==================== uart_rx
==> config.mk <==
export PLATFORM = sky130hd
export DESIGN_NAME = uart_rx
export DESIGN_NICKNAME = d
export VERILOG_FILES = /design/src/rtl/uart_rx.sv
export SDC_FILE = /design/constraint.sdc
export NUM_CORES = 1
export LEC_CHECK = 0
export CORE_AREA = 3 3 70 72
export CTS_CLUSTER_DIAMETER = 150
export DETAILED_ROUTE_END_ITERATION = 8
export DIE_AREA = 0 0 73 75
export PLACE_DENSITY = 0.72
export SLEW_MARGIN = 20
export SYNTH_ARGS = -nofsm -noshare
export SYNTH_HDL_FRONTEND = slang
export SYNTH_SLANG_ARGS = --single-unit
==> constraint.sdc <==
create_clock -name clk -period 2.7 [get_ports clk]
set_input_delay 0.675 -clock clk [delete_from_list [all_inputs] [get_ports clk]]
set_output_delay 0.675 -clock clk [all_outputs]
set_load 0.05 [all_outputs]
==> src/rtl/uart_rx.sv <==
// -----------------------------------------------------------------------------
// uart_rx: 8N1 UART receiver (LSB first, idle-high line).
//
// Synchronises the asynchronous serial line through a two-flop chain. It
// qualifies the start bit at its midpoint and then samples each data bit and
// the stop bit one bit period apart, so every sample lands mid-bit. Each
// received byte is held on data_out until the consumer acknowledges it.
//
// Ports:
//   clk         in   system clock, rising edge
//   reset       in   asynchronous, active-low reset
//   serial_rx   in   asynchronous serial line, idle high
//   data_out    out  [7:0] last accepted byte
//   data_valid  out  high while data_out holds an unacknowledged byte
//   data_ack    in   consumer acknowledge; clears data_valid
//   frame_error out  one-clock pulse: stop bit sampled low
//   overrun     out  one-clock pulse: frame completed while data_valid high
//   busy        out  high whenever the FSM is not in IDLE
//
// Handshake: data_valid rises when a good frame is accepted and stays high
// until a cycle with data_ack=1 is seen. If a new frame completes in the same
// cycle as the ack, the new byte replaces the old one and data_valid stays
// high. If a frame completes while data_valid=1 and there is no ack, the new
// byte is dropped and overrun pulses. data_ack while data_valid=0 is ignored.
// -----------------------------------------------------------------------------
module uart_rx #(
  parameter int CLKS_PER_BIT = 868
) (
  input  logic       clk,
  input  logic       reset,
  input  logic       serial_rx,
  output logic [7:0] data_out,
  output logic       data_valid,
  input  logic       data_ack,
  output logic       frame_error,
  output logic       overrun,
  output logic       busy
);

  localparam int CW = $clog2(CLKS_PER_BIT);
  localparam logic [CW-1:0] LAST_CNT = CW'(CLKS_PER_BIT - 1);
  localparam logic [CW-1:0] HALF_CNT = CW'(CLKS_PER_BIT / 2 - 1);

  localparam logic [2:0] S_IDLE      = 3'd0;
  localparam logic [2:0] S_START     = 3'd1;
  localparam logic [2:0] S_DATA      = 3'd2;
  localparam logic [2:0] S_STOP      = 3'd3;
  localparam logic [2:0] S_WAIT_HIGH = 3'd4;

  logic          r_sync1;
  logic          r_sync2;
  logic          w_rx_s;
  logic [2:0]    r_state;
  logic [CW-1:0] r_clk_cnt;
  logic [2:0]    r_bit_idx;
  logic [7:0]    r_shift;
  logic [7:0]    r_data_out;
  logic          r_data_valid;
  logic          r_frame_error;
  logic          r_overrun;
  logic          r_busy;

  // Both synchroniser flops reset high so the line reads as idle.
  always_ff @(posedge clk or negedge reset) begin
    if (!reset) begin
      r_sync1 <= 1'b1;
      r_sync2 <= 1'b1;
    end else begin
      r_sync1 <= serial_rx;
      r_sync2 <= r_sync1;
    end
  end

  assign w_rx_s = r_sync2;

  always_ff @(posedge clk or negedge reset) begin
    if (!reset) begin
      r_state       <= S_IDLE;
      r_clk_cnt     <= '0;
      r_bit_idx     <= 3'd0;
      r_shift       <= 8'h00;
      r_data_out    <= 8'h00;
      r_data_valid  <= 1'b0;
      r_frame_error <= 1'b0;
      r_overrun     <= 1'b0;
      r_busy        <= 1'b0;
    end else begin
      r_frame_error <= 1'b0;
      r_overrun     <= 1'b0;

      // Plain acknowledge; a good frame completing this cycle overrides it.
      if (r_data_valid && data_ack) begin
        r_data_valid <= 1'b0;
      end

      case (r_state)
        S_IDLE: begin
          if (!w_rx_s) begin
            r_state   <= S_START;
            r_busy    <= 1'b1;
            r_clk_cnt <= '0;
          end
        end

        S_START: begin
          if (r_clk_cnt == HALF_CNT) begin
            r_clk_cnt <= '0;
            if (!w_rx_s) begin
              r_state   <= S_DATA;
              r_bit_idx <= 3'd0;
            end else begin
              // Line back high at mid-start: a glitch, not a frame.
              r_state <= S_IDLE;
              r_busy  <= 1'b0;
            end
          end else begin
            r_clk_cnt <= r_clk_cnt + 1'b1;
          end
        end

        S_DATA: begin
          if (r_clk_cnt == LAST_CNT) begin
            r_clk_cnt          <= '0;
            r_shift[r_bit_idx] <= w_rx_s;
            if (r_bit_idx == 3'd7) begin
              r_state <= S_STOP;
            end else begin
              r_bit_idx <= r_bit_idx + 1'b1;
            end
          end else begin
            r_clk_cnt <= r_clk_cnt + 1'b1;
          end
        end

        S_STOP: begin
          if (r_clk_cnt == LAST_CNT) begin
            r_clk_cnt <= '0;
            if (w_rx_s) begin
              // Returning to IDLE at mid-stop lets a back-to-back start
              // edge be caught.
              r_state <= S_IDLE;
              r_busy  <= 1'b0;
              if (!r_data_valid || data_ack) begin
                r_data_out   <= r_shift;
                r_data_valid <= 1'b1;
              end else begin
                r_overrun <= 1'b1;
              end
            end else begin
              r_frame_error <= 1'b1;
              r_state       <= S_WAIT_HIGH;
            end
          end else begin
            r_clk_cnt <= r_clk_cnt + 1'b1;
          end
        end

        S_WAIT_HIGH: begin
          // A held-low (break) line must not be taken as a new start bit.
          if (w_rx_s) begin
            r_state <= S_IDLE;
            r_busy  <= 1'b0;
          end
        end

        default: begin
          r_state <= S_IDLE;
          r_busy  <= 1'b0;
        end
      endcase
    end
  end

  assign data_out    = r_data_out;
  assign data_valid  = r_data_valid;
  assign frame_error = r_frame_error;
  assign overrun     = r_overrun;
  assign busy        = r_busy;

endmodule
uart_rx/clock_map.png
Scale: 4 px per um.
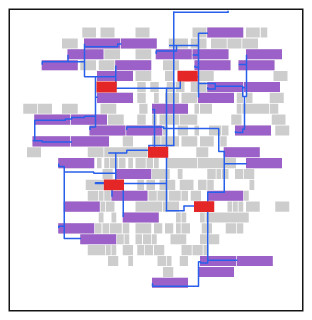
legend:
  purple:
    item: flip-flops
    count: 38
  blue:
    item: clock wires
    length: 490 um
  red:
    item: cells driving clock nets
    count: 5
flops lie: widely spread
routed clock nets: 6
clk ins delay skew pair: 0.29 ns
setup skew after layout: 0.00535 ns

==> PnR_summary.wiki <==
=== Physical design figures ===
{| class="wikitable"
! Metric !! Value
|-
| Wirelength, routed || 3680 um
|-
| Syn Std Cell Area || between 0.0015 and 0.002 mm^2
|-
| Worst setup path startpoint || busy
|-
| Share of final-layout standard cells stronger than drive strength 1 || 0.204
|-
| Cell chosen for the clock root || sky130_fd_sc_hd__clkbuf_8
|-
| Core utilization at floorplan || 0.457
|-
| Crit path cell chain || clkdlybuf4s50_1
|-
| Number of logic inverters in the finished layout || 7
|-
| Sequential power share || 0.483
|-
| Setup TNS after final layout || 0 ns
|-
| Mean instance size in the synthesized netlist || 10.9 um^2
|-
| Final number of setup-violating endpoints || 0
|-
| Bufs w/o clock || 15
|-
| Via count of the first global-routing pass || 1337
|-
| Overflow left after global routing || 0
|-
| Gate count of the mapped netlist || 182
|-
| Area added between synthesis and finish || 15.5%
|-
| DRT iter0 DRCs || roughly 70
|-
| Int Power || between 0.0009 and 0.001 W
|-
| Die outline area || 0.00548 mm^2
|-
| Run status || finished, final reports clean
|-
| Worst hold path cell count || 0
|-
| Net load switching power || 0.000220 W
|-
| Net Count, Synth || 190
|-
| Number of vias per cell after detailed routing || 5.79
|-
| TritonCTS clock tree || yes
|-
| Leakage power total || 0.979 nW
|}
uart_rx/cell_classes.png
Scale: 4 px per um.
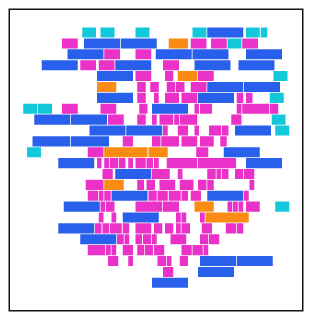
legend:
  cyan:
    class: other buffers and delay cells
    cells: 15
    share_of_their_area: 6.5%
  magenta:
    class: all other logic
    cells: 135
    share_of_their_area: 44%
  blue:
    class: flip-flops
    cells: 38
    share_of_their_area: 43%
  orange:
    class: clock drivers and dummy loads
    cells: 8
    share_of_their_area: 6.4%
utilization after layout: 0.528
Core ar.: 0.00435 mm^2
number of placement rows: 24
final std cell area, no fill: 0.00230 mm^2

-- synth_stat cells (all sizes together) (2+ instances only) --
library cell,n,area share
nand2,19,0.036
mux2,17,0.096
ha,4,0.025
o21ai,9,0.023
nor4,8,0.033
a21oi,2,0.0050
nand3,6,0.018
or3,3,0.0094
nor3b,6,0.034
buf,5,0.014
nand4,6,0.019
nor3,2,0.0050
mux2i,2,0.010
nor2,8,0.019
clkbuf,4,0.0082
dfrtp,36,0.45
dfstp,2,0.026
or3b,2,0.010
o211ai,8,0.030
or2,3,0.0094
inv,7,0.013
a22oi,2,0.0075
and2,2,0.0063
-- routing by layer --
layer / vias up / GRT usage / part of all wire
met5: - / 0 / 0
met4: 0 / 0.0553 / 0.017
met1: 708 / 0.205 / 0.48
li1: 699 / - / -
met2: 22 / 0.240 / 0.48
met3: 6 / 0.0320 / 0.030
-- kinds of logic after synthesis --
kind of cell,after synthesis,share of synthesized area
buffers and inverters,16,0.0352
and+or+nand+nor,74,0.239
DFF,38,0.479
AOI/OAI and AO/OA,30,0.111
muxes,19,0.106
adders and majority gates,5,0.0302

==================== controle_ignicao_flat
controle_ignicao_flat/final_placement.png
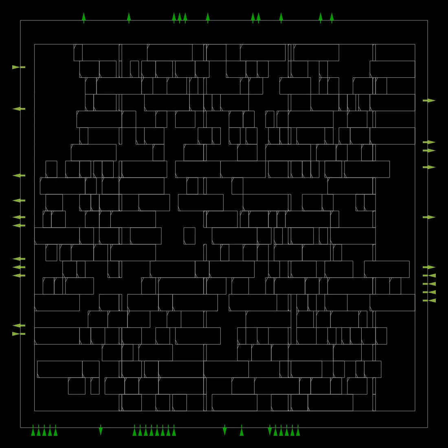
`src/rtl/controle_ignicao_if.sv`:
```
// Signal bundle between the ignition controller and the engine-phase/host side.
// The master drives phases, rpm and enables; the slave (controller) returns sparks, counters and flags.
interface controle_ignicao_if;
  logic        enable;
  logic [3:0]  estado_cilindro1;
  logic [3:0]  estado_cilindro2;
  logic [12:0] rpm;
  logic        clr_erro;
  logic        vela1;
  logic        vela2;
  logic [15:0] contador_ign;
  logic [7:0]  perdidas;
  logic        erro_estado;
  logic        erro_fase;
  logic        corte_ativo;

  modport master (
    output enable, estado_cilindro1, estado_cilindro2, rpm, clr_erro,
    input  vela1, vela2, contador_ign, perdidas, erro_estado, erro_fase, corte_ativo
  );

  modport slave (
    input  enable, estado_cilindro1, estado_cilindro2, rpm, clr_erro,
    output vela1, vela2, contador_ign, perdidas, erro_estado, erro_fase, corte_ativo
  );
endinterface

```
`src/rtl/controle_ignicao.sv`:
```
// Two-cylinder spark controller: one pulse FSM per cylinder, spark/lost counters, sticky phase errors.
// Optional rev limiter enabled by defining CORTE_RPM_EN.
//
// state   | meaning
// OCIOSO  | idle, waiting for an entry into the 0010 (ignicao) phase
// DISPARO | spark pulse in progress, down-counter holds remaining clocks
module controle_ignicao #(
  parameter int unsigned PULSE_LARGURA = 3,
  parameter int unsigned RPM_LIMIAR    = 4000,
  parameter int unsigned RPM_CORTE     = 7800
) (
  input logic               clk,
  input logic               reset,
  controle_ignicao_if.slave bus
);

  typedef enum logic {OCIOSO = 1'b0, DISPARO = 1'b1} estado_t;

  localparam int unsigned     MEIA_LARGURA = ((PULSE_LARGURA >> 1) < 1) ? 1 : (PULSE_LARGURA >> 1);
  localparam logic [3:0]      W_BAIXA      = 4'(PULSE_LARGURA);
  localparam logic [3:0]      W_ALTA       = 4'(MEIA_LARGURA);
  localparam logic [3:0]      FASE_IGN     = 4'b0010;

  function automatic logic fase_legal(input logic [3:0] f);
    return (f == 4'b1000) || (f == 4'b0100) || (f == 4'b0010) || (f == 4'b0001);
  endfunction

  logic [3:0]  fase       [2];
  logic [3:0]  fase_ant_q [2];
  estado_t     est_q      [2];
  estado_t     est_d      [2];
  logic [3:0]  cnt_q      [2];
  logic [3:0]  cnt_d      [2];
  logic        vela_q     [2];
  logic        inicio     [2];
  logic        perdida    [2];
  logic [3:0]  largura;
  logic        supressao;
  logic [15:0] cont_ign_q;
  logic [7:0]  perdidas_q;
  logic [16:0] soma_ign;
  logic [8:0]  soma_perd;
  logic        erro_estado_q;
  logic        erro_fase_q;
  logic        set_estado;
  logic        set_fase;

  assign fase[0] = bus.estado_cilindro1;
  assign fase[1] = bus.estado_cilindro2;

  assign largura = (bus.rpm < 13'(RPM_LIMIAR)) ? W_BAIXA : W_ALTA;

`ifdef CORTE_RPM_EN
  // Limiter acts on the registered comparison, so it lags rpm by one clock.
  logic corte_q;

  always_ff @(posedge clk) begin
    if (reset) corte_q <= 1'b0;
    else       corte_q <= (bus.rpm >= 13'(RPM_CORTE));
  end

  assign supressao       = corte_q;
  assign bus.corte_ativo = corte_q;
`else
  assign supressao       = 1'b0;
  assign bus.corte_ativo = 1'b0;
`endif

  always_comb begin
    logic entrada;
    logic aceita;
    for (int i = 0; i < 2; i++) begin
      est_d[i]   = est_q[i];
      cnt_d[i]   = cnt_q[i];
      inicio[i]  = 1'b0;
      perdida[i] = 1'b0;
      entrada    = (fase[i] == FASE_IGN) && (fase_ant_q[i] != FASE_IGN);
      aceita     = entrada && bus.enable && !supressao;
      case (est_q[i])
        OCIOSO: begin
          if (aceita) begin
            est_d[i]  = DISPARO;
            cnt_d[i]  = largura;
            inicio[i] = 1'b1;
          end
        end
        DISPARO: begin
          perdida[i] = aceita;
          if (cnt_q[i] == 4'd1) est_d[i] = OCIOSO;
          else                  cnt_d[i] = cnt_q[i] - 4'd1;
        end
        default: est_d[i] = OCIOSO;
      endcase
    end
  end

  always_ff @(posedge clk) begin
    for (int i = 0; i < 2; i++) begin
      if (reset) begin
        est_q[i]      <= OCIOSO;
        cnt_q[i]      <= 4'd0;
        fase_ant_q[i] <= 4'b0000;
        vela_q[i]     <= 1'b0;
      end else begin
        est_q[i]      <= est_d[i];
        cnt_q[i]      <= cnt_d[i];
        fase_ant_q[i] <= fase[i];
        vela_q[i]     <= (est_d[i] == DISPARO);
      end
    end
  end

  // Both cylinders may start or lose in the same clock, so each counter can step by 2.
  assign soma_ign  = {1'b0, cont_ign_q} + {16'd0, inicio[0]} + {16'd0, inicio[1]};
  assign soma_perd = {1'b0, perdidas_q} + {8'd0, perdida[0]} + {8'd0, perdida[1]};

  assign set_estado = !fase_legal(fase[0]) || !fase_legal(fase[1]);
  assign set_fase   = fase_legal(fase[0]) && fase_legal(fase[1]) && (fase[0] == fase[1]);

  always_ff @(posedge clk) begin
    if (reset) begin
      cont_ign_q    <= 16'd0;
      perdidas_q    <= 8'd0;
      erro_estado_q <= 1'b0;
      erro_fase_q   <= 1'b0;
    end else begin
      cont_ign_q    <= soma_ign[16] ? 16'hFFFF : soma_ign[15:0];
      perdidas_q    <= soma_perd[8] ? 8'hFF : soma_perd[7:0];
      erro_estado_q <= set_estado || (erro_estado_q && !bus.clr_erro);
      erro_fase_q   <= set_fase || (erro_fase_q && !bus.clr_erro);
    end
  end

  assign bus.vela1        = vela_q[0];
  assign bus.vela2        = vela_q[1];
  assign bus.contador_ign = cont_ign_q;
  assign bus.perdidas     = perdidas_q;
  assign bus.erro_estado  = erro_estado_q;
  assign bus.erro_fase    = erro_fase_q;

endmodule

```
`src/flat_wrapper.sv`:
```
// flat-port wrapper written by rule: the top's interface ports become plain ports
module controle_ignicao_flat 
#(
  parameter int unsigned PULSE_LARGURA = 3,
  parameter int unsigned RPM_LIMIAR    = 4000,
  parameter int unsigned RPM_CORTE     = 7800
)
  (clk, reset, bus_enable, bus_estado_cilindro1, bus_estado_cilindro2, bus_rpm, bus_clr_erro, bus_vela1, bus_vela2, bus_contador_ign, bus_perdidas, bus_erro_estado, bus_erro_fase, bus_corte_ativo);
  controle_ignicao_if bus_i ();
  input logic clk;
  input logic reset;
  input wire logic [$bits(bus_i.enable)-1:0] bus_enable;
  input wire logic [$bits(bus_i.estado_cilindro1)-1:0] bus_estado_cilindro1;
  input wire logic [$bits(bus_i.estado_cilindro2)-1:0] bus_estado_cilindro2;
  input wire logic [$bits(bus_i.rpm)-1:0] bus_rpm;
  input wire logic [$bits(bus_i.clr_erro)-1:0] bus_clr_erro;
  output wire logic [$bits(bus_i.vela1)-1:0] bus_vela1;
  output wire logic [$bits(bus_i.vela2)-1:0] bus_vela2;
  output wire logic [$bits(bus_i.contador_ign)-1:0] bus_contador_ign;
  output wire logic [$bits(bus_i.perdidas)-1:0] bus_perdidas;
  output wire logic [$bits(bus_i.erro_estado)-1:0] bus_erro_estado;
  output wire logic [$bits(bus_i.erro_fase)-1:0] bus_erro_fase;
  output wire logic [$bits(bus_i.corte_ativo)-1:0] bus_corte_ativo;
  assign bus_i.enable = bus_enable;
  assign bus_i.estado_cilindro1 = bus_estado_cilindro1;
  assign bus_i.estado_cilindro2 = bus_estado_cilindro2;
  assign bus_i.rpm = bus_rpm;
  assign bus_i.clr_erro = bus_clr_erro;
  assign bus_vela1 = bus_i.vela1;
  assign bus_vela2 = bus_i.vela2;
  assign bus_contador_ign = bus_i.contador_ign;
  assign bus_perdidas = bus_i.perdidas;
  assign bus_erro_estado = bus_i.erro_estado;
  assign bus_erro_fase = bus_i.erro_fase;
  assign bus_corte_ativo = bus_i.corte_ativo;
  controle_ignicao #(.PULSE_LARGURA(PULSE_LARGURA), .RPM_LIMIAR(RPM_LIMIAR), .RPM_CORTE(RPM_CORTE)) u_core (.clk(clk), .reset(reset), .bus(bus_i));
endmodule
```
`config.mk`:
```
export PLATFORM = sky130hd
export DESIGN_NAME = controle_ignicao_flat
export DESIGN_NICKNAME = d
export VERILOG_FILES = /design/src/rtl/controle_ignicao_if.sv /design/src/rtl/controle_ignicao.sv /design/src/flat_wrapper.sv
export SDC_FILE = /design/constraint.sdc
export NUM_CORES = 1
export LEC_CHECK = 0
export ABC_CLOCK_PERIOD_IN_PS = 8200
export CAP_MARGIN = 30
export CORE_MARGIN = 2
export CORE_UTILIZATION = 55
export DETAILED_ROUTE_END_ITERATION = 12
export DONT_BUFFER_PORTS = 1
export GPL_ROUTABILITY_DRIVEN = 0
export PLACE_DENSITY = 0.73
export SYNTH_ARGS = -nofsm -noshare
export SYNTH_HDL_FRONTEND = slang
export SYNTH_SLANG_ARGS = --single-unit
```
`constraint.sdc`:
```
create_clock -name clk -period 8.2 [get_ports clk]
set_clock_uncertainty 0.1 [all_clocks]
set_input_delay 1.64 -clock clk [delete_from_list [all_inputs] [get_ports clk]]
set_output_delay 1.64 -clock clk [all_outputs]
set_load 0.01 [all_outputs]
```
==> PnR_summary.wiki <==
=== Physical design figures ===
{| class="wikitable"
! Metric !! Value
|-
| Cell chosen for the clock root || sky130_fd_sc_hd__clkbuf_8
|-
| Run status || finished, final reports clean
|-
| Clk ins delay skew pair || 0.29 ns
|-
| Relative max-transition margin || 0.600
|-
| Die outline area || 0.00442 mm^2
|-
| Sequential element share of the synthesized area || 0.410
|-
| Comb pwr share || 0.040
|-
| Most common logic cell in the routed design || sky130_fd_sc_hd__dfxtp_1
|-
| Number of buffers added for setup after CTS || 0
|-
| Number of vias per cell after detailed routing || 5.80
|-
| Setup TNS after final layout || 0 ns
|-
| Tool warnings || 33
|-
| FA/HA/MAJ Cells, Area Fraction || 0.0536
|-
| Minimum period implied by the final worst setup slack || 4.07 ns
|-
| Dominant cell by count in the synthesized netlist || sky130_fd_sc_hd__dfxtp_1
|-
| Multi-input combinational cell count || between 150 and 200
|-
| Fraction of synthesized cell area in xor and xnor cells || 0.0735
|-
| Area added between synthesis and finish || 4.90%
|-
| Classification of the worst-slack hold path || register to register
|-
| Most common logic cells in the final layout || 44 x sky130_fd_sc_hd__dfxtp_1, 25 x sky130_fd_sc_hd__a21oi_1, 17 x sky130_fd_sc_hd__inv_1
|-
| RR Startpoint || u_core.est_q[0]
|-
| DR WL/cell || around 14 um
|-
| Number of synthesized flops with an enable pin || 0
|-
| Number of gates on the worst path with buffers counted || 9
|-
| Wirelength, routed || 3950 um
|-
| Remaining number of nets flagged by the antenna check after routing || 0
|}
## Picture notes: controle_ignicao_flat/final_placement.png
number of placement rows: 22
sequential fraction of total cell area: 0.391
sequential cells: 44
post-route non-filler standard cell count: 282
Core ar.: 0.00372 mm^2

-- stage by stage --
step	util	cell area [um^2]	power, W	setup WS [ns]
6_report	0.606	2250	0.000373	4.13
3_3_place_gp	0.581	2160	0.000240	3.85
5_1_grt	0.606	2250	0.000387	3.92
4_1_cts	0.606	2250	0.000377	4.12
3_5_place_dp	0.581	2160	0.000240	3.82
2_1_floorplan	-	2150	0.000241	4.02
-- power by group through the flow --
stage	Combinational [W]	Clock (W)	Sequential (W)
CTS	0.0000150	0.000142	0.000220
global placement	0.0000146	0	0.000225
floorplan	0.0000167	0	0.000224
finish	0.0000148	0.000138	0.000220
global route	0.0000171	0.000150	0.000221
detailed placement	0.0000149	0	0.000225
-- registers in the layout, summed over array words and instances (netlist names) --
name and flops:
u_core.fase_ant_q 8, u_core.bus.perdidas 8, u_core.bus.contador_ign 16, u_core.bus.erro_fase 1
u_core.cnt_q 8, u_core.bus.erro_estado 1, u_core.est_q 2
-- routing by layer --
layer  global-route usage  vias up
li1                     -      839
met1                0.241      755
met2                0.320       38
met3               0.0659        5
met4               0.0918        0
met5                    0        -

==================== adc_buffer_reader_flat
<file path="config.mk">
export PLATFORM = sky130hd
export DESIGN_NAME = adc_buffer_reader_flat
export DESIGN_NICKNAME = d
export VERILOG_FILES = /design/src/rtl/adc_buffer_reader_if.sv /design/src/rtl/adc_buffer_reader.sv /design/src/flat_wrapper.sv
export SDC_FILE = /design/constraint.sdc
export NUM_CORES = 1
export LEC_CHECK = 0
export ABC_AREA = 1
export CAP_MARGIN = 20
export CORE_MARGIN = 2
export CORE_UTILIZATION = 54
export CTS_CLUSTER_DIAMETER = 50
export DETAILED_ROUTE_END_ITERATION = 10
export HOLD_SLACK_MARGIN = 0.15
export PLACE_DENSITY = 0.87
export SLEW_MARGIN = 20
export SYNTH_ARGS = -nofsm -noshare
export SYNTH_HDL_FRONTEND = slang
export SYNTH_SLANG_ARGS = --single-unit
</file>
<file path="constraint.sdc">
create_clock -name clock -period 2.9 [get_ports clock]
set_input_delay 0.29 -clock clock [delete_from_list [all_inputs] [get_ports clock]]
set_output_delay 0.29 -clock clock [all_outputs]
set_load 0.01 [all_outputs]
</file>
<file path="src/rtl/adc_buffer_reader_if.sv">
// Sample stream from the buffer reader toward the host link (valid/ready, with last marker).
interface adc_buffer_reader_if #(
   parameter int DATA_WIDTH = 8
) ();
   logic [DATA_WIDTH-1:0] m_data;
   logic                  m_valid;
   logic                  m_ready;
   logic                  m_last;

   modport master (output m_data, output m_valid, output m_last, input m_ready);
   modport slave  (input m_data, input m_valid, input m_last, output m_ready);
endinterface

</file>
<file path="src/rtl/adc_buffer_reader.sv">
// Streams a circular window of the ADC sample buffer; a 2-entry skid FIFO absorbs the
// buffer's 1-cycle read latency so backpressure never drops or repeats a sample.
module adc_buffer_reader #(
   parameter int DATA_WIDTH = 8,
   parameter int ADDR_WIDTH = 12
) (
   input  logic                  clock,
   input  logic                  reset,
   input  logic                  start_i,
   input  logic [ADDR_WIDTH-1:0] start_addr_i,
   input  logic [ADDR_WIDTH:0]   length_i,
   input  logic                  abort_i,
   output logic [ADDR_WIDTH-1:0] buf_read_addr_o,
   input  logic [DATA_WIDTH-1:0] buf_data_i,
   adc_buffer_reader_if.master   m_if,
   output logic                  busy_o,
   output logic                  done_o
);

   typedef enum logic [1:0] {IDLE, STREAM, FLUSH} state_t;

   localparam logic [ADDR_WIDTH:0]   CNT_ONE  = (ADDR_WIDTH+1)'(1);
   localparam logic [ADDR_WIDTH-1:0] ADDR_ONE = ADDR_WIDTH'(1);

   state_t                state_q, state_d;
   logic [ADDR_WIDTH-1:0] addr_q, addr_d;
   logic [ADDR_WIDTH:0]   rem_issue_q, rem_issue_d;
   logic [ADDR_WIDTH:0]   rem_send_q, rem_send_d;
   logic                  inflight_q, inflight_d;
   logic [DATA_WIDTH-1:0] mem_q [2];
   logic [DATA_WIDTH-1:0] mem_d [2];
   logic                  rd_ptr_q, rd_ptr_d;
   logic                  wr_ptr_q, wr_ptr_d;
   logic [1:0]            count_q, count_d;
   logic                  done_q, done_d;

   logic                  pop;
   logic                  issue;
   logic [2:0]            occ;

   assign pop   = (count_q != 2'd0) && m_if.m_ready;
   // Occupancy the FIFO will have once this cycle's pop and arriving sample settle.
   assign occ   = 3'(count_q) + 3'(inflight_q) - 3'(pop);
   assign issue = (state_q == STREAM) && (rem_issue_q != '0) && (occ < 3'd2);

   always_comb begin
      state_d     = state_q;
      addr_d      = addr_q;
      rem_issue_d = rem_issue_q;
      rem_send_d  = rem_send_q;
      inflight_d  = 1'b0;
      mem_d       = mem_q;
      rd_ptr_d    = rd_ptr_q;
      wr_ptr_d    = wr_ptr_q;
      count_d     = count_q;
      done_d      = 1'b0;
      case (state_q)
         IDLE: begin
            if (start_i) begin
               if (length_i == '0) begin
                  done_d = 1'b1;
               end else begin
                  state_d     = STREAM;
                  addr_d      = start_addr_i;
                  rem_issue_d = length_i;
                  rem_send_d  = length_i;
               end
            end
         end
         default: begin
            if (abort_i) begin
               state_d  = IDLE;
               count_d  = 2'd0;
               rd_ptr_d = 1'b0;
               wr_ptr_d = 1'b0;
            end else begin
               inflight_d = issue;
               if (issue) begin
                  addr_d      = addr_q + ADDR_ONE;
                  rem_issue_d = rem_issue_q - CNT_ONE;
                  if (rem_issue_q == CNT_ONE) state_d = FLUSH;
               end
               if (inflight_q) begin
                  mem_d[wr_ptr_q] = buf_data_i;
                  wr_ptr_d        = ~wr_ptr_q;
               end
               if (pop) begin
                  rd_ptr_d   = ~rd_ptr_q;
                  rem_send_d = rem_send_q - CNT_ONE;
                  if (rem_send_q == CNT_ONE) begin
                     state_d = IDLE;
                     done_d  = 1'b1;
                  end
               end
               count_d = count_q + {1'b0, inflight_q} - {1'b0, pop};
            end
         end
      endcase
   end

   always_ff @(posedge clock) begin
      if (reset) begin
         state_q     <= IDLE;
         addr_q      <= '0;
         rem_issue_q <= '0;
         rem_send_q  <= '0;
         inflight_q  <= 1'b0;
         mem_q       <= '{default: '0};
         rd_ptr_q    <= 1'b0;
         wr_ptr_q    <= 1'b0;
         count_q     <= 2'd0;
         done_q      <= 1'b0;
      end else begin
         state_q     <= state_d;
         addr_q      <= addr_d;
         rem_issue_q <= rem_issue_d;
         rem_send_q  <= rem_send_d;
         inflight_q  <= inflight_d;
         mem_q       <= mem_d;
         rd_ptr_q    <= rd_ptr_d;
         wr_ptr_q    <= wr_ptr_d;
         count_q     <= count_d;
         done_q      <= done_d;
      end
   end

   assign buf_read_addr_o = addr_q;
   assign busy_o          = (state_q != IDLE);
   assign done_o          = done_q;
   assign m_if.m_valid    = (count_q != 2'd0);
   assign m_if.m_data     = m_if.m_valid ? mem_q[rd_ptr_q] : '0;
   // The FIFO head is always the next sample to send, so last is a pure count test.
   assign m_if.m_last     = m_if.m_valid && (rem_send_q == CNT_ONE);

endmodule
</file>
<file path="src/flat_wrapper.sv">
// flat-port wrapper written by rule: the top's interface ports become plain ports
module adc_buffer_reader_flat 
#(
   parameter int DATA_WIDTH = 8,
   parameter int ADDR_WIDTH = 12
)
  (clock, reset, start_i, start_addr_i, length_i, abort_i, buf_read_addr_o, buf_data_i, busy_o, done_o, m_if_m_data, m_if_m_valid, m_if_m_last, m_if_m_ready);
  adc_buffer_reader_if #(.DATA_WIDTH(DATA_WIDTH)) m_if_i ();
  input  logic clock;
  input  logic reset;
  input  logic start_i;
  input  logic [ADDR_WIDTH-1:0] start_addr_i;
  input  logic [ADDR_WIDTH:0] length_i;
  input  logic abort_i;
  output logic [ADDR_WIDTH-1:0] buf_read_addr_o;
  input  logic [DATA_WIDTH-1:0] buf_data_i;
  output logic busy_o;
  output logic done_o;
  output wire logic [$bits(m_if_i.m_data)-1:0] m_if_m_data;
  output wire logic [$bits(m_if_i.m_valid)-1:0] m_if_m_valid;
  output wire logic [$bits(m_if_i.m_last)-1:0] m_if_m_last;
  input wire logic [$bits(m_if_i.m_ready)-1:0] m_if_m_ready;
  assign m_if_m_data = m_if_i.m_data;
  assign m_if_m_valid = m_if_i.m_valid;
  assign m_if_m_last = m_if_i.m_last;
  assign m_if_i.m_ready = m_if_m_ready;
  adc_buffer_reader #(.DATA_WIDTH(DATA_WIDTH), .ADDR_WIDTH(ADDR_WIDTH)) u_core (.clock(clock), .reset(reset), .start_i(start_i), .start_addr_i(start_addr_i), .length_i(length_i), .abort_i(abort_i), .buf_read_addr_o(buf_read_addr_o), .buf_data_i(buf_data_i), .m_if(m_if_i), .busy_o(busy_o), .done_o(done_o));
endmodule
</file>
adc_buffer_reader_flat/cell_classes.png
Scale: 3 px per um.
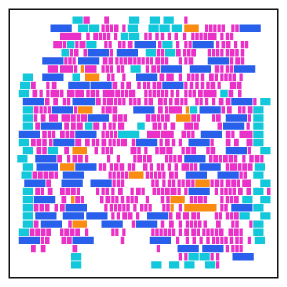
legend:
  orange:
    class: clock drivers and dummy loads
    cells: 15
    share_of_their_area: 3.9%
  blue:
    class: flip-flops
    cells: 62
    share_of_their_area: 27%
  magenta:
    class: all other logic
    cells: 568
    share_of_their_area: 54%
  cyan:
    class: other buffers and delay cells
    cells: 70
    share_of_their_area: 15%

adc_buffer_reader_flat/registers.png
Scale: 3 px per um.
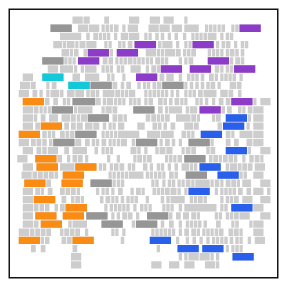
legend:
  purple:
    name_in_the_netlist: u_core.rem_send_q
    placed_flops: 13
  blue:
    name_in_the_netlist: u_core.buf_read_addr_o
    placed_flops: 12
  orange:
    name_in_the_netlist: u_core.mem_q
    placed_flops: 16
  cyan:
    name_in_the_netlist: u_core.state_q
    placed_flops: 2
not coloured: 19

==> cell type report <==
type,instances,area share
Multi-Input combinational cell,492,0.468
Sequential cell,62,0.262
Timing Repair Buffer,70,0.145
Inverter,76,0.0601
Clock buffer,14,0.0321
Tap cell,99,0.0261
Clock inverter,1,0.00632
==> synthesized netlist by cell type (all sizes together) <==
library cell | instances | area [um^2]
clkinv | 1 | 3.75
fa | 1 | 20.0
xor2 | 5 | 43.8
a32o | 1 | 10.0
nor2 | 123 | 474
o32ai | 1 | 8.76
inv | 75 | 282
dfxtp | 62 | 1240
nor3 | 3 | 15.0
nand4 | 6 | 37.5
o221ai | 1 | 8.76
ha | 6 | 75.1
o21ai | 45 | 229
and3 | 1 | 6.26
nand3b | 2 | 15.0
nand3 | 51 | 255
buf | 12 | 105
clkbuf | 13 | 48.8
nand2 | 190 | 738
or2 | 2 | 12.5
o21bai | 1 | 7.51
a21oi | 52 | 260
a21boi | 1 | 7.51
==> routing by layer <==
layer  wire length (um)  GRT usage  share of wire
met5                  0          0              0
met4                367      0.148          0.035
met3                544     0.0369          0.052
met1               4470      0.332           0.43
met2               5040      0.457           0.48
==> PnR_summary.wiki <==
=== Physical design figures ===
{| class="wikitable"
! Metric !! Value
|-
| Run status || finished, final reports clean
|-
| Core ar. || 0.00714 mm^2
|-
| Classification of the worst-slack hold path || register to register
|-
| Fraction of synthesized cell area in xor and xnor cells || 0.0112
|-
| Crit path cell chain || clkdlybuf4s50_1 > inv_1 > nor2_1 > xor2_1 > ha_1 > inv_1 > fa_1 > nand3_1 > nor2_1 > nand2_2 > nand2_2 > buf_4 > nand3_1 > a21oi_1
|-
| Gr usage total || 0.270
|-
| Number of placement rows || 31
|-
| CP Data Arrival Time || 2.84 ns
|-
| Prevailing logic family in the synthesized netlist || simple AND/OR/NAND/NOR gates
|-
| Remaining number of nets flagged by the antenna check after routing || 0
|-
| Count of buffer and inverter cells on the critical path || 4
|-
| Relative max-transition margin || 0.479
|-
| Mean instance size in the synthesized netlist || 5.96 um^2
|-
| Sequential power share || 0.406
|-
| WS Path Type || input pin to register
|-
| Hold Crit Start || u_core.mem_q[12]
|-
| Post-route non-filler standard cell count || slightly above 800
|-
| Synth cell types || 33
|-
| CP endpoint kind || register
|-
| Net Count, Synth || 700
|-
| Fill cells || 658
|-
| Area added between synthesis and finish || 21.6%
|-
| CP delay by family, top || buffers and inverters
|}

==================== gray_codec
gray_codec/registers.png
Scale: 6 px per um.
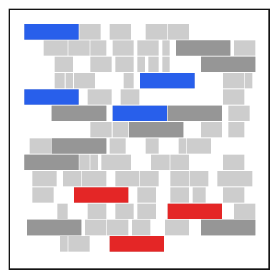
gray_codec/cell_classes.png
Scale: 6 px per um.
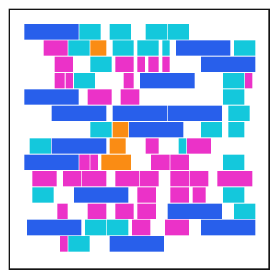
gray_codec/port_nets.png
Scale: 12 px per um.
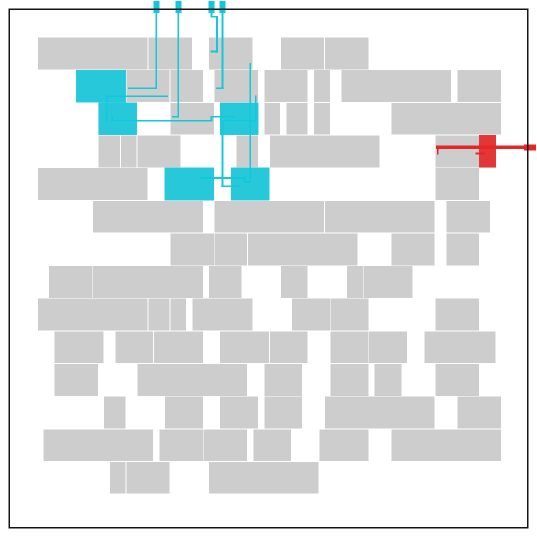
<file path="src/rtl/gray_codec.sv">
// gray_codec: two independent registered channels.
//   B2G encodes a binary word to Gray code and registers its parity alongside.
//   G2B decodes a Gray word to binary and flags any step that is not a single-bit change.
// Both channels have a one-clock latency and hold their data on idle cycles.
module gray_codec #(
    parameter int WIDTH = 32'd4
) (
    input  logic             clk,
    input  logic             rst,
    input  logic             b2g_valid_in,
    input  logic [WIDTH-1:0] b2g_bin_in,
    output logic             b2g_valid_out,
    output logic [WIDTH-1:0] b2g_gray_out,
    output logic             b2g_parity,
    input  logic             g2b_valid_in,
    input  logic [WIDTH-1:0] g2b_gray_in,
    output logic             g2b_valid_out,
    output logic [WIDTH-1:0] g2b_bin_out,
    output logic             g2b_step_err
);

    if (WIDTH < 32'sd1) begin : g_bad_width
        $error("gray_codec: WIDTH must be at least 1");
    end

    // Binary to Gray: each bit is XORed with its upper neighbour; the MSB passes through.
    function automatic logic [WIDTH-1:0] bin_to_gray(input logic [WIDTH-1:0] bin_v);
        return bin_v ^ (bin_v >> 32'd1);
    endfunction

    // Gray to binary: a running XOR from the MSB downwards.
    function automatic logic [WIDTH-1:0] gray_to_bin(input logic [WIDTH-1:0] gray_v);
        logic [WIDTH-1:0] bin_v;
        bin_v = gray_v;
        for (int i = WIDTH - 2; i >= 0; i--) begin
            bin_v[i] = bin_v[i+1] ^ gray_v[i];
        end
        return bin_v;
    endfunction

    // Even/odd parity of a word.
    function automatic logic parity_of(input logic [WIDTH-1:0] word_v);
        return ^word_v;
    endfunction

    // True when two words differ in exactly one bit, i.e. the XOR is a non-zero power of two.
    function automatic logic is_unit_step(input logic [WIDTH-1:0] a_v, input logic [WIDTH-1:0] b_v);
        logic [WIDTH-1:0] diff_v;
        diff_v = a_v ^ b_v;
        return (diff_v != {WIDTH{1'b0}}) &&
               ((diff_v & (diff_v - WIDTH'(1'b1))) == {WIDTH{1'b0}});
    endfunction

    logic [WIDTH-1:0] b2g_gray_s;
    logic             b2g_parity_s;
    logic [WIDTH-1:0] g2b_bin_s;
    logic             g2b_step_err_s;

    logic             b2g_valid_r;
    logic [WIDTH-1:0] b2g_gray_r;
    logic             b2g_parity_r;
    logic             g2b_valid_r;
    logic [WIDTH-1:0] g2b_bin_r;
    logic             g2b_step_err_r;
    logic [WIDTH-1:0] prev_gray_r;
    logic             have_prev_r;

    // Next-result logic for both channels; the step flag only fires on a valid word that has a predecessor.
    always_comb begin
        b2g_gray_s     = bin_to_gray(b2g_bin_in);
        b2g_parity_s   = parity_of(b2g_gray_s);
        g2b_bin_s      = gray_to_bin(g2b_gray_in);
        g2b_step_err_s = 1'b0;
        if (g2b_valid_in && have_prev_r) begin
            g2b_step_err_s = !is_unit_step(g2b_gray_in, prev_gray_r);
        end else begin
            g2b_step_err_s = 1'b0;
        end
    end

    // B2G result register: capture on valid, otherwise hold data and drop valid.
    always_ff @(posedge clk or posedge rst) begin
        if (rst) begin
            b2g_valid_r  <= 1'b0;
            b2g_gray_r   <= {WIDTH{1'b0}};
            b2g_parity_r <= 1'b0;
        end else begin
            b2g_valid_r <= b2g_valid_in;
            if (b2g_valid_in) begin
                b2g_gray_r   <= b2g_gray_s;
                b2g_parity_r <= b2g_parity_s;
            end
        end
    end

    // G2B result register plus the stored previous word used by the step checker.
    always_ff @(posedge clk or posedge rst) begin
        if (rst) begin
            g2b_valid_r    <= 1'b0;
            g2b_bin_r      <= {WIDTH{1'b0}};
            g2b_step_err_r <= 1'b0;
            prev_gray_r    <= {WIDTH{1'b0}};
            have_prev_r    <= 1'b0;
        end else begin
            g2b_valid_r    <= g2b_valid_in;
            g2b_step_err_r <= g2b_step_err_s;
            if (g2b_valid_in) begin
                g2b_bin_r   <= g2b_bin_s;
                prev_gray_r <= g2b_gray_in;
                have_prev_r <= 1'b1;
            end
        end
    end

    assign b2g_valid_out = b2g_valid_r;
    assign b2g_gray_out  = b2g_gray_r;
    assign b2g_parity    = b2g_parity_r;
    assign g2b_valid_out = g2b_valid_r;
    assign g2b_bin_out   = g2b_bin_r;
    assign g2b_step_err  = g2b_step_err_r;

endmodule

</file>
<file path="config.mk">
export PLATFORM = sky130hd
export DESIGN_NAME = gray_codec
export DESIGN_NICKNAME = d
export VERILOG_FILES = /design/src/rtl/gray_codec.sv
export SDC_FILE = /design/constraint.sdc
export NUM_CORES = 1
export LEC_CHECK = 0
export CORE_MARGIN = 2
export CORE_UTILIZATION = 46
export CTS_CLUSTER_SIZE = 24
export DETAILED_ROUTE_END_ITERATION = 8
export GPL_TIMING_DRIVEN = 0
export PLACE_DENSITY_LB_ADDON = 0.08
export SLEW_MARGIN = 20
export SYNTH_ARGS = -nofsm -noshare
export SYNTH_HDL_FRONTEND = slang
export SYNTH_SLANG_ARGS = --single-unit
</file>
<file path="constraint.sdc">
create_clock -name clk -period 3.1 [get_ports clk]
set_input_delay 0.93 -clock clk [delete_from_list [all_inputs] [get_ports clk]]
set_output_delay 0.93 -clock clk [all_outputs]
set_load 0.02 [all_outputs]
</file>
==> PnR_summary.wiki <==
=== Physical design figures ===
{| class="wikitable"
! Metric !! Value
|-
| Run status || finished, final reports clean
|-
| Clk ins delay skew pair || 0.28 ns
|-
| RR Startpoint || g2b_bin_out[3]
|-
| Number of port buffers || 23
|-
| Most common logic cells in the final layout || 23 x sky130_fd_sc_hd__clkdlybuf4s50_1, 16 x sky130_fd_sc_hd__dfrtp_1, 11 x sky130_fd_sc_hd__xnor2_1
|-
| Final HPWL DP || about 860 um
|-
| Tool warnings || 26
|-
| DR WL/cell || 11.7 um
|-
| Comb pwr share || 0.271
|-
| Overflow left after global routing || 0
|-
| Number of buffers inserted for hold repair after clock tree synthesis || 0
|-
| Ys cells || 55
|-
| TritonCTS clock tree || yes
|-
| Mean instance size in the synthesized netlist || 12.8 um^2
|-
| AND-OR/OR-AND Cells, Area Fraction || 0.0570
|-
| Worst setup path startpoint || g2b_bin_out[3]
|-
| Most area-consuming cells after synthesis || sky130_fd_sc_hd__dfrtp_1 57%, sky130_fd_sc_hd__xnor2_1 14%, sky130_fd_sc_hd__mux2_2 11%
|-
| Multi-input gate share of total cell area || 0.286
|-
| Remaining number of nets flagged by the antenna check after routing || 0
|-
| Logic cell area || 283 um^2
|-
| Leakage power total || 0.397 nW
|-
| Most used flip-flop cell after synthesis || sky130_fd_sc_hd__dfrtp_1
|-
| Minimum period implied by the final worst setup slack || 2.35 ns
|-
| Deepest level of the CTS H-tree || 1
|}
Notes on gray_codec/registers.png above:
legend:
  blue:
    name_in_the_netlist: b2g_gray_out
    placed_flops: 4
  red:
    name_in_the_netlist: prev_gray_r
    placed_flops: 3

Notes on gray_codec/cell_classes.png above:
legend:
  orange:
    class: clock drivers and dummy loads
    cells: 4
    share_of_their_area: 3.7%
  cyan:
    class: other buffers and delay cells
    cells: 26
    share_of_their_area: 25%
  blue:
    class: flip-flops
    cells: 16
    share_of_their_area: 41%
  magenta:
    class: all other logic
    cells: 36
    share_of_their_area: 30%
number of placement rows: 14
final std cell area, no fill: 988 um^2
sequential fraction of total cell area: 0.405

Notes on gray_codec/port_nets.png above:
legend:
  cyan:
    port: b2g_bin_in
    bits: 4
    direction: input
    end_cells: 5
    buffers: 4
    wire: 72.4 um
  red:
    port: rst
    bits: 1
    direction: input
    end_cells: 1
    buffers: 1
    wire: 8.30 um

per-stage QoR:
stage / std cells / instance area [um^2] / worst slack, ns / util / hold slack, ns
after detailed placement: 94 / 952 / 0.739 / 0.647 / 0.455
final: 98 / 988 / 0.752 / 0.672 / 0.477
after floorplan: 55 / 702 / 1.42 / - / 0.437
after CTS: 98 / 988 / 0.738 / 0.672 / 0.483
after global routing: 98 / 988 / 0.692 / 0.672 / 0.510
after global placement: 94 / 952 / 0.762 / 0.647 / 0.460
worst paths after layout:
path	depth (start not counted)	end	slack, ns
hold reg to reg	1	have_prev_r	0.48
max in group asynchronous	2	g2b_step_err	1.72
min in group asynchronous	2	g2b_bin_out[3]	1.00
setup reg to reg	4	g2b_step_err	1.94
setup / recovery	2	g2b_bin_out[3]	0.75
hold / removal	1	have_prev_r	0.48
metal layers:
metal  routed length (um)  GRT usage  vias to the layer above
li1                     -          -                      234
met1                  572      0.190                      219
met2                  484      0.218                       13
met3                   61     0.0298                        4
met4                   24     0.0727                        0
met5                    0          0                        -

==================== operand_forward_select
operand_forward_select/cell_classes.png
Scale: 4 px per um.
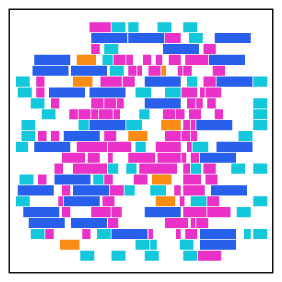
operand_forward_select/registers.png
Scale: 4 px per um.
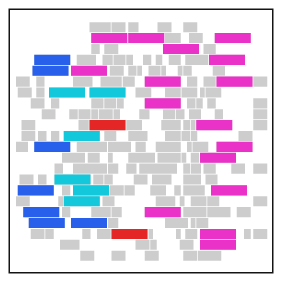
operand_forward_select/final_placement.png
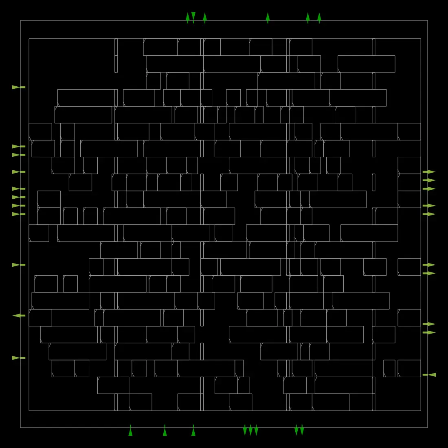
<file path="src/rtl/processor_pkg.sv">
// Shared pipeline definitions: operand-select encodings and the in-flight slot record
// used by the forwarding/hazard logic.
package processor_pkg;

  localparam int DEF_REG_ADDR_W = 4;

  localparam logic [1:0] OP_REGFILE   = 2'b00;
  localparam logic [1:0] OP_FWD_EXMEM = 2'b01;
  localparam logic [1:0] OP_FWD_MEMWB = 2'b10;
  localparam logic [1:0] OP_IMM       = 2'b11;

  typedef struct packed {
    logic                      valid;
    logic [DEF_REG_ADDR_W-1:0] rd;
    logic                      writes;
    logic                      is_load;
  } fwd_slot_t;

  // A slot can supply rs only if it really writes that register; r0 is hard zero.
  function automatic logic slot_hits(fwd_slot_t s, logic [DEF_REG_ADDR_W-1:0] rs);
    return s.valid & s.writes & (s.rd == rs) & (rs != '0);
  endfunction

endpackage

</file>
<file path="src/rtl/fwd_slot_reg.sv">
// One in-flight pipeline slot: clear wins over load, otherwise the slot holds.
module fwd_slot_reg
  import processor_pkg::*;
(
  input  logic      clock,
  input  logic      reset,
  input  logic      clear,
  input  logic      load,
  input  fwd_slot_t d,
  output fwd_slot_t q
);

  fwd_slot_t slot_d, slot_q;

  always_comb begin
    // NOTE: default first so every path assigns slot_d and no latch is inferred.
    slot_d = slot_q;
    if (clear)     slot_d = '0;
    else if (load) slot_d = d;
  end

  always_ff @(posedge clock or negedge reset) begin
    // NOTE: non-blocking here so every flop samples pre-edge values, independent of block order.
    if (!reset) slot_q <= '0;
    else        slot_q <= slot_d;
  end

  assign q = slot_q;

endmodule

</file>
<file path="src/rtl/operand_forward_select.sv">
// EX-stage operand select generator: forwarding priority, load-use stall and a
// saturating stall counter, tracking the two instructions ahead in EX and MEM slots.
module operand_forward_select
  import processor_pkg::*;
#(
  // Must match the slot record width in processor_pkg.
  parameter int REG_ADDR_W = DEF_REG_ADDR_W,
  parameter int CNT_W      = 16
) (
  input  logic                  clock,
  input  logic                  reset,
  input  logic                  id_valid,
  input  logic [REG_ADDR_W-1:0] id_rs,
  input  logic                  id_use_imm,
  input  logic [REG_ADDR_W-1:0] id_rd,
  input  logic                  id_writes,
  input  logic                  id_is_load,
  input  logic                  flush,
  output logic [1:0]            op_sel,
  output logic                  ex_valid,
  output logic                  stall,
  output logic [CNT_W-1:0]      stall_count
);

  fwd_slot_t        ex_q, mem_q, id_slot;
  logic             accept;
  logic [1:0]       op_sel_d, op_sel_q;
  logic [CNT_W-1:0] stall_count_d, stall_count_q;

  always_comb begin
    stall = id_valid & ~id_use_imm & ~flush & ex_q.is_load & slot_hits(ex_q, id_rs);
    accept = id_valid & ~stall & ~flush;

    id_slot = '{valid: 1'b1, rd: id_rd, writes: id_writes, is_load: id_is_load};

    // EX is checked before MEM so the youngest producer of a register wins.
    op_sel_d = OP_REGFILE;
    if (accept) begin
      if (id_use_imm)                 op_sel_d = OP_IMM;
      else if (slot_hits(ex_q, id_rs))  op_sel_d = OP_FWD_EXMEM;
      else if (slot_hits(mem_q, id_rs)) op_sel_d = OP_FWD_MEMWB;
    end

    stall_count_d = stall_count_q;
    if (stall && (stall_count_q != '1)) stall_count_d = stall_count_q + CNT_W'(1);
  end

  // A rejected instruction (stall, flush, no instruction) enters EX as a bubble.
  fwd_slot_reg u_ex_slot (
    .clock (clock),
    .reset (reset),
    .clear (~accept),
    .load  (accept),
    .d     (id_slot),
    .q     (ex_q)
  );

  // A taken branch also kills the instruction currently in EX before it reaches MEM.
  fwd_slot_reg u_mem_slot (
    .clock (clock),
    .reset (reset),
    .clear (flush),
    .load  (1'b1),
    .d     (ex_q),
    .q     (mem_q)
  );

  always_ff @(posedge clock or negedge reset) begin
    if (!reset) begin
      op_sel_q      <= OP_REGFILE;
      stall_count_q <= '0;
    end else begin
      op_sel_q      <= op_sel_d;
      stall_count_q <= stall_count_d;
    end
  end

  assign op_sel      = op_sel_q;
  assign ex_valid    = ex_q.valid;
  assign stall_count = stall_count_q;

endmodule

</file>
<file path="config.mk">
export PLATFORM = sky130hd
export DESIGN_NAME = operand_forward_select
export DESIGN_NICKNAME = d
export VERILOG_FILES = /design/src/rtl/processor_pkg.sv /design/src/rtl/fwd_slot_reg.sv /design/src/rtl/operand_forward_select.sv
export SDC_FILE = /design/constraint.sdc
export NUM_CORES = 1
export LEC_CHECK = 0
export CAP_MARGIN = 10
export CORE_UTILIZATION = 35
export DETAILED_ROUTE_END_ITERATION = 12
export GPL_TIMING_DRIVEN = 0
export PLACE_DENSITY_LB_ADDON = 0.1
export SLEW_MARGIN = 15
export SYNTH_ARGS = -nofsm -noshare
export SYNTH_HDL_FRONTEND = slang
export SYNTH_SLANG_ARGS = --single-unit
</file>
<file path="constraint.sdc">
create_clock -name clock -period 1.61 [get_ports clock]
set_input_delay 0.161 -clock clock [delete_from_list [all_inputs] [get_ports clock]]
set_output_delay 0.161 -clock clock [all_outputs]
set_load 0.005 [all_outputs]
</file>
==> PnR_summary.wiki <==
=== Physical design figures ===
{| class="wikitable"
! Metric !! Value
|-
| Run status || complete, but fails checks
|-
| Failing checks || setup timing
|-
| Top cells by count, synth || 31 x sky130_fd_sc_hd__dfrtp_1, 17 x sky130_fd_sc_hd__xor2_1, 10 x sky130_fd_sc_hd__nor2_1
|-
| Final number of setup-violating endpoints || 21
|-
| Count of max-cap constraint violations || 0
|-
| Wire length of the first global-routing pass || 5200 um
|-
| Post-synth ARST share || 1.00
|-
| Via count of the first global-routing pass || 1116
|-
| Data required time at the worst endpoint || 1.77 ns
|-
| Least setup slack across all paths after layout || -0.205 ns
|-
| Mean instance size in the synthesized netlist || 11.4 um^2
|-
| TritonCTS buffer count || 5
|-
| DR WL/cell || around 13 um
|-
| # clock sinks || 31
|-
| Overflow left after global routing || 0
|-
| Syn Std Cell Area || ~0.0014 mm^2
|-
| Gr usage total || 0.167
|-
| Post-placement worst setup slack || -0.600 ns
|-
| Share of final-layout standard cells stronger than drive strength 1 || 0.322
|-
| CP Data Arrival Time || 1.98 ns
|-
| Pin slew with the least headroom to its limit || 0.675 ns
|}
## Picture notes: operand_forward_select/cell_classes.png
legend:
  magenta:
    class: all other logic
    cells: 92
    share_of_their_area: 37%
  orange:
    class: clock drivers and dummy loads
    cells: 8
    share_of_their_area: 4.6%
  cyan:
    class: other buffers and delay cells
    cells: 52
    share_of_their_area: 22%
  blue:
    class: flip-flops
    cells: 31
    share_of_their_area: 36%
final std cell area, no fill: 0.00224 mm^2
number of placement rows: 22
Core ar.: 0.00377 mm^2
sequential fraction of total cell area: 0.347

## Picture notes: operand_forward_select/registers.png
legend:
  magenta:
    name_in_the_netlist: stall_count
    placed_flops: 16
  red:
    name_in_the_netlist: op_sel
    placed_flops: 2
  blue:
    name_in_the_netlist: u_ex_slot.q
    placed_flops: 7
  cyan:
    name_in_the_netlist: u_mem_slot.q
    placed_flops: 6

## Picture notes: operand_forward_select/final_placement.png
Fill cells: 308
number of tapcells: 48
sequential cells: 31
utilization after layout: 0.594
post-route non-filler standard cell count: 231

## worst register-to-register path, cell delays in order (launching register included)
cell and delay [ns]:
sky130_fd_sc_hd__dfrtp_1 0.40, sky130_fd_sc_hd__xor2_2 0.17, sky130_fd_sc_hd__nor4_4 0.34, sky130_fd_sc_hd__buf_4 0.18, sky130_fd_sc_hd__o2111ai_4 0.15, sky130_fd_sc_hd__buf_6 0.17, sky130_fd_sc_hd__mux2_4 0.28
## report_power, final
part	internal [W]	total, W	leakage (nW)	switching (W)
registers	0.000792	0.000800	0.416	0.00000797
clock network	0.000390	0.000671	0.0515	0.000281
logic	0.0000694	0.000129	0.587	0.0000592
total	0.00125	0.00160	1.05	0.000348
## per-layer routing
layer  GRT usage  vias to the layer above  routed length [um]
met5           0                        -                   0
met4      0.0897                        0                  57
met3      0.0573                        6                 116
met2       0.273                       25                1570
met1       0.192                      539                1320
li1            -                      531                   -
## timing repair
action / in CTS / in global routing
buffers inserted: 11 / 6
endpoints found under the setup margin: 25 / 25
gates resized: 26 / 18
pin swaps: 7 / 13
gates cloned: 1 / 0
hold buffers: 1 / 0
endpoints found under the hold margin: 31 / 0

==================== dff_response_monitor
===== src/rtl/dff_response_monitor.sv =====
// Golden-model observer for a D flip-flop under test: counts output mismatches and raises a sticky fault.
// Optional macro DFFMON_COMPL_CHECK_EN adds the Q/Qbar complement check and the compl_err output.
module dff_response_monitor #(
  parameter int unsigned CNT_W      = 16,
  parameter int unsigned SETTLE_CYC = 2,
  parameter int unsigned RUN_LIMIT  = 4
) (
  input  logic             CLK,
  input  logic             RESET,
  input  logic             D,
  input  logic             Q,
  input  logic             Qbar,
  input  logic             enable,
  input  logic             clr_err,
  output logic             mismatch,
  output logic [CNT_W-1:0] err_count,
  output logic [CNT_W-1:0] run_len,
  output logic             fault,
  output logic [CNT_W-1:0] first_fail,
  output logic             first_valid,
  output logic             checking
`ifdef DFFMON_COMPL_CHECK_EN
  ,
  output logic             compl_err
`endif
);

  localparam int unsigned SET_W = 4;
  localparam logic [CNT_W-1:0] CNT_MAX = '1;

  typedef enum logic [1:0] {
    ST_SETTLE = 2'd0,
    ST_CHECK  = 2'd1,
    ST_FAULT  = 2'd2
  } state_t;

  state_t             state_q, state_d;
  logic [SET_W-1:0]   settle_q, settle_d;
  logic               q_ref;
  logic [CNT_W-1:0]   cycle_count;
  logic               cmp_en;
  logic               q_bad;
  logic               compl_bad;
  logic               any_bad;
  logic               hit;
  logic               limit_hit;
  logic [CNT_W-1:0]   err_inc;
  logic [CNT_W-1:0]   run_inc;

  // Compare qualification; a clear in the same cycle discards the compare
  assign cmp_en    = (state_q != ST_SETTLE) && enable;
  assign q_bad     = (Q != q_ref);
`ifdef DFFMON_COMPL_CHECK_EN
  assign compl_bad = (Q == Qbar);
`else
  logic unused_qbar;
  assign unused_qbar = Qbar;
  assign compl_bad   = 1'b0;
`endif
  assign any_bad   = q_bad || compl_bad;
  assign hit       = cmp_en && any_bad && !clr_err;
  assign err_inc   = (err_count == CNT_MAX) ? err_count : err_count + CNT_W'(1);
  assign run_inc   = (run_len == CNT_MAX) ? run_len : run_len + CNT_W'(1);
  assign limit_hit = hit && (run_inc >= CNT_W'(RUN_LIMIT));

  // State register
  always_ff @(posedge CLK) begin
    if (RESET) begin
      state_q  <= ST_SETTLE;
      settle_q <= '0;
    end else begin
      state_q  <= state_d;
      settle_q <= settle_d;
    end
  end

  // Next-state logic
  always_comb begin
    state_d  = state_q;
    settle_d = settle_q;
    case (state_q)
      ST_SETTLE: begin
        if (settle_q == SET_W'(SETTLE_CYC)) state_d = ST_CHECK;
        else                                settle_d = settle_q + SET_W'(1);
      end
      ST_CHECK: begin
        if (limit_hit) state_d = ST_FAULT;
      end
      ST_FAULT: begin
        if (clr_err) state_d = ST_CHECK;
      end
      default: state_d = ST_SETTLE;
    endcase
  end

  // Golden model, counters and registered status outputs
  always_ff @(posedge CLK) begin
    if (RESET) begin
      q_ref       <= 1'b0;
      cycle_count <= '0;
      mismatch    <= 1'b0;
      err_count   <= '0;
      run_len     <= '0;
      fault       <= 1'b0;
      first_fail  <= '0;
      first_valid <= 1'b0;
      checking    <= 1'b0;
`ifdef DFFMON_COMPL_CHECK_EN
      compl_err   <= 1'b0;
`endif
    end else begin
      q_ref       <= D;
      cycle_count <= cycle_count + CNT_W'(1);
      checking    <= (state_d != ST_SETTLE);
      if (clr_err) begin
        mismatch    <= 1'b0;
        err_count   <= '0;
        run_len     <= '0;
        fault       <= 1'b0;
        first_fail  <= '0;
        first_valid <= 1'b0;
`ifdef DFFMON_COMPL_CHECK_EN
        compl_err   <= 1'b0;
`endif
      end else begin
        mismatch <= hit;
`ifdef DFFMON_COMPL_CHECK_EN
        compl_err <= cmp_en && compl_bad;
`endif
        if (hit) begin
          err_count <= err_inc;
          run_len   <= run_inc;
          if (!first_valid) begin
            first_valid <= 1'b1;
            first_fail  <= cycle_count;
          end
          if (limit_hit) fault <= 1'b1;
        end else if (cmp_en) begin
          run_len <= '0;
        end
      end
    end
  end

endmodule


===== config.mk =====
export PLATFORM = sky130hd
export DESIGN_NAME = dff_response_monitor
export DESIGN_NICKNAME = d
export VERILOG_FILES = /design/src/rtl/dff_response_monitor.sv
export SDC_FILE = /design/constraint.sdc
export NUM_CORES = 1
export LEC_CHECK = 0
export ABC_AREA = 1
export CORE_MARGIN = 2
export CORE_UTILIZATION = 30
export DETAILED_ROUTE_END_ITERATION = 12
export PLACE_DENSITY = 0.52
export SYNTH_ARGS = -nofsm -noshare
export SYNTH_HDL_FRONTEND = slang
export SYNTH_SLANG_ARGS = --single-unit
export TNS_END_PERCENT = 1

===== constraint.sdc =====
create_clock -name CLK -period 2.1 [get_ports CLK]
set_input_delay 0.42 -clock CLK [delete_from_list [all_inputs] [get_ports CLK]]
set_output_delay 0.42 -clock CLK [all_outputs]
set_load 0.005 [all_outputs]

dff_response_monitor/port_nets.png
Scale: 4 px per um.
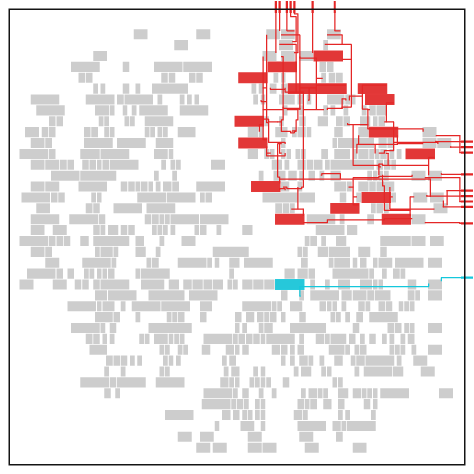
legend:
  cyan:
    port: fault
    bits: 1
    direction: output
    end_cells: 1
    buffers: 1
    wire: 41.1 um
  red:
    port: err_count
    bits: 16
    direction: output
    end_cells: 16
    buffers: 16
    wire: 716 um

==> PnR_summary.wiki <==
=== Physical design figures ===
{| class="wikitable"
! Metric !! Value
|-
| Count of max-cap constraint violations || 0
|-
| Final std cell area, no fill || a little under 0.005 mm^2
|-
| Run status || finished, final reports clean
|-
| Number of gates on the worst path with buffers counted || 15
|-
| Ys cells || between 500 and 600
|-
| FA/HA/MAJ Cells, Area Fraction || 0.0174
|-
| Core utilization at floorplan || 0.311
|-
| TritonCTS buffer count || 9
|-
| Portion of synthesized cell area occupied by the leading cell type || 0.417
|-
| AND-OR/OR-AND Cells, Area Fraction || 0.146
|-
| Int Power || 0.00267 W
|-
| Setup TNS after final layout || 0 ns
|-
| Classification of the worst-slack hold path || register to register
|-
| Number of nets in the final layout || 606
|-
| Pin slew with the least headroom to its limit || approximately 0.41 ns
|-
| # clock sinks || 75
|-
| DRT iter0 DRCs || 101
|-
| Count of pins on the block boundary || 59
|-
| Most numerous cell on the critical path || sky130_fd_sc_hd__nand2_1
|-
| Final Power || between 0.003 and 0.004 W
|-
| RSZ-0062 raised after global routing || yes
|}
## kinds of logic after synthesis
| group | after synthesis |
|---|---|
| DFF | 75 |
| xor gates and xnor gates | 7 |
| adders and majority gates | 5 |
| and+or+nand+nor | 237 |
| AOI/OAI and AO/OA | 100 |
| buffers and inverters | 89 |
## state kept, by name, indices dropped and copies added (netlist names), 2 cells and up
| signal | cells |
|---|---|
| cycle_count | 16 |
| err_count | 16 |
| first_fail | 16 |
| run_len | 16 |
| settle_q | 4 |
| state_q | 2 |
## cell type report
type / count / area [um^2] / area share
Clock buffer: 10 / 239 / 0.0494
Timing Repair Buffer: 80 / 756 / 0.156
Multi-Input combinational cell: 349 / 1770 / 0.366
Tap cell: 143 / 179 / 0.0370
Inverter: 79 / 297 / 0.0612
Clock inverter: 6 / 95.1 / 0.0196
Sequential cell: 75 / 1500 / 0.310
## power by group through the flow
stage / clock network [W] / registers, W / logic, W
floorplan: 0 / 0.00153 / 0.000182
global placement: 0 / 0.00153 / 0.000284
detailed placement: 0 / 0.00153 / 0.000292
CTS: 0.00178 / 0.00150 / 0.000293
global route: 0.00183 / 0.00151 / 0.000331
finish: 0.00173 / 0.00150 / 0.000287

==================== sdc_wb_arbiter
sdc_wb_arbiter/registers.png
Scale: 2 px per um.
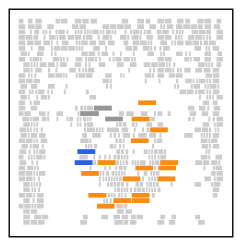
sdc_wb_arbiter/cell_classes.png
Scale: 2 px per um.
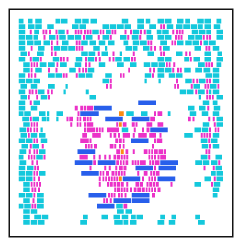
sdc_wb_arbiter/clock_map.png
Scale: 2 px per um.
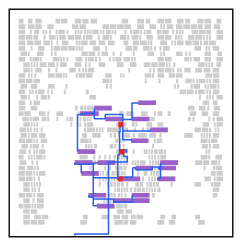
==> config.mk <==
export PLATFORM = sky130hd
export DESIGN_NAME = sdc_wb_arbiter
export DESIGN_NICKNAME = d
export VERILOG_FILES = /design/src/rtl/sdc_pkg.sv /design/src/rtl/sdc_wb_watchdog.sv /design/src/rtl/sdc_wb_arbiter.sv
export SDC_FILE = /design/constraint.sdc
export NUM_CORES = 1
export LEC_CHECK = 0
export ABC_AREA = 1
export ABC_CLOCK_PERIOD_IN_PS = 4000
export CAP_MARGIN = 20
export CORE_AREA = 4 4 107 109
export CTS_BUF_LIST = sky130_fd_sc_hd__clkbuf_2
export CTS_CLUSTER_SIZE = 16
export DETAILED_ROUTE_END_ITERATION = 7
export DIE_AREA = 0 0 111 113
export GPL_TIMING_DRIVEN = 0
export PLACE_DENSITY = 0.71
export SLEW_MARGIN = 20
export SYNTH_ARGS = -nofsm -noshare
export SYNTH_HDL_FRONTEND = slang
export SYNTH_SLANG_ARGS = --single-unit
export TNS_END_PERCENT = 10
==> constraint.sdc <==
create_clock -name aclk -period 4 [get_ports aclk]
set_input_delay 0.8 -clock aclk [delete_from_list [all_inputs] [get_ports aclk]]
set_output_delay 0.8 -clock aclk [all_outputs]
set_load 0.05 [all_outputs]
==> src/rtl/sdc_pkg.sv <==
// Shared types and constants for the SD-controller Wishbone arbiter slice.
package sdc_pkg;

  typedef enum logic [1:0] {
    ST_IDLE  = 2'd0,
    ST_BUSY  = 2'd1,
    ST_ABORT = 2'd2
  } sdc_state_t;

  localparam int SDC_AW   = 30;
  localparam int SDC_DW   = 32;
  localparam int SDC_WD_W = 16;

endpackage

==> src/rtl/sdc_wb_watchdog.sv <==
// Bus watchdog: counts stalled strobe cycles and flags the cycle that reaches TIMEOUT-1.
module sdc_wb_watchdog
  import sdc_pkg::*;
#(
  parameter int TIMEOUT = 1024
) (
  input  logic clk,
  input  logic rst,
  input  logic clear,
  input  logic cnt_en,
  output logic expired
);

  localparam logic [SDC_WD_W-1:0] LIMIT = SDC_WD_W'(TIMEOUT - 1);

  logic [SDC_WD_W-1:0] cnt_q;

  always_ff @(posedge clk or posedge rst) begin
    if (rst) begin
      cnt_q <= '0;
    end else if (clear) begin
      cnt_q <= '0;
    end else if (cnt_en) begin
      cnt_q <= cnt_q + 1'b1;
    end
  end

  // cnt_en already excludes a termination, so an ack on the limit cycle wins.
  assign expired = cnt_en && (cnt_q == LIMIT);

endmodule

==> src/rtl/sdc_wb_arbiter.sv <==
// Two-requester round-robin Wishbone classic arbiter with a stalled-bus watchdog.
module sdc_wb_arbiter
  import sdc_pkg::*;
#(
  parameter int AW      = SDC_AW,
  parameter int DW      = SDC_DW,
  parameter int TIMEOUT = 1024
) (
  input  logic            aclk,
  input  logic            areset,
  input  logic            i_s0_cyc,
  input  logic            i_s0_stb,
  input  logic            i_s0_we,
  input  logic [AW-1:0]   i_s0_addr,
  input  logic [DW-1:0]   i_s0_data,
  input  logic [DW/8-1:0] i_s0_sel,
  output logic            o_s0_ack,
  output logic            o_s0_err,
  input  logic            i_s1_cyc,
  input  logic            i_s1_stb,
  input  logic            i_s1_we,
  input  logic [AW-1:0]   i_s1_addr,
  input  logic [DW-1:0]   i_s1_data,
  input  logic [DW/8-1:0] i_s1_sel,
  output logic            o_s1_ack,
  output logic            o_s1_err,
  output logic [DW-1:0]   o_s_data,
  output logic            o_mcyc,
  output logic            o_mstb,
  output logic            o_mwe,
  output logic [AW-1:0]   o_maddr,
  output logic [DW-1:0]   o_mdata,
  output logic [DW/8-1:0] o_msel,
  input  logic            i_mack,
  input  logic            i_merr,
  input  logic [DW-1:0]   i_mdata,
  output logic [1:0]      o_grant,
  output logic            o_timeout
);

  sdc_state_t state_q;
  logic [1:0] grant_q;
  logic       last_q;
  logic       own1, own_cyc, own_stb, own_we, busy, term;
  logic       wd_clear, wd_en, expired;

  assign own1    = grant_q[1];
  assign own_cyc = own1 ? i_s1_cyc : i_s0_cyc;
  assign own_stb = own1 ? i_s1_stb : i_s0_stb;
  assign own_we  = own1 ? i_s1_we  : i_s0_we;
  assign busy    = (state_q == ST_BUSY);
  assign term    = i_mack | i_merr;

  assign wd_clear = !busy || term;
  assign wd_en    = busy && own_cyc && own_stb && !term;

  sdc_wb_watchdog #(.TIMEOUT(TIMEOUT)) u_watchdog (
    .clk     (aclk),
    .rst     (areset),
    .clear   (wd_clear),
    .cnt_en  (wd_en),
    .expired (expired)
  );

  always_ff @(posedge aclk or posedge areset) begin
    if (areset) begin
      state_q <= ST_IDLE;
      grant_q <= 2'b00;
      last_q  <= 1'b1;
    end else begin
      case (state_q)
        ST_IDLE: begin
          if (i_s0_cyc || i_s1_cyc) begin
            state_q <= ST_BUSY;
            // Requester 0 wins unless requester 1 is alone or it is 1's turn.
            if (i_s0_cyc && (!i_s1_cyc || last_q)) begin
              grant_q <= 2'b01;
              last_q  <= 1'b0;
            end else begin
              grant_q <= 2'b10;
              last_q  <= 1'b1;
            end
          end
        end
        ST_BUSY: begin
          if (!own_cyc) begin
            state_q <= ST_IDLE;
            grant_q <= 2'b00;
          end else if (expired) begin
            state_q <= ST_ABORT;
          end
        end
        ST_ABORT: begin
          if (!own_cyc) begin
            state_q <= ST_IDLE;
            grant_q <= 2'b00;
          end
        end
        default: begin
          state_q <= ST_IDLE;
          grant_q <= 2'b00;
        end
      endcase
    end
  end

  assign o_mcyc  = busy && own_cyc && !expired;
  assign o_mstb  = busy && own_cyc && own_stb && !expired;
  assign o_mwe   = busy && own_we;
  assign o_maddr = own1 ? i_s1_addr : i_s0_addr;
  assign o_mdata = own1 ? i_s1_data : i_s0_data;
  assign o_msel  = own1 ? i_s1_sel  : i_s0_sel;

  assign o_s0_ack  = busy && grant_q[0] && i_mack;
  assign o_s1_ack  = busy && grant_q[1] && i_mack;
  assign o_s0_err  = busy && grant_q[0] && (i_merr || expired);
  assign o_s1_err  = busy && grant_q[1] && (i_merr || expired);
  assign o_s_data  = i_mdata;
  assign o_grant   = grant_q;
  assign o_timeout = expired;

endmodule

==> PnR_summary.wiki <==
=== Physical design figures ===
{| class="wikitable"
! Metric !! Value
|-
| Busiest metal layer after global routing || met2
|-
| Chip area line of the yosys report || 0.00242 mm^2
|-
| End point of the most critical hold path || last_q
|-
| Post-placement worst setup slack || 0.0788 ns
|-
| DR WL/cell || 14.4 um
|-
| # clock sinks || 21
|-
| Data required time at the worst endpoint || 3.20 ns
|-
| Net Count, Synth || 618
|-
| Logic cell area || 0.00148 mm^2
|-
| Run status || finished, final reports clean
|-
| Die outline area || approximately 0.013 mm^2
|-
| Number of iterations in the first detailed-routing pass || 5
|-
| Worst setup path startpoint || i_s0_cyc
|-
| Count of buffer and inverter cells on the critical path || 3
|-
| Dominant cell by count in the synthesized netlist || sky130_fd_sc_hd__nand2_1
|-
| Wire length of the first global-routing pass || 18200 um
|-
| Clock tree buffer count of the final layout || 3
|-
| Final-layout clock-cell area share || 0.00440
|-
| Count of pins on the block boundary || 282
|-
| Die width || 111 um
|}
About sdc_wb_arbiter/registers.png:
legend:
  blue:
    name_in_the_netlist: state_q
    placed_flops: 2
  orange:
    name_in_the_netlist: u_watchdog.cnt_q
    placed_flops: 16
not coloured: 3
sequential fraction of total cell area: 0.103
utilization after layout: 0.483
power consumed by sequential cells: 0.000260 W
FF/Latch Area: 527 um^2

About sdc_wb_arbiter/cell_classes.png:
legend:
  cyan:
    class: other buffers and delay cells
    cells: 296
    share_of_their_area: 57%
  magenta:
    class: all other logic
    cells: 371
    share_of_their_area: 32%
  blue:
    class: flip-flops
    cells: 21
    share_of_their_area: 11%
  orange:
    class: clock drivers and dummy loads
    cells: 4
    share_of_their_area: 0.46%

About sdc_wb_arbiter/clock_map.png:
legend:
  red:
    item: cells driving clock nets
    count: 3
  purple:
    item: flip-flops
    count: 21
  blue:
    item: clock wires
    length: 322 um
routed clock nets: 4

[registers in the layout, summed over array words and instances, names as in the netlist]
signal	flops
last_q	1
o_grant	2
state_q	2
u_watchdog.cnt_q	16
[metrics by stage]
stage               hold WS (ns)  utilization
floorplan                  0.467            -
global placement           0.487        0.480
detailed placement         0.497        0.480
CTS                        0.524        0.482
global route               0.559        0.483
finish                     0.521        0.483
[report_power, final]
| group | leakage [nW] | total, W | switching (W) | internal (W) |
|---|---|---|---|---|
| combinational | 2.17 | 0.00229 | 0.00154 | 0.000746 |
| clock | 0.0126 | 0.0000980 | 0.0000747 | 0.0000232 |
| sequential | 0.286 | 0.000260 | 0.0000192 | 0.000241 |
[worst min-delay path, delay by kind of cell (launching register included)]
| kind | cells | cell delay, ns |
|---|---|---|
| compound gates | 1 | 0.08 |
| flops | 1 | 0.41 |
| buf+inv | 1 | 0.05 |
[kinds of logic after synthesis]
logic type,Yosys count
flip-flops,21
adder cells (fa/ha/maj),5
buffers and inverters,76
AND-OR/OR-AND,20
XOR/XNOR,5
AND/OR/NAND/NOR,312
[timing repair]
item	in CTS	in global routing
resized	0	2
hold buffers	0	0
setup endpoints to repair	0	2

==================== transceiver_crc_test_sequencer
==> config.mk <==
export PLATFORM = sky130hd
export DESIGN_NAME = transceiver_crc_test_sequencer
export DESIGN_NICKNAME = d
export VERILOG_FILES = /design/src/rtl/crc_test_seq_pkg.sv /design/src/rtl/load_down_counter.sv /design/src/rtl/transceiver_crc_test_sequencer.sv
export SDC_FILE = /design/constraint.sdc
export NUM_CORES = 1
export LEC_CHECK = 0
export ABC_AREA = 1
export CORE_MARGIN = 5
export CORE_UTILIZATION = 40
export DETAILED_ROUTE_END_ITERATION = 6
export PLACE_DENSITY = 0.67
export SYNTH_ARGS = -nofsm -noshare
export SYNTH_HDL_FRONTEND = slang
export SYNTH_SLANG_ARGS = --single-unit
export TNS_END_PERCENT = 10
==> constraint.sdc <==
create_clock -name i_clk -period 1.68 [get_ports i_clk]
set_input_delay 0.168 -clock i_clk [delete_from_list [all_inputs] [get_ports i_clk]]
set_output_delay 0.168 -clock i_clk [all_outputs]
set_load 0.01 [all_outputs]
==> src/rtl/crc_test_seq_pkg.sv <==
// Shared types and encodings for the CRC error-injection campaign sequencer.
package crc_test_seq_pkg;

  // Injection mode encodings; the reserved code behaves like DLLP-only.
  localparam logic [1:0] MODE_DLLP = 2'd0;
  localparam logic [1:0] MODE_TLP  = 2'd1;
  localparam logic [1:0] MODE_ALT  = 2'd2;
  localparam logic [1:0] MODE_RSVD = 2'd3;

  typedef enum logic [2:0] {
    StIdle     = 3'd0,
    StGap      = 3'd1,
    StInject   = 3'd2,
    StWaitRply = 3'd3,
    StAck      = 3'd4,
    StDone     = 3'd5
  } state_e;

  // Selects TLP corruption for the next injection; alt_tlp tracks the alternate-mode phase.
  function automatic logic inject_is_tlp(input logic [1:0] mode, input logic alt_tlp);
    logic sel;
    case (mode)
      MODE_TLP: sel = 1'b1;
      MODE_ALT: sel = alt_tlp;
      default:  sel = 1'b0;
    endcase
    return sel;
  endfunction

endpackage

==> src/rtl/load_down_counter.sv <==
// Loadable down-counter that stops at zero; used for the gap and replay-timeout timers.
module load_down_counter #(
  parameter int unsigned WIDTH = 16
) (
  input  logic             clk,
  input  logic             rst,
  input  logic             load,
  input  logic             en,
  input  logic [WIDTH-1:0] load_value,
  output logic             zero
);

  logic [WIDTH-1:0] value_q;

  // Load has priority over decrement; the count never wraps below zero.
  always_ff @(posedge clk) begin
    if (rst) begin
      value_q <= '0;
    end else if (load) begin
      value_q <= load_value;
    end else if (en && (value_q != '0)) begin
      value_q <= value_q - WIDTH'(1);
    end
  end

  assign zero = (value_q == '0);

endmodule

==> src/rtl/transceiver_crc_test_sequencer.sv <==
// Campaign controller for the CRC error-injection manipulator: issues spaced DLLP/TLP corruption
// requests, waits for the replay indication, acknowledges it and tallies pass/timeout results.
module transceiver_crc_test_sequencer
  import crc_test_seq_pkg::*;
#(
  parameter int unsigned CNT_W = 16,
  parameter int unsigned GAP_W = 16,
  parameter int unsigned TO_W  = 20
) (
  input  logic             i_clk,
  input  logic             i_rst,
  input  logic             i_start,
  input  logic             i_abort,
  input  logic [1:0]       i_cfg_mode,
  input  logic [CNT_W-1:0] i_cfg_count,
  input  logic [GAP_W-1:0] i_cfg_gap,
  input  logic [TO_W-1:0]  i_cfg_timeout,
  input  logic             i_rply_status,
  output logic             o_inject_dllp,
  output logic             o_inject_tlp,
  output logic             o_rply_ack,
  output logic             o_busy,
  output logic             o_done,
  output logic             o_aborted,
  output logic [CNT_W-1:0] o_pass_cnt,
  output logic [CNT_W-1:0] o_fail_cnt
);

  state_e state_q, state_d;

  logic [1:0]       mode_q, mode_d;
  logic [GAP_W-1:0] gap_cfg_q, gap_cfg_d;
  logic [TO_W-1:0]  to_cfg_q, to_cfg_d;
  logic [CNT_W-1:0] remaining_q, remaining_d;
  logic             alt_tlp_q, alt_tlp_d;
  logic [CNT_W-1:0] pass_q, pass_d;
  logic [CNT_W-1:0] fail_q, fail_d;
  logic             aborted_q, aborted_d;

  logic inject_dllp_q, inject_dllp_d;
  logic inject_tlp_q, inject_tlp_d;
  logic ack_q, ack_d;
  logic busy_q, busy_d;
  logic done_q, done_d;

  logic             start_acc;
  logic             abort_acc;
  logic             inject_fire;
  logic             count_pass;
  logic             count_fail;
  logic             tlp_sel;

  logic             gap_load;
  logic             gap_en;
  logic             gap_zero;
  logic [GAP_W-1:0] gap_load_value;
  logic             to_load;
  logic             to_en;
  logic             to_zero;
  logic [TO_W-1:0]  to_load_value;

  assign abort_acc = i_abort && (state_q != StIdle);
  assign tlp_sel   = inject_is_tlp(mode_q, alt_tlp_q);

  // The first gap comes straight from the config inputs; later gaps from the latched copy.
  assign gap_load_value = (state_q == StIdle) ? i_cfg_gap : gap_cfg_q;

  // Counter runs down to zero and times out on the zero cycle, so waiting lasts exactly the
  // configured number of cycles; a zero timeout behaves as one.
  assign to_load_value = (to_cfg_q == '0) ? '0 : to_cfg_q - TO_W'(1);

  load_down_counter #(
    .WIDTH(GAP_W)
  ) u_gap_cnt (
    .clk       (i_clk),
    .rst       (i_rst),
    .load      (gap_load),
    .en        (gap_en),
    .load_value(gap_load_value),
    .zero      (gap_zero)
  );

  load_down_counter #(
    .WIDTH(TO_W)
  ) u_to_cnt (
    .clk       (i_clk),
    .rst       (i_rst),
    .load      (to_load),
    .en        (to_en),
    .load_value(to_load_value),
    .zero      (to_zero)
  );

  // Next-state logic and timer control; abort overrides every transition outside idle.
  always_comb begin
    state_d     = state_q;
    start_acc   = 1'b0;
    count_pass  = 1'b0;
    count_fail  = 1'b0;
    inject_fire = 1'b0;
    gap_load    = 1'b0;
    gap_en      = 1'b0;
    to_load     = 1'b0;
    to_en       = 1'b0;

    unique case (state_q)
      StIdle: begin
        if (i_start) begin
          start_acc = 1'b1;
          if (i_cfg_count == '0) begin
            state_d = StDone;
          end else begin
            state_d  = StGap;
            gap_load = 1'b1;
          end
        end
      end
      StGap: begin
        if (gap_zero) begin
          state_d = StInject;
        end else begin
          gap_en = 1'b1;
        end
      end
      StInject: begin
        inject_fire = 1'b1;
        to_load     = 1'b1;
        state_d     = StWaitRply;
      end
      StWaitRply: begin
        // A replay seen on the timeout cycle still counts as recovered.
        if (i_rply_status) begin
          count_pass = 1'b1;
          state_d    = StAck;
        end else if (to_zero) begin
          count_fail = 1'b1;
          state_d    = StAck;
        end else begin
          to_en = 1'b1;
        end
      end
      StAck: begin
        if (!i_rply_status) begin
          if (remaining_q != '0) begin
            state_d  = StGap;
            gap_load = 1'b1;
          end else begin
            state_d = StDone;
          end
        end
      end
      StDone: begin
        state_d = StIdle;
      end
      default: begin
        state_d = StIdle;
      end
    endcase

    if (abort_acc) begin
      state_d     = StIdle;
      count_pass  = 1'b0;
      count_fail  = 1'b0;
      inject_fire = 1'b0;
      gap_load    = 1'b0;
      to_load     = 1'b0;
    end
  end

  // Campaign datapath: config latch, remaining count, alternate phase and result counters.
  always_comb begin
    mode_d      = mode_q;
    gap_cfg_d   = gap_cfg_q;
    to_cfg_d    = to_cfg_q;
    remaining_d = remaining_q;
    alt_tlp_d   = alt_tlp_q;
    pass_d      = pass_q;
    fail_d      = fail_q;
    aborted_d   = aborted_q;

    if (start_acc) begin
      mode_d      = i_cfg_mode;
      gap_cfg_d   = i_cfg_gap;
      to_cfg_d    = i_cfg_timeout;
      remaining_d = i_cfg_count;
      alt_tlp_d   = 1'b0;
      pass_d      = '0;
      fail_d      = '0;
      aborted_d   = 1'b0;
    end

    if (abort_acc) begin
      aborted_d = 1'b1;
    end

    if (inject_fire) begin
      remaining_d = remaining_q - CNT_W'(1);
      if (mode_q == MODE_ALT) begin
        alt_tlp_d = ~alt_tlp_q;
      end
    end

    if (count_pass && (pass_q != {CNT_W{1'b1}})) begin
      pass_d = pass_q + CNT_W'(1);
    end
    if (count_fail && (fail_q != {CNT_W{1'b1}})) begin
      fail_d = fail_q + CNT_W'(1);
    end
  end

  // Registered outputs are decoded from the upcoming state so they line up with it.
  always_comb begin
    inject_dllp_d = (state_d == StInject) && !tlp_sel;
    inject_tlp_d  = (state_d == StInject) && tlp_sel;
    ack_d         = (state_d == StAck) && i_rply_status;
    busy_d        = (state_d != StIdle);
    done_d        = (state_d == StDone);
  end

  // State, datapath and output registers with synchronous reset.
  always_ff @(posedge i_clk) begin
    if (i_rst) begin
      state_q       <= StIdle;
      mode_q        <= MODE_DLLP;
      gap_cfg_q     <= '0;
      to_cfg_q      <= '0;
      remaining_q   <= '0;
      alt_tlp_q     <= 1'b0;
      pass_q        <= '0;
      fail_q        <= '0;
      aborted_q     <= 1'b0;
      inject_dllp_q <= 1'b0;
      inject_tlp_q  <= 1'b0;
      ack_q         <= 1'b0;
      busy_q        <= 1'b0;
      done_q        <= 1'b0;
    end else begin
      state_q       <= state_d;
      mode_q        <= mode_d;
      gap_cfg_q     <= gap_cfg_d;
      to_cfg_q      <= to_cfg_d;
      remaining_q   <= remaining_d;
      alt_tlp_q     <= alt_tlp_d;
      pass_q        <= pass_d;
      fail_q        <= fail_d;
      aborted_q     <= aborted_d;
      inject_dllp_q <= inject_dllp_d;
      inject_tlp_q  <= inject_tlp_d;
      ack_q         <= ack_d;
      busy_q        <= busy_d;
      done_q        <= done_d;
    end
  end

  assign o_inject_dllp = inject_dllp_q;
  assign o_inject_tlp  = inject_tlp_q;
  assign o_rply_ack    = ack_q;
  assign o_busy        = busy_q;
  assign o_done        = done_q;
  assign o_aborted     = aborted_q;
  assign o_pass_cnt    = pass_q;
  assign o_fail_cnt    = fail_q;

endmodule

transceiver_crc_test_sequencer/final_placement.png
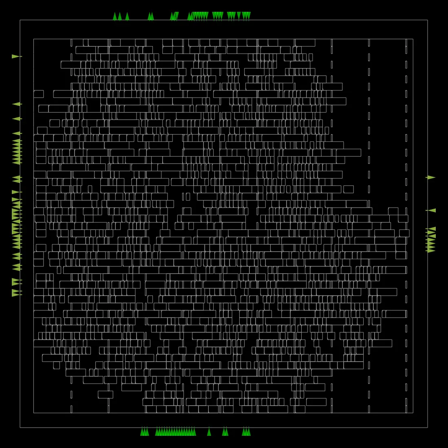
number of tapcells: 265
utilization after layout: 0.575
Core ar.: 0.0195 mm^2
sequential cells: 132

==> PnR_summary.wiki <==
=== Physical design figures ===
{| class="wikitable"
! Metric !! Value
|-
| Run status || complete, but fails checks
|-
| Failing checks || setup timing
|-
| Number of logic inverters in the finished layout || 140
|-
| Number of vias per cell after detailed routing || 4.99
|-
| Number of synthesized flops with an enable pin || 0
|-
| Most numerous cell on the critical path || sky130_fd_sc_hd__nand3_1
|-
| Sequential element share of the synthesized area || 0.331
|-
| Critical path's largest stage delay || 0.32 ns
|-
| Pin slew with the least headroom to its limit || about 0.65 ns
|-
| Worst hold path cell count || 4
|-
| Relative max-transition margin || 0.569
|-
| Number of gates on the worst path with buffers counted || 8
|-
| Final-layout clock-cell area share || 0.0541
|-
| Final number of setup-violating endpoints || 4
|-
| TritonCTS clock tree || yes
|-
| CTS clk-pin slew, worst paths || ~0.06 ns
|-
| DR WL/cell || roughly 14 um
|-
| Synthesis-stage register bit count || between 100 and 150
|-
| Number of buffers inserted for hold repair after clock tree synthesis || 0
|-
| RSZ-0062 raised after global routing || yes
|-
| Portion of synthesized cell area occupied by the leading cell type || 0.331
|-
| Die outline area || 0.0229 mm^2
|-
| Least setup slack across all paths after layout || -0.0325 ns
|}
transceiver_crc_test_sequencer/port_nets.png
Scale: 3 px per um.
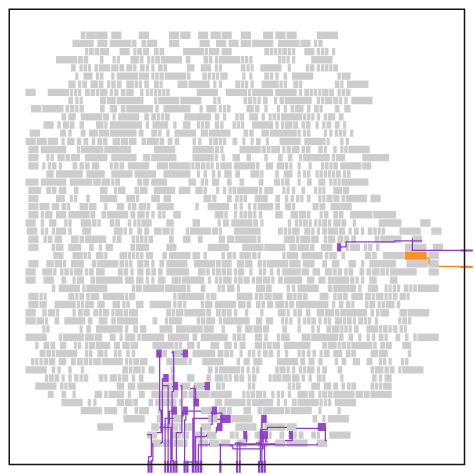
legend:
  purple:
    port: i_cfg_timeout
    bits: 20
    direction: input
    end_cells: 20
    buffers: 20
    wire: 533 um
  orange:
    port: o_inject_tlp
    bits: 1
    direction: output
    end_cells: 1
    buffers: 1
    wire: 11.1 um

-- logic make-up after synthesis --
family / Yosys count / synth area share
AND/OR/NAND/NOR: 707 / 0.375
flip-flops: 132 / 0.331
adder cells (fa/ha/maj): 11 / 0.0173
buffers and inverters: 189 / 0.0960
XOR/XNOR: 41 / 0.0450
AND-OR/OR-AND: 205 / 0.136
-- sequential cells by signal, indices dropped and copies added (netlist names) --
register,cells
o_aborted,1
remaining_q,16
o_inject_tlp,1
o_inject_dllp,1
o_busy,1
u_gap_cnt.value_q,16
o_rply_ack,1
o_fail_cnt,16
o_done,1
gap_cfg_q,16
u_to_cnt.value_q,20
o_pass_cnt,16
alt_tlp_q,1
mode_q,2
to_cfg_q,20
state_q,3
-- report_power, final --
part / switching (W) / internal, W
clock network: 0.00156 / 0.00233
registers: 0.000181 / 0.00334
logic: 0.00145 / 0.00106
total: 0.00319 / 0.00672
-- per-layer routing --
| metal | GRT usage | part of all wire | vias to the layer above |
|---|---|---|---|
| li1 | - | - | 4543 |
| met1 | 0.293 | 0.47 | 4006 |
| met2 | 0.324 | 0.46 | 269 |
| met3 | 0.0467 | 0.059 | 33 |
| met4 | 0.0576 | 0.013 | 0 |
| met5 | 0 | 0 | - |

==================== chacha_xor_stream
chacha_xor_stream/registers.png
Scale: 1 px per um.
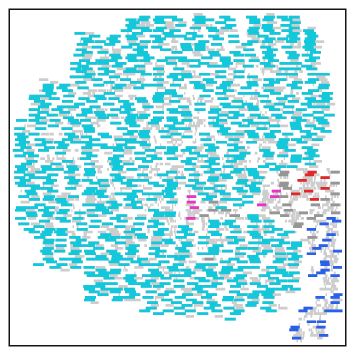
chacha_xor_stream/final_placement.png
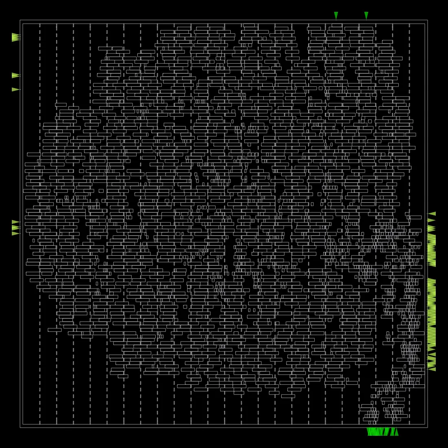
===== src/rtl/chacha_xor_stream.sv =====
// Keystream consumer for the ChaCha block core: buffers serialized keystream
// bytes, requests blocks with incrementing counters and XORs them onto a byte stream.
module chacha_xor_stream #(
  parameter int KS_DEPTH    = 128,
  parameter int BLOCK_BYTES = 64
) (
  input  logic        clk_i,
  input  logic        rst_i,
  input  logic        start_i,
  input  logic [31:0] counter_init_i,
  output logic        block_req_o,
  output logic [31:0] block_counter_o,
  input  logic        block_ack_i,
  input  logic        ks_valid_i,
  input  logic [7:0]  ks_data_i,
  input  logic        in_valid_i,
  input  logic [7:0]  in_data_i,
  input  logic        in_last_i,
  output logic        in_ready_o,
  output logic        out_valid_o,
  output logic [7:0]  out_data_o,
  output logic        out_last_o,
  input  logic        out_ready_i,
  output logic        done_o,
  output logic        ks_overflow_o,
  output logic        counter_wrap_o
);

  localparam int AW = $clog2(KS_DEPTH);
  localparam logic [AW:0] DEPTH_W = (AW+1)'(KS_DEPTH);
  localparam logic [AW:0] BLOCK_W = (AW+1)'(BLOCK_BYTES);

  localparam logic [1:0] IDLE  = 2'd0;
  localparam logic [1:0] RUN   = 2'd1;
  localparam logic [1:0] FLUSH = 2'd2;

  logic [1:0]    state;
  logic [7:0]    ks_mem [0:KS_DEPTH-1];
  logic [AW-1:0] wr_ptr;
  logic [AW-1:0] rd_ptr;
  logic [AW:0]   ks_count;
  logic [AW:0]   ks_free;
  logic          in_flight;
  logic [5:0]    arr_cnt;
  logic [31:0]   blk_cnt;
  logic          fifo_full;
  logic          fifo_empty;
  logic          push;
  logic          pop;
  logic          hs;

  assign ks_free         = DEPTH_W - ks_count;
  assign fifo_full       = (ks_count == DEPTH_W);
  assign fifo_empty      = (ks_count == '0);
  assign block_req_o     = (state == RUN) && !in_flight && (ks_free >= BLOCK_W);
  assign block_counter_o = blk_cnt;
  assign in_ready_o      = (state == RUN) && !fifo_empty && (!out_valid_o || out_ready_i);
  assign hs              = in_valid_i && in_ready_o;
  assign pop             = hs;
  assign push            = (state == RUN) && ks_valid_i && !fifo_full;

  // Read is combinational so the popped byte lands in the output register
  // on the handshake edge, keeping a one-cycle, full-throughput datapath.
  always_ff @(posedge clk_i) begin
    if (push) begin
      ks_mem[wr_ptr] <= ks_data_i;
    end
  end

  always_ff @(posedge clk_i or negedge rst_i) begin
    if (!rst_i) begin
      state          <= IDLE;
      wr_ptr         <= '0;
      rd_ptr         <= '0;
      ks_count       <= '0;
      in_flight      <= 1'b0;
      arr_cnt        <= '0;
      blk_cnt        <= '0;
      out_valid_o    <= 1'b0;
      out_data_o     <= '0;
      out_last_o     <= 1'b0;
      done_o         <= 1'b0;
      ks_overflow_o  <= 1'b0;
      counter_wrap_o <= 1'b0;
    end else begin
      done_o <= 1'b0;

      case (state)
        IDLE: begin
          if (start_i) begin
            blk_cnt        <= counter_init_i;
            wr_ptr         <= '0;
            rd_ptr         <= '0;
            ks_count       <= '0;
            ks_overflow_o  <= 1'b0;
            counter_wrap_o <= 1'b0;
            state          <= RUN;
          end
        end

        RUN: begin
          if (block_req_o && block_ack_i) begin
            in_flight <= 1'b1;
            arr_cnt   <= '0;
            blk_cnt   <= blk_cnt + 32'd1;
            if (blk_cnt == '1) begin
              counter_wrap_o <= 1'b1;
            end
          end
          if (ks_valid_i && fifo_full) begin
            ks_overflow_o <= 1'b1;
          end
          if (push) begin
            wr_ptr <= wr_ptr + 1'b1;
          end
          if (pop) begin
            rd_ptr <= rd_ptr + 1'b1;
          end
          if (push && !pop) begin
            ks_count <= ks_count + 1'b1;
          end else if (pop && !push) begin
            ks_count <= ks_count - 1'b1;
          end
          if (hs && in_last_i) begin
            state <= FLUSH;
          end
        end

        FLUSH: begin
          wr_ptr   <= '0;
          rd_ptr   <= '0;
          ks_count <= '0;
          if (!in_flight && fifo_empty && !out_valid_o) begin
            state  <= IDLE;
            done_o <= 1'b1;
          end
        end

        default: state <= IDLE;
      endcase

      // Arrivals are counted in every state so a flushed block still retires.
      if (in_flight && ks_valid_i) begin
        arr_cnt <= arr_cnt + 6'd1;
        if (arr_cnt == 6'd63) begin
          in_flight <= 1'b0;
        end
      end

      if (hs) begin
        out_data_o  <= in_data_i ^ ks_mem[rd_ptr];
        out_last_o  <= in_last_i;
        out_valid_o <= 1'b1;
      end else if (out_ready_i) begin
        out_valid_o <= 1'b0;
      end
    end
  end

endmodule


===== config.mk =====
export PLATFORM = sky130hd
export DESIGN_NAME = chacha_xor_stream
export DESIGN_NICKNAME = d
export VERILOG_FILES = /design/src/rtl/chacha_xor_stream.sv
export SDC_FILE = /design/constraint.sdc
export NUM_CORES = 1
export LEC_CHECK = 0
export CAP_MARGIN = 20
export CORE_MARGIN = 2
export CORE_UTILIZATION = 40
export DETAILED_ROUTE_END_ITERATION = 6
export DONT_BUFFER_PORTS = 1
export HOLD_SLACK_MARGIN = 0.03
export PLACE_DENSITY = 0.53
export SYNTH_ARGS = -nofsm -noshare
export SYNTH_HDL_FRONTEND = slang
export SYNTH_SLANG_ARGS = --single-unit

===== constraint.sdc =====
create_clock -name clk_i -period 6.4 [get_ports clk_i]
set_clock_uncertainty 0.1 [all_clocks]
set_input_delay 0.96 -clock clk_i [delete_from_list [all_inputs] [get_ports clk_i]]
set_output_delay 0.96 -clock clk_i [all_outputs]
set_load 0.02 [all_outputs]

==> PnR_summary.wiki <==
=== Physical design figures ===
{| class="wikitable"
! Metric !! Value
|-
| Power per Cell Area || slightly below 300 mW/mm^2
|-
| Remaining number of nets flagged by the antenna check after routing || 0
|-
| Run status || finished, final reports clean
|-
| CP delay by family, top || simple AND/OR/NAND/NOR gates
|-
| Gr usage total || 0.197
|-
| Fill cells || 9254
|-
| Count of max-cap constraint violations || 0
|-
| Most common logic cells in the final layout || 1024 x sky130_fd_sc_hd__edfxtp_1, 247 x sky130_fd_sc_hd__mux4_2, 180 x sky130_fd_sc_hd__nor2_1
|-
| TritonCTS clock tree || yes
|-
| Longest Clk Path Bufs || 3
|-
| Gpl congestion || 0.803
|-
| Wirelength, routed || 110000 um
|-
| Final-layout clock-cell area share || 0.0727
|-
| CP endpoint kind || register
|-
| Prevailing logic family in the synthesized netlist || multiplexers
|-
| Die outline area || 0.112 mm^2
|-
| Number of gates on the worst path with buffers counted || 14
|-
| Number of gates resized after CTS || 0
|-
| Number of tapcells || between 1k and 1.5k
|-
| Max-slew violation count || 0
|}
About chacha_xor_stream/registers.png:
legend:
  red:
    name_in_the_netlist: ks_count
    placed_flops: 8
    where: middle right
  blue:
    name_in_the_netlist: block_counter_o
    placed_flops: 32
    where: lower right
  magenta:
    name_in_the_netlist: wr_ptr
    placed_flops: 7
    where: centre
  cyan:
    name_in_the_netlist: ks_mem
    placed_flops: 1024
    where: widely spread

About chacha_xor_stream/final_placement.png:
sequential cells: 1100
Core ar.: 0.109 mm^2

## cell usage after synthesis, drive strengths merged, types with 2 or more instances
| cell | count |
|---|---|
| a21o | 2 |
| nand3 | 48 |
| clkinv | 3 |
| or2 | 2 |
| nand2b | 11 |
| and2 | 5 |
| and3 | 13 |
| dfrtp | 76 |
| xor2 | 13 |
| a31oi | 9 |
| nand2 | 118 |
| a221oi | 5 |
| nor3 | 9 |
| o221ai | 5 |
| xnor2 | 11 |
| o31ai | 5 |
| or3 | 4 |
| nor3b | 2 |
| mux2i | 32 |
| inv | 15 |
| o22ai | 26 |
| nor2b | 18 |
| ha | 10 |
| o22a | 2 |
| nand3b | 4 |
| o21bai | 3 |
| o21ai | 68 |
| a22o | 4 |
| o211ai | 10 |
| nor2 | 181 |
| nor4 | 3 |
| a21oi | 88 |
| nand4 | 8 |
| clkbuf | 59 |
| nand4b | 3 |
| edfxtp | 1024 |
| and4 | 2 |
| a22oi | 53 |
| a211oi | 3 |
| mux4 | 259 |
| buf | 68 |
| a2111oi | 10 |
## power by group
group          total (W)  internal (W)  switching, W
Combinational  0.0000432     0.0000167     0.0000264
Sequential       0.00788       0.00787     0.0000121
Clock            0.00633       0.00363       0.00270

==================== uart_8n1
File: config.mk
export PLATFORM = sky130hd
export DESIGN_NAME = uart_8n1
export DESIGN_NICKNAME = d
export VERILOG_FILES = /design/src/rtl/uart_pkg.sv /design/src/rtl/uart_rx.sv /design/src/rtl/uart_tx.sv /design/src/rtl/uart_8n1.sv
export SDC_FILE = /design/constraint.sdc
export NUM_CORES = 1
export LEC_CHECK = 0
export ABC_AREA = 1
export ABC_CLOCK_PERIOD_IN_PS = 2550
export CAP_MARGIN = 20
export CORE_MARGIN = 1
export CORE_UTILIZATION = 34
export DETAILED_ROUTE_END_ITERATION = 16
export PLACE_DENSITY_LB_ADDON = 0.05
export SYNTH_ARGS = -nofsm -noshare
export SYNTH_HDL_FRONTEND = slang
export SYNTH_SLANG_ARGS = --single-unit
File: constraint.sdc
create_clock -name clk -period 2.55 [get_ports clk]
set_input_delay 0.51 -clock clk [delete_from_list [all_inputs] [get_ports clk]]
set_output_delay 0.51 -clock clk [all_outputs]
set_load 0.005 [all_outputs]
File: src/rtl/uart_pkg.sv
// Shared types and helpers for the 8N1 UART transmitter and receiver.
package uart_pkg;

   typedef enum logic [1:0] {IDLE, START, DATA, STOP} uart_state_e;

   function automatic int unsigned clks_per_bit(input int unsigned clk_hz,
                                                input int unsigned baud);
      return clk_hz / baud;
   endfunction

endpackage

File: src/rtl/uart_rx.sv
// 8N1 receiver with 2-flop synchroniser, mid-bit sampling and framing-error recovery.
module uart_rx
   import uart_pkg::*;
#(
   parameter int unsigned CLKS_PER_BIT = 104
) (
   input  logic       clk,
   input  logic       rst,
   input  logic       rx,
   input  logic       rx_enable,
   output logic [7:0] rx_byte,
   output logic       byte_available
);

   localparam int unsigned CntW = $clog2(CLKS_PER_BIT);
   localparam logic [CntW-1:0] CntLast = CntW'(CLKS_PER_BIT - 1);
   localparam logic [CntW-1:0] CntHalf = CntW'(CLKS_PER_BIT / 2);

   uart_state_e     state_q, state_d;
   logic [CntW-1:0] cnt_q, cnt_d;
   logic [2:0]      bit_q, bit_d;
   logic [7:0]      shift_q, shift_d;
   logic [7:0]      byte_q, byte_d;
   logic            avail_q, avail_d;
   logic            err_q, err_d;
   logic            sync1_q, sync2_q, prev_q;
   logic            rx_s;

   assign rx_s = sync2_q;

   // Synchroniser flops reset to the idle-high line level to avoid a false start.
   always_ff @(posedge clk or posedge rst) begin
      if (rst) begin
         sync1_q <= 1'b1;
         sync2_q <= 1'b1;
         prev_q  <= 1'b1;
         state_q <= IDLE;
         cnt_q   <= '0;
         bit_q   <= '0;
         shift_q <= '0;
         byte_q  <= '0;
         avail_q <= 1'b0;
         err_q   <= 1'b0;
      end else begin
         sync1_q <= rx;
         sync2_q <= sync1_q;
         prev_q  <= sync2_q;
         state_q <= state_d;
         cnt_q   <= cnt_d;
         bit_q   <= bit_d;
         shift_q <= shift_d;
         byte_q  <= byte_d;
         avail_q <= avail_d;
         err_q   <= err_d;
      end
   end

   always_comb begin
      state_d = state_q;
      cnt_d   = cnt_q;
      bit_d   = bit_q;
      shift_d = shift_q;
      byte_d  = byte_q;
      avail_d = 1'b0;
      err_d   = err_q;
      unique case (state_q)
         IDLE: begin
            if (rx_enable && prev_q && !rx_s) begin
               cnt_d   = '0;
               state_d = START;
            end
         end
         START: begin
            if (cnt_q == CntHalf) begin
               cnt_d   = '0;
               bit_d   = '0;
               state_d = rx_s ? IDLE : DATA;
            end else begin
               cnt_d = cnt_q + 1'b1;
            end
         end
         DATA: begin
            if (cnt_q == CntLast) begin
               cnt_d   = '0;
               shift_d = {rx_s, shift_q[7:1]};
               bit_d   = bit_q + 3'd1;
               if (bit_q == 3'd7) state_d = STOP;
            end else begin
               cnt_d = cnt_q + 1'b1;
            end
         end
         STOP: begin
            // After a framing error, hold here until the line returns high.
            if (err_q) begin
               if (rx_s) begin
                  err_d   = 1'b0;
                  state_d = IDLE;
               end
            end else if (cnt_q == CntLast) begin
               cnt_d = '0;
               if (rx_s) begin
                  byte_d  = shift_q;
                  avail_d = 1'b1;
                  state_d = IDLE;
               end else begin
                  err_d = 1'b1;
               end
            end else begin
               cnt_d = cnt_q + 1'b1;
            end
         end
         default: state_d = IDLE;
      endcase
   end

   assign rx_byte        = byte_q;
   assign byte_available = avail_q;

endmodule

File: src/rtl/uart_tx.sv
// 8N1 transmitter: start bit, 8 data bits LSB first, stop bit, each CLKS_PER_BIT clocks.
module uart_tx
   import uart_pkg::*;
#(
   parameter int unsigned CLKS_PER_BIT = 104
) (
   input  logic       clk,
   input  logic       rst,
   input  logic [7:0] tx_byte,
   input  logic       tx_enable,
   output logic       tx,
   output logic       tx_busy
);

   localparam int unsigned CntW = $clog2(CLKS_PER_BIT);
   localparam logic [CntW-1:0] CntLast = CntW'(CLKS_PER_BIT - 1);

   uart_state_e     state_q, state_d;
   logic [CntW-1:0] cnt_q, cnt_d;
   logic [2:0]      bit_q, bit_d;
   logic [7:0]      shift_q, shift_d;

   always_ff @(posedge clk or posedge rst) begin
      if (rst) begin
         state_q <= IDLE;
         cnt_q   <= '0;
         bit_q   <= '0;
         shift_q <= '0;
      end else begin
         state_q <= state_d;
         cnt_q   <= cnt_d;
         bit_q   <= bit_d;
         shift_q <= shift_d;
      end
   end

   always_comb begin
      state_d = state_q;
      cnt_d   = cnt_q;
      bit_d   = bit_q;
      shift_d = shift_q;
      unique case (state_q)
         IDLE: begin
            if (tx_enable) begin
               shift_d = tx_byte;
               cnt_d   = '0;
               bit_d   = '0;
               state_d = START;
            end
         end
         START: begin
            if (cnt_q == CntLast) begin
               cnt_d   = '0;
               state_d = DATA;
            end else begin
               cnt_d = cnt_q + 1'b1;
            end
         end
         DATA: begin
            if (cnt_q == CntLast) begin
               cnt_d   = '0;
               shift_d = {1'b0, shift_q[7:1]};
               bit_d   = bit_q + 3'd1;
               if (bit_q == 3'd7) state_d = STOP;
            end else begin
               cnt_d = cnt_q + 1'b1;
            end
         end
         STOP: begin
            if (cnt_q == CntLast) begin
               cnt_d   = '0;
               state_d = IDLE;
            end else begin
               cnt_d = cnt_q + 1'b1;
            end
         end
         default: state_d = IDLE;
      endcase
   end

   // Line level decoded straight from state so reset forces idle-high without a clock.
   always_comb begin
      tx = 1'b1;
      unique case (state_q)
         START:   tx = 1'b0;
         DATA:    tx = shift_q[0];
         default: tx = 1'b1;
      endcase
   end

   assign tx_busy = (state_q != IDLE);

endmodule

File: src/rtl/uart_8n1.sv
// Full-duplex 8N1 UART top: independent transmitter and receiver on one clock.
module uart_8n1
   import uart_pkg::*;
#(
   parameter int unsigned CLK_HZ = 12_000_000,
   parameter int unsigned BAUD   = 115_200
) (
   input  logic       clk,
   input  logic       rst,
   input  logic       rx,
   output logic       tx,
   input  logic [7:0] tx_byte,
   input  logic       tx_enable,
   output logic       tx_busy,
   output logic [7:0] rx_byte,
   input  logic       rx_enable,
   output logic       byte_available
);

   localparam int unsigned CLKS_PER_BIT = clks_per_bit(CLK_HZ, BAUD);

   uart_tx #(
      .CLKS_PER_BIT(CLKS_PER_BIT)
   ) u_tx (
      .clk      (clk),
      .rst      (rst),
      .tx_byte  (tx_byte),
      .tx_enable(tx_enable),
      .tx       (tx),
      .tx_busy  (tx_busy)
   );

   uart_rx #(
      .CLKS_PER_BIT(CLKS_PER_BIT)
   ) u_rx (
      .clk           (clk),
      .rst           (rst),
      .rx            (rx),
      .rx_enable     (rx_enable),
      .rx_byte       (rx_byte),
      .byte_available(byte_available)
   );

endmodule

==> PnR_summary.wiki <==
=== Physical design figures ===
{| class="wikitable"
! Metric !! Value
|-
| Clk ins delay skew pair || 0.31 ns
|-
| Core utilization at floorplan || 0.356
|-
| Simple-gate share of the synthesized area || 0.198
|-
| Setup TNS after final layout || 0 ns
|-
| Highest attainable clock frequency || 443 MHz
|-
| Bufs w/o clock || 26
|-
| Nature of the critical path startpoint || register
|-
| Logic cell area || around 0.0012 mm^2
|-
| TritonCTS clock tree || yes
|-
| Die outline area || between 0.008 and 0.009 mm^2
|-
| AND-OR/OR-AND Cells, Area Fraction || 0.132
|-
| Overall die height || 92.4 um
|-
| Run status || finished, final reports clean
|-
| Remaining number of nets flagged by the antenna check after routing || 0
|-
| Minimum period implied by the final worst setup slack || 2.26 ns
|-
| Ant. Diodes || 0
|-
| Final Hold Violation Tally || 0
|-
| Most common logic cells in the final layout || 70 x sky130_fd_sc_hd__nand2_1, 50 x sky130_fd_sc_hd__dfrtp_1, 36 x sky130_fd_sc_hd__inv_1
|-
| Relative max-transition margin || 0.577
|-
| Classification of the worst-slack hold path || register to register
|-
| Largest net degree at the start of global routing || 31
|-
| Crit Reg-Reg Endpoint || u_tx.shift_q[2]
|}
-- where the power goes --
| group | switching, W | leakage [nW] | internal, W |
|---|---|---|---|
| Combinational | 0.000280 | 0.787 | 0.000149 |
| Clock | 0.000296 | 0.0445 | 0.000196 |
| Sequential | 0.0000352 | 0.701 | 0.000877 |
-- Yosys cell counts, drive strengths merged --
cell type | count | area [um^2]
nand2 | 76 | 305
mux2i | 7 | 70.1
clkbuf | 1 | 5.00
nor2 | 23 | 113
xnor2 | 1 | 8.76
dfstp | 3 | 78.8
a22o | 1 | 8.76
or2 | 2 | 12.5
o31ai | 2 | 15.0
xor2 | 5 | 43.8
buf | 4 | 47.5
clkinv | 1 | 5.00
nand3b | 1 | 7.51
nand4 | 1 | 21.3
inv | 40 | 150
ha | 16 | 200
o21ai | 39 | 259
o22ai | 2 | 12.5
o211ai | 2 | 28.8
o2111ai | 1 | 8.76
a21oi | 7 | 35.0
dfrtp | 50 | 1250
nand3 | 15 | 85.1
nor3 | 1 | 5.00
-- per-layer routing --
layer	vias up	track usage
li1	1021	-
met4	0	0.0469
met5	-	0
met2	21	0.212
met1	897	0.166
met3	7	0.0304
uart_8n1/clock_map.png
Scale: 3 px per um.
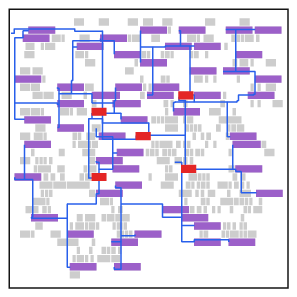
legend:
  blue:
    item: clock wires
    length: 748 um
  red:
    item: cells driving clock nets
    count: 5
  purple:
    item: flip-flops
    count: 53
routed clock nets: 6

uart_8n1/port_nets.png
Scale: 4 px per um.
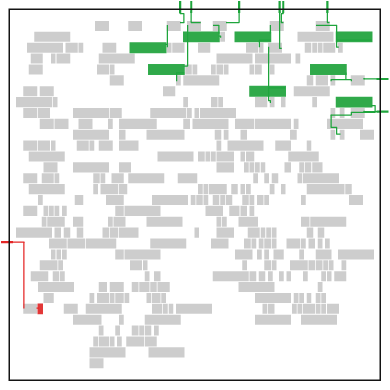
legend:
  red:
    port: rst
    bits: 1
    direction: input
    end_cells: 1
    buffers: 1
    wire: 19.9 um
  green:
    port: rx_byte
    bits: 8
    direction: output
    end_cells: 8
    buffers: 8
    wire: 139 um
count of pins on the block boundary: 24
number of port buffers: 23

uart_8n1/registers.png
Scale: 3 px per um.
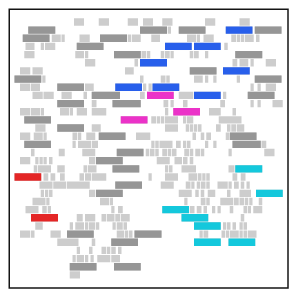
legend:
  cyan:
    name_in_the_netlist: u_rx.cnt_q
    placed_flops: 7
  red:
    name_in_the_netlist: u_tx.state_q
    placed_flops: 2
  blue:
    name_in_the_netlist: u_rx.shift_q
    placed_flops: 8
  magenta:
    name_in_the_netlist: u_rx.bit_q
    placed_flops: 3
not coloured: 33
utilization after layout: 0.409
power consumed by sequential cells: 0.000912 W
sequential fraction of total cell area: 0.416
FF/Latch Area: 0.00133 mm^2


==================== hex_editor
hex_editor/clock_map.png
Scale: 4 px per um.
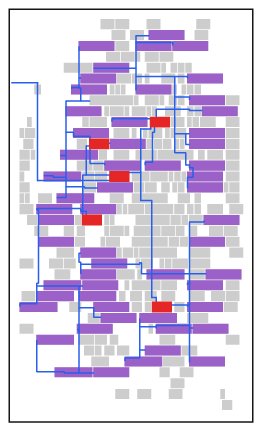
hex_editor/registers.png
Scale: 4 px per um.
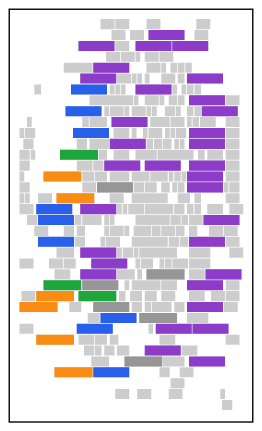
**config.mk**
```make
export PLATFORM = sky130hd
export DESIGN_NAME = hex_editor
export DESIGN_NICKNAME = d
export VERILOG_FILES = /design/src/rtl/hex_pkg.sv /design/src/rtl/btn_debounce.sv /design/src/rtl/hex_editor.sv
export SDC_FILE = /design/constraint.sdc
export NUM_CORES = 1
export LEC_CHECK = 0
export CORE_ASPECT_RATIO = 1.75
export CORE_MARGIN = 2
export CORE_UTILIZATION = 45
export DETAILED_ROUTE_END_ITERATION = 16
export GPL_TIMING_DRIVEN = 0
export PLACE_DENSITY = 0.86
export SETUP_SLACK_MARGIN = 0.5
export SYNTH_ARGS = -nofsm -noshare
export SYNTH_HDL_FRONTEND = slang
export SYNTH_SLANG_ARGS = --single-unit
export TNS_END_PERCENT = 10
```
**constraint.sdc**
```tcl
create_clock -name clk_i -period 2.47 [get_ports clk_i]
set_input_delay 0.6175 -clock clk_i [delete_from_list [all_inputs] [get_ports clk_i]]
set_output_delay 0.6175 -clock clk_i [all_outputs]
set_load 0.005 [all_outputs]
```
**src/rtl/hex_pkg.sv**
```systemverilog
// Shared types and constants for the hex editor and the seven-segment display driver.
package hex_pkg;

    localparam int NUM_DIGITS = 8;
    localparam int NIBBLE_W   = 4;
    localparam int NUM_BTNS   = 3;

    localparam int BTN_LEFT  = 0;
    localparam int BTN_RIGHT = 1;
    localparam int BTN_WRITE = 2;

    typedef logic [NUM_DIGITS*NIBBLE_W-1:0] hex_word_t;
    typedef logic [$clog2(NUM_DIGITS)-1:0]  digit_idx_t;

    typedef enum logic [1:0] {ACT_NONE, ACT_WRITE, ACT_LEFT, ACT_RIGHT} action_t;

    // Coincident presses: write wins over left, left over right; losers are dropped.
    function automatic action_t pick_action(input logic [NUM_BTNS-1:0] press);
        if (press[BTN_WRITE])      return ACT_WRITE;
        else if (press[BTN_LEFT])  return ACT_LEFT;
        else if (press[BTN_RIGHT]) return ACT_RIGHT;
        else                       return ACT_NONE;
    endfunction

endpackage

```
**src/rtl/btn_debounce.sv**
```systemverilog
// Two-flop synchroniser plus stability counter for one active-low button;
// emits a one-cycle press_o pulse on an accepted release->press transition.
module btn_debounce #(
    parameter int DEBOUNCE_CYCLES = 4
) (
    input  logic clk_i,
    input  logic nrst_i,
    input  logic nbtn_i,
    output logic press_o
);

    localparam int CNT_W = $clog2(DEBOUNCE_CYCLES + 1);

    logic [1:0]       sync_q;
    logic             stable_q;
    logic [CNT_W-1:0] cnt_q;

    // The change is accepted on the cycle the count would reach N, so press_o
    // rises exactly N cycles after the synchroniser output changes.
    always_ff @(posedge clk_i or negedge nrst_i) begin
        if (!nrst_i) begin
            sync_q   <= 2'b11;
            stable_q <= 1'b1;
            cnt_q    <= '0;
            press_o  <= 1'b0;
        end else begin
            sync_q  <= {sync_q[0], nbtn_i};
            press_o <= 1'b0;
            if (sync_q[1] == stable_q) begin
                cnt_q <= '0;
            end else if (cnt_q == CNT_W'(DEBOUNCE_CYCLES - 1)) begin
                stable_q <= sync_q[1];
                cnt_q    <= '0;
                press_o  <= stable_q;
            end else begin
                cnt_q <= cnt_q + CNT_W'(1);
            end
        end
    end

endmodule

```
**src/rtl/hex_editor.sv**
```systemverilog
// Button-driven nibble editor feeding the seven-segment driver.
// Cursor blinking is built only when HEX_EDITOR_BLINK_EN is defined.
module hex_editor
    import hex_pkg::*;
#(
    parameter int        DEBOUNCE_CYCLES = 4,
    parameter int        BLINK_CYCLES    = 8,
    parameter hex_word_t INIT_VALUE      = '0
) (
    input  logic                  clk_i,
    input  logic                  nrst_i,
    input  logic [NUM_BTNS-1:0]   nbtn_i,
    input  logic [NIBBLE_W-1:0]   sw_i,
    output hex_word_t             data_o,
    output digit_idx_t            cursor_o,
    output logic [NUM_DIGITS-1:0] dig_en_o
);

    logic [NUM_BTNS-1:0] press;
    action_t             act;
    hex_word_t           data_d;
    digit_idx_t          cursor_d;
    logic                move;

    btn_debounce #(.DEBOUNCE_CYCLES(DEBOUNCE_CYCLES)) u_btn [NUM_BTNS-1:0] (
        .clk_i   (clk_i),
        .nrst_i  (nrst_i),
        .nbtn_i  (nbtn_i),
        .press_o (press)
    );

    always_comb begin
        act      = pick_action(press);
        data_d   = data_o;
        cursor_d = cursor_o;
        move     = 1'b0;
        case (act)
            ACT_WRITE: data_d[int'(cursor_o)*NIBBLE_W +: NIBBLE_W] = sw_i;
            ACT_LEFT:  begin cursor_d = cursor_o + digit_idx_t'(1); move = 1'b1; end
            ACT_RIGHT: begin cursor_d = cursor_o - digit_idx_t'(1); move = 1'b1; end
            default:   ;
        endcase
    end

    always_ff @(posedge clk_i or negedge nrst_i) begin
        if (!nrst_i) begin
            data_o   <= INIT_VALUE;
            cursor_o <= '0;
        end else begin
            data_o   <= data_d;
            cursor_o <= cursor_d;
        end
    end

`ifdef HEX_EDITOR_BLINK_EN
    localparam int BLINK_W = $clog2(BLINK_CYCLES > 1 ? BLINK_CYCLES : 2);

    logic [BLINK_W-1:0]    blink_cnt_q, blink_cnt_d;
    logic                  phase_q, phase_d;
    logic [NUM_DIGITS-1:0] dig_en_d;

    // A cursor move restarts the blink so the newly selected digit is lit at once.
    always_comb begin
        blink_cnt_d = blink_cnt_q + BLINK_W'(1);
        phase_d     = phase_q;
        if (move) begin
            blink_cnt_d = '0;
            phase_d     = 1'b0;
        end else if (blink_cnt_q == BLINK_W'(BLINK_CYCLES - 1)) begin
            blink_cnt_d = '0;
            phase_d     = ~phase_q;
        end
        dig_en_d = phase_d ? ~(NUM_DIGITS'(1) << cursor_d) : '1;
    end

    always_ff @(posedge clk_i or negedge nrst_i) begin
        if (!nrst_i) begin
            blink_cnt_q <= '0;
            phase_q     <= 1'b0;
            dig_en_o    <= '1;
        end else begin
            blink_cnt_q <= blink_cnt_d;
            phase_q     <= phase_d;
            dig_en_o    <= dig_en_d;
        end
    end
`else
    assign dig_en_o = '1;
`endif

endmodule

```
==> PnR_summary.wiki <==
=== Physical design figures ===
{| class="wikitable"
! Metric !! Value
|-
| Run status || finished, final reports clean
|-
| Number of nets in the final layout || 290
|-
| Number of logic inverters in the finished layout || 15
|-
| Remaining design rule violation count || 0
|-
| Leakage power total || 1.48 nW
|-
| Overflow left after global routing || 0
|-
| Remaining number of nets flagged by the antenna check after routing || 0
|-
| Multi-input combinational cell count || 129
|-
| Clock tree buffer count of the final layout || 7
|-
| Number of buffers added for setup after CTS || 7
|-
| Core utilization at floorplan || 0.457
|-
| Pin slew with the least headroom to its limit || 0.638 ns
|-
| Comb pwr share || 0.405
|-
| Number of buffers inserted for hold repair after clock tree synthesis || 0
|-
| Chip area line of the yosys report || 0.00251 mm^2
|-
| Int Power || ~0.0020 W
|-
| Worst IR drop on VDD || 0.406 mV
|-
| Number of tapcells || 76
|-
| Post-synth ARST share || 1.00
|-
| Nature of the critical path startpoint || register
|-
| Sequential fraction of total cell area || 0.421
|}
About hex_editor/clock_map.png:
legend:
  red:
    item: cells driving clock nets
    count: 5
  blue:
    item: clock wires
    length: 592 um
  purple:
    item: flip-flops
    count: 56
routed clock nets: 6
clock distribution power: 0.000584 W
clk ins delay skew pair: 0.32 ns

About hex_editor/registers.png:
legend:
  blue:
    name_in_the_netlist: u_btn.cnt_q
    placed_flops: 9
  purple:
    name_in_the_netlist: data_o
    placed_flops: 32
  orange:
    name_in_the_netlist: u_btn.sync_q
    placed_flops: 6
  green:
    name_in_the_netlist: u_btn.stable_q
    placed_flops: 3

==> worst max-delay path by stage <==
stage                            end  slack (ns)
after global routing      data_o[18]        0.23
final                     data_o[18]        0.27
after global placement    data_o[18]       -0.78
after detailed placement  data_o[18]        0.11
after floorplan           data_o[16]        0.24
after CTS                 data_o[19]        0.29
==> logic make-up after synthesis <==
family / share of synthesized area
and+or+nand+nor: 0.155
muxes: 0.121
DFF: 0.563
AOI/OAI and AO/OA: 0.0424
adders and majority gates: 0.0379
xor gates and xnor gates: 0.0174
other: 0.00149
buffers and inverters: 0.0623
==> layer usage <==
metal  up-vias  global-route usage  wire [um]
li1        822                   -          -
met1       856               0.186       1860
met2        58               0.298       2660
met3        16              0.0251        207
met4         0              0.0836        177
met5         -                   0          0
==> metrics by stage <==
stage	util	cells	cell area, um^2	hold WS, ns
global placement	0.566	334	3110	0.346
finish	0.612	351	3360	0.311
CTS	0.599	350	3290	0.337
detailed placement	0.569	335	3120	0.349
global route	0.612	351	3360	0.362
floorplan	-	215	2580	0.322
==> registers in the layout (all words and copies together) (netlist names) <==
name / flops
data_o: 32
u_btn.press_o: 3
u_btn.cnt_q: 9
cursor_o: 3
u_btn.stable_q: 3
u_btn.sync_q: 6


==> layout pictures side by side <==
Where the registers sit.
picture 1
Scale: 4 px per um.
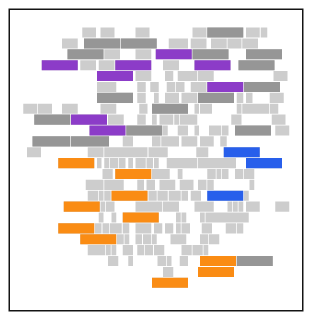
picture 2
Scale: 2 px per um.
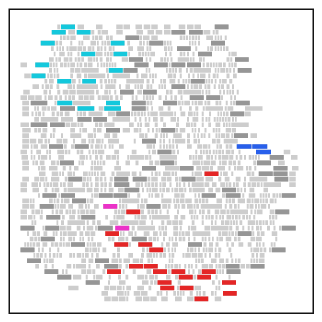
picture 3
Scale: 4 px per um.
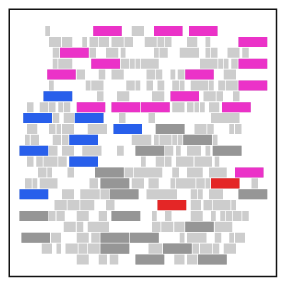
picture 4
Scale: 2 px per um.
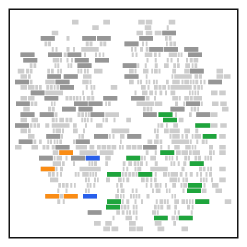
Of these, most sequential cells: picture 2
Of these, most cells: picture 2
| from | picture |
|---|---|
| dff_response_monitor | picture 4 |
| uart_rx | picture 1 |
| controle_ignicao_flat | picture 3 |
| transceiver_crc_test_sequencer | picture 2 |

Key to picture 4:
legend:
  orange:
    name_in_the_netlist: settle_q
    placed_flops: 4
    where: lower left
  blue:
    name_in_the_netlist: state_q
    placed_flops: 2
  green:
    name_in_the_netlist: run_len
    placed_flops: 16
not coloured: 53


==> screenshots <==
Clock distribution.
(a)
Scale: 1 px per um.
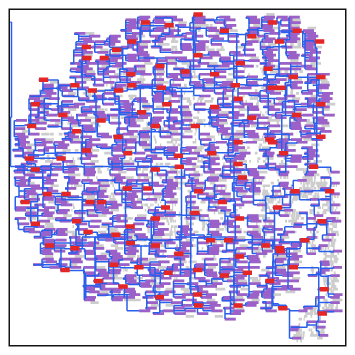
(b)
Scale: 2 px per um.
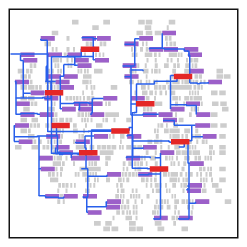
(c)
Scale: 2 px per um.
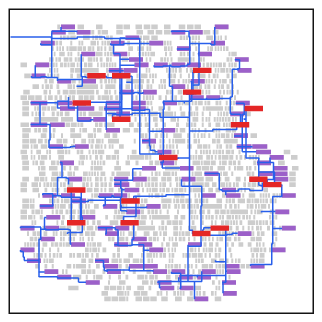
(d)
Scale: 4 px per um.
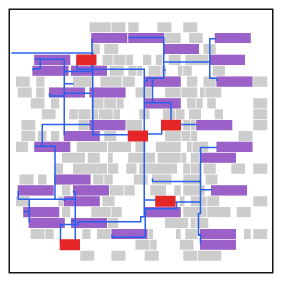
(e)
Scale: 4 px per um.
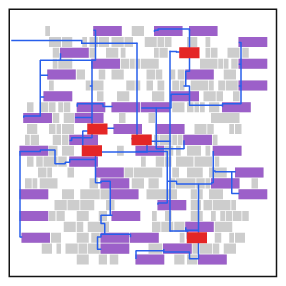
(f)
Scale: 3 px per um.
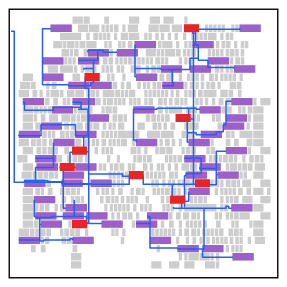
- fewest sequential cells: (d)
- largest die: (a)
| picture | from |
|---|---|
| (a) | chacha_xor_stream |
| (d) | operand_forward_select |
| (b) | dff_response_monitor |
| (e) | controle_ignicao_flat |
| (f) | adc_buffer_reader_flat |
| (c) | transceiver_crc_test_sequencer |

Key to (a):
legend:
  red:
    item: cells driving clock nets
    count: 116
  purple:
    item: flip-flops
    count: 1100
  blue:
    item: clock wires
    length: 13100 um
flops lie: widely spread
routed clock nets: 117

Power is estimated from default activity; no workload was simulated.
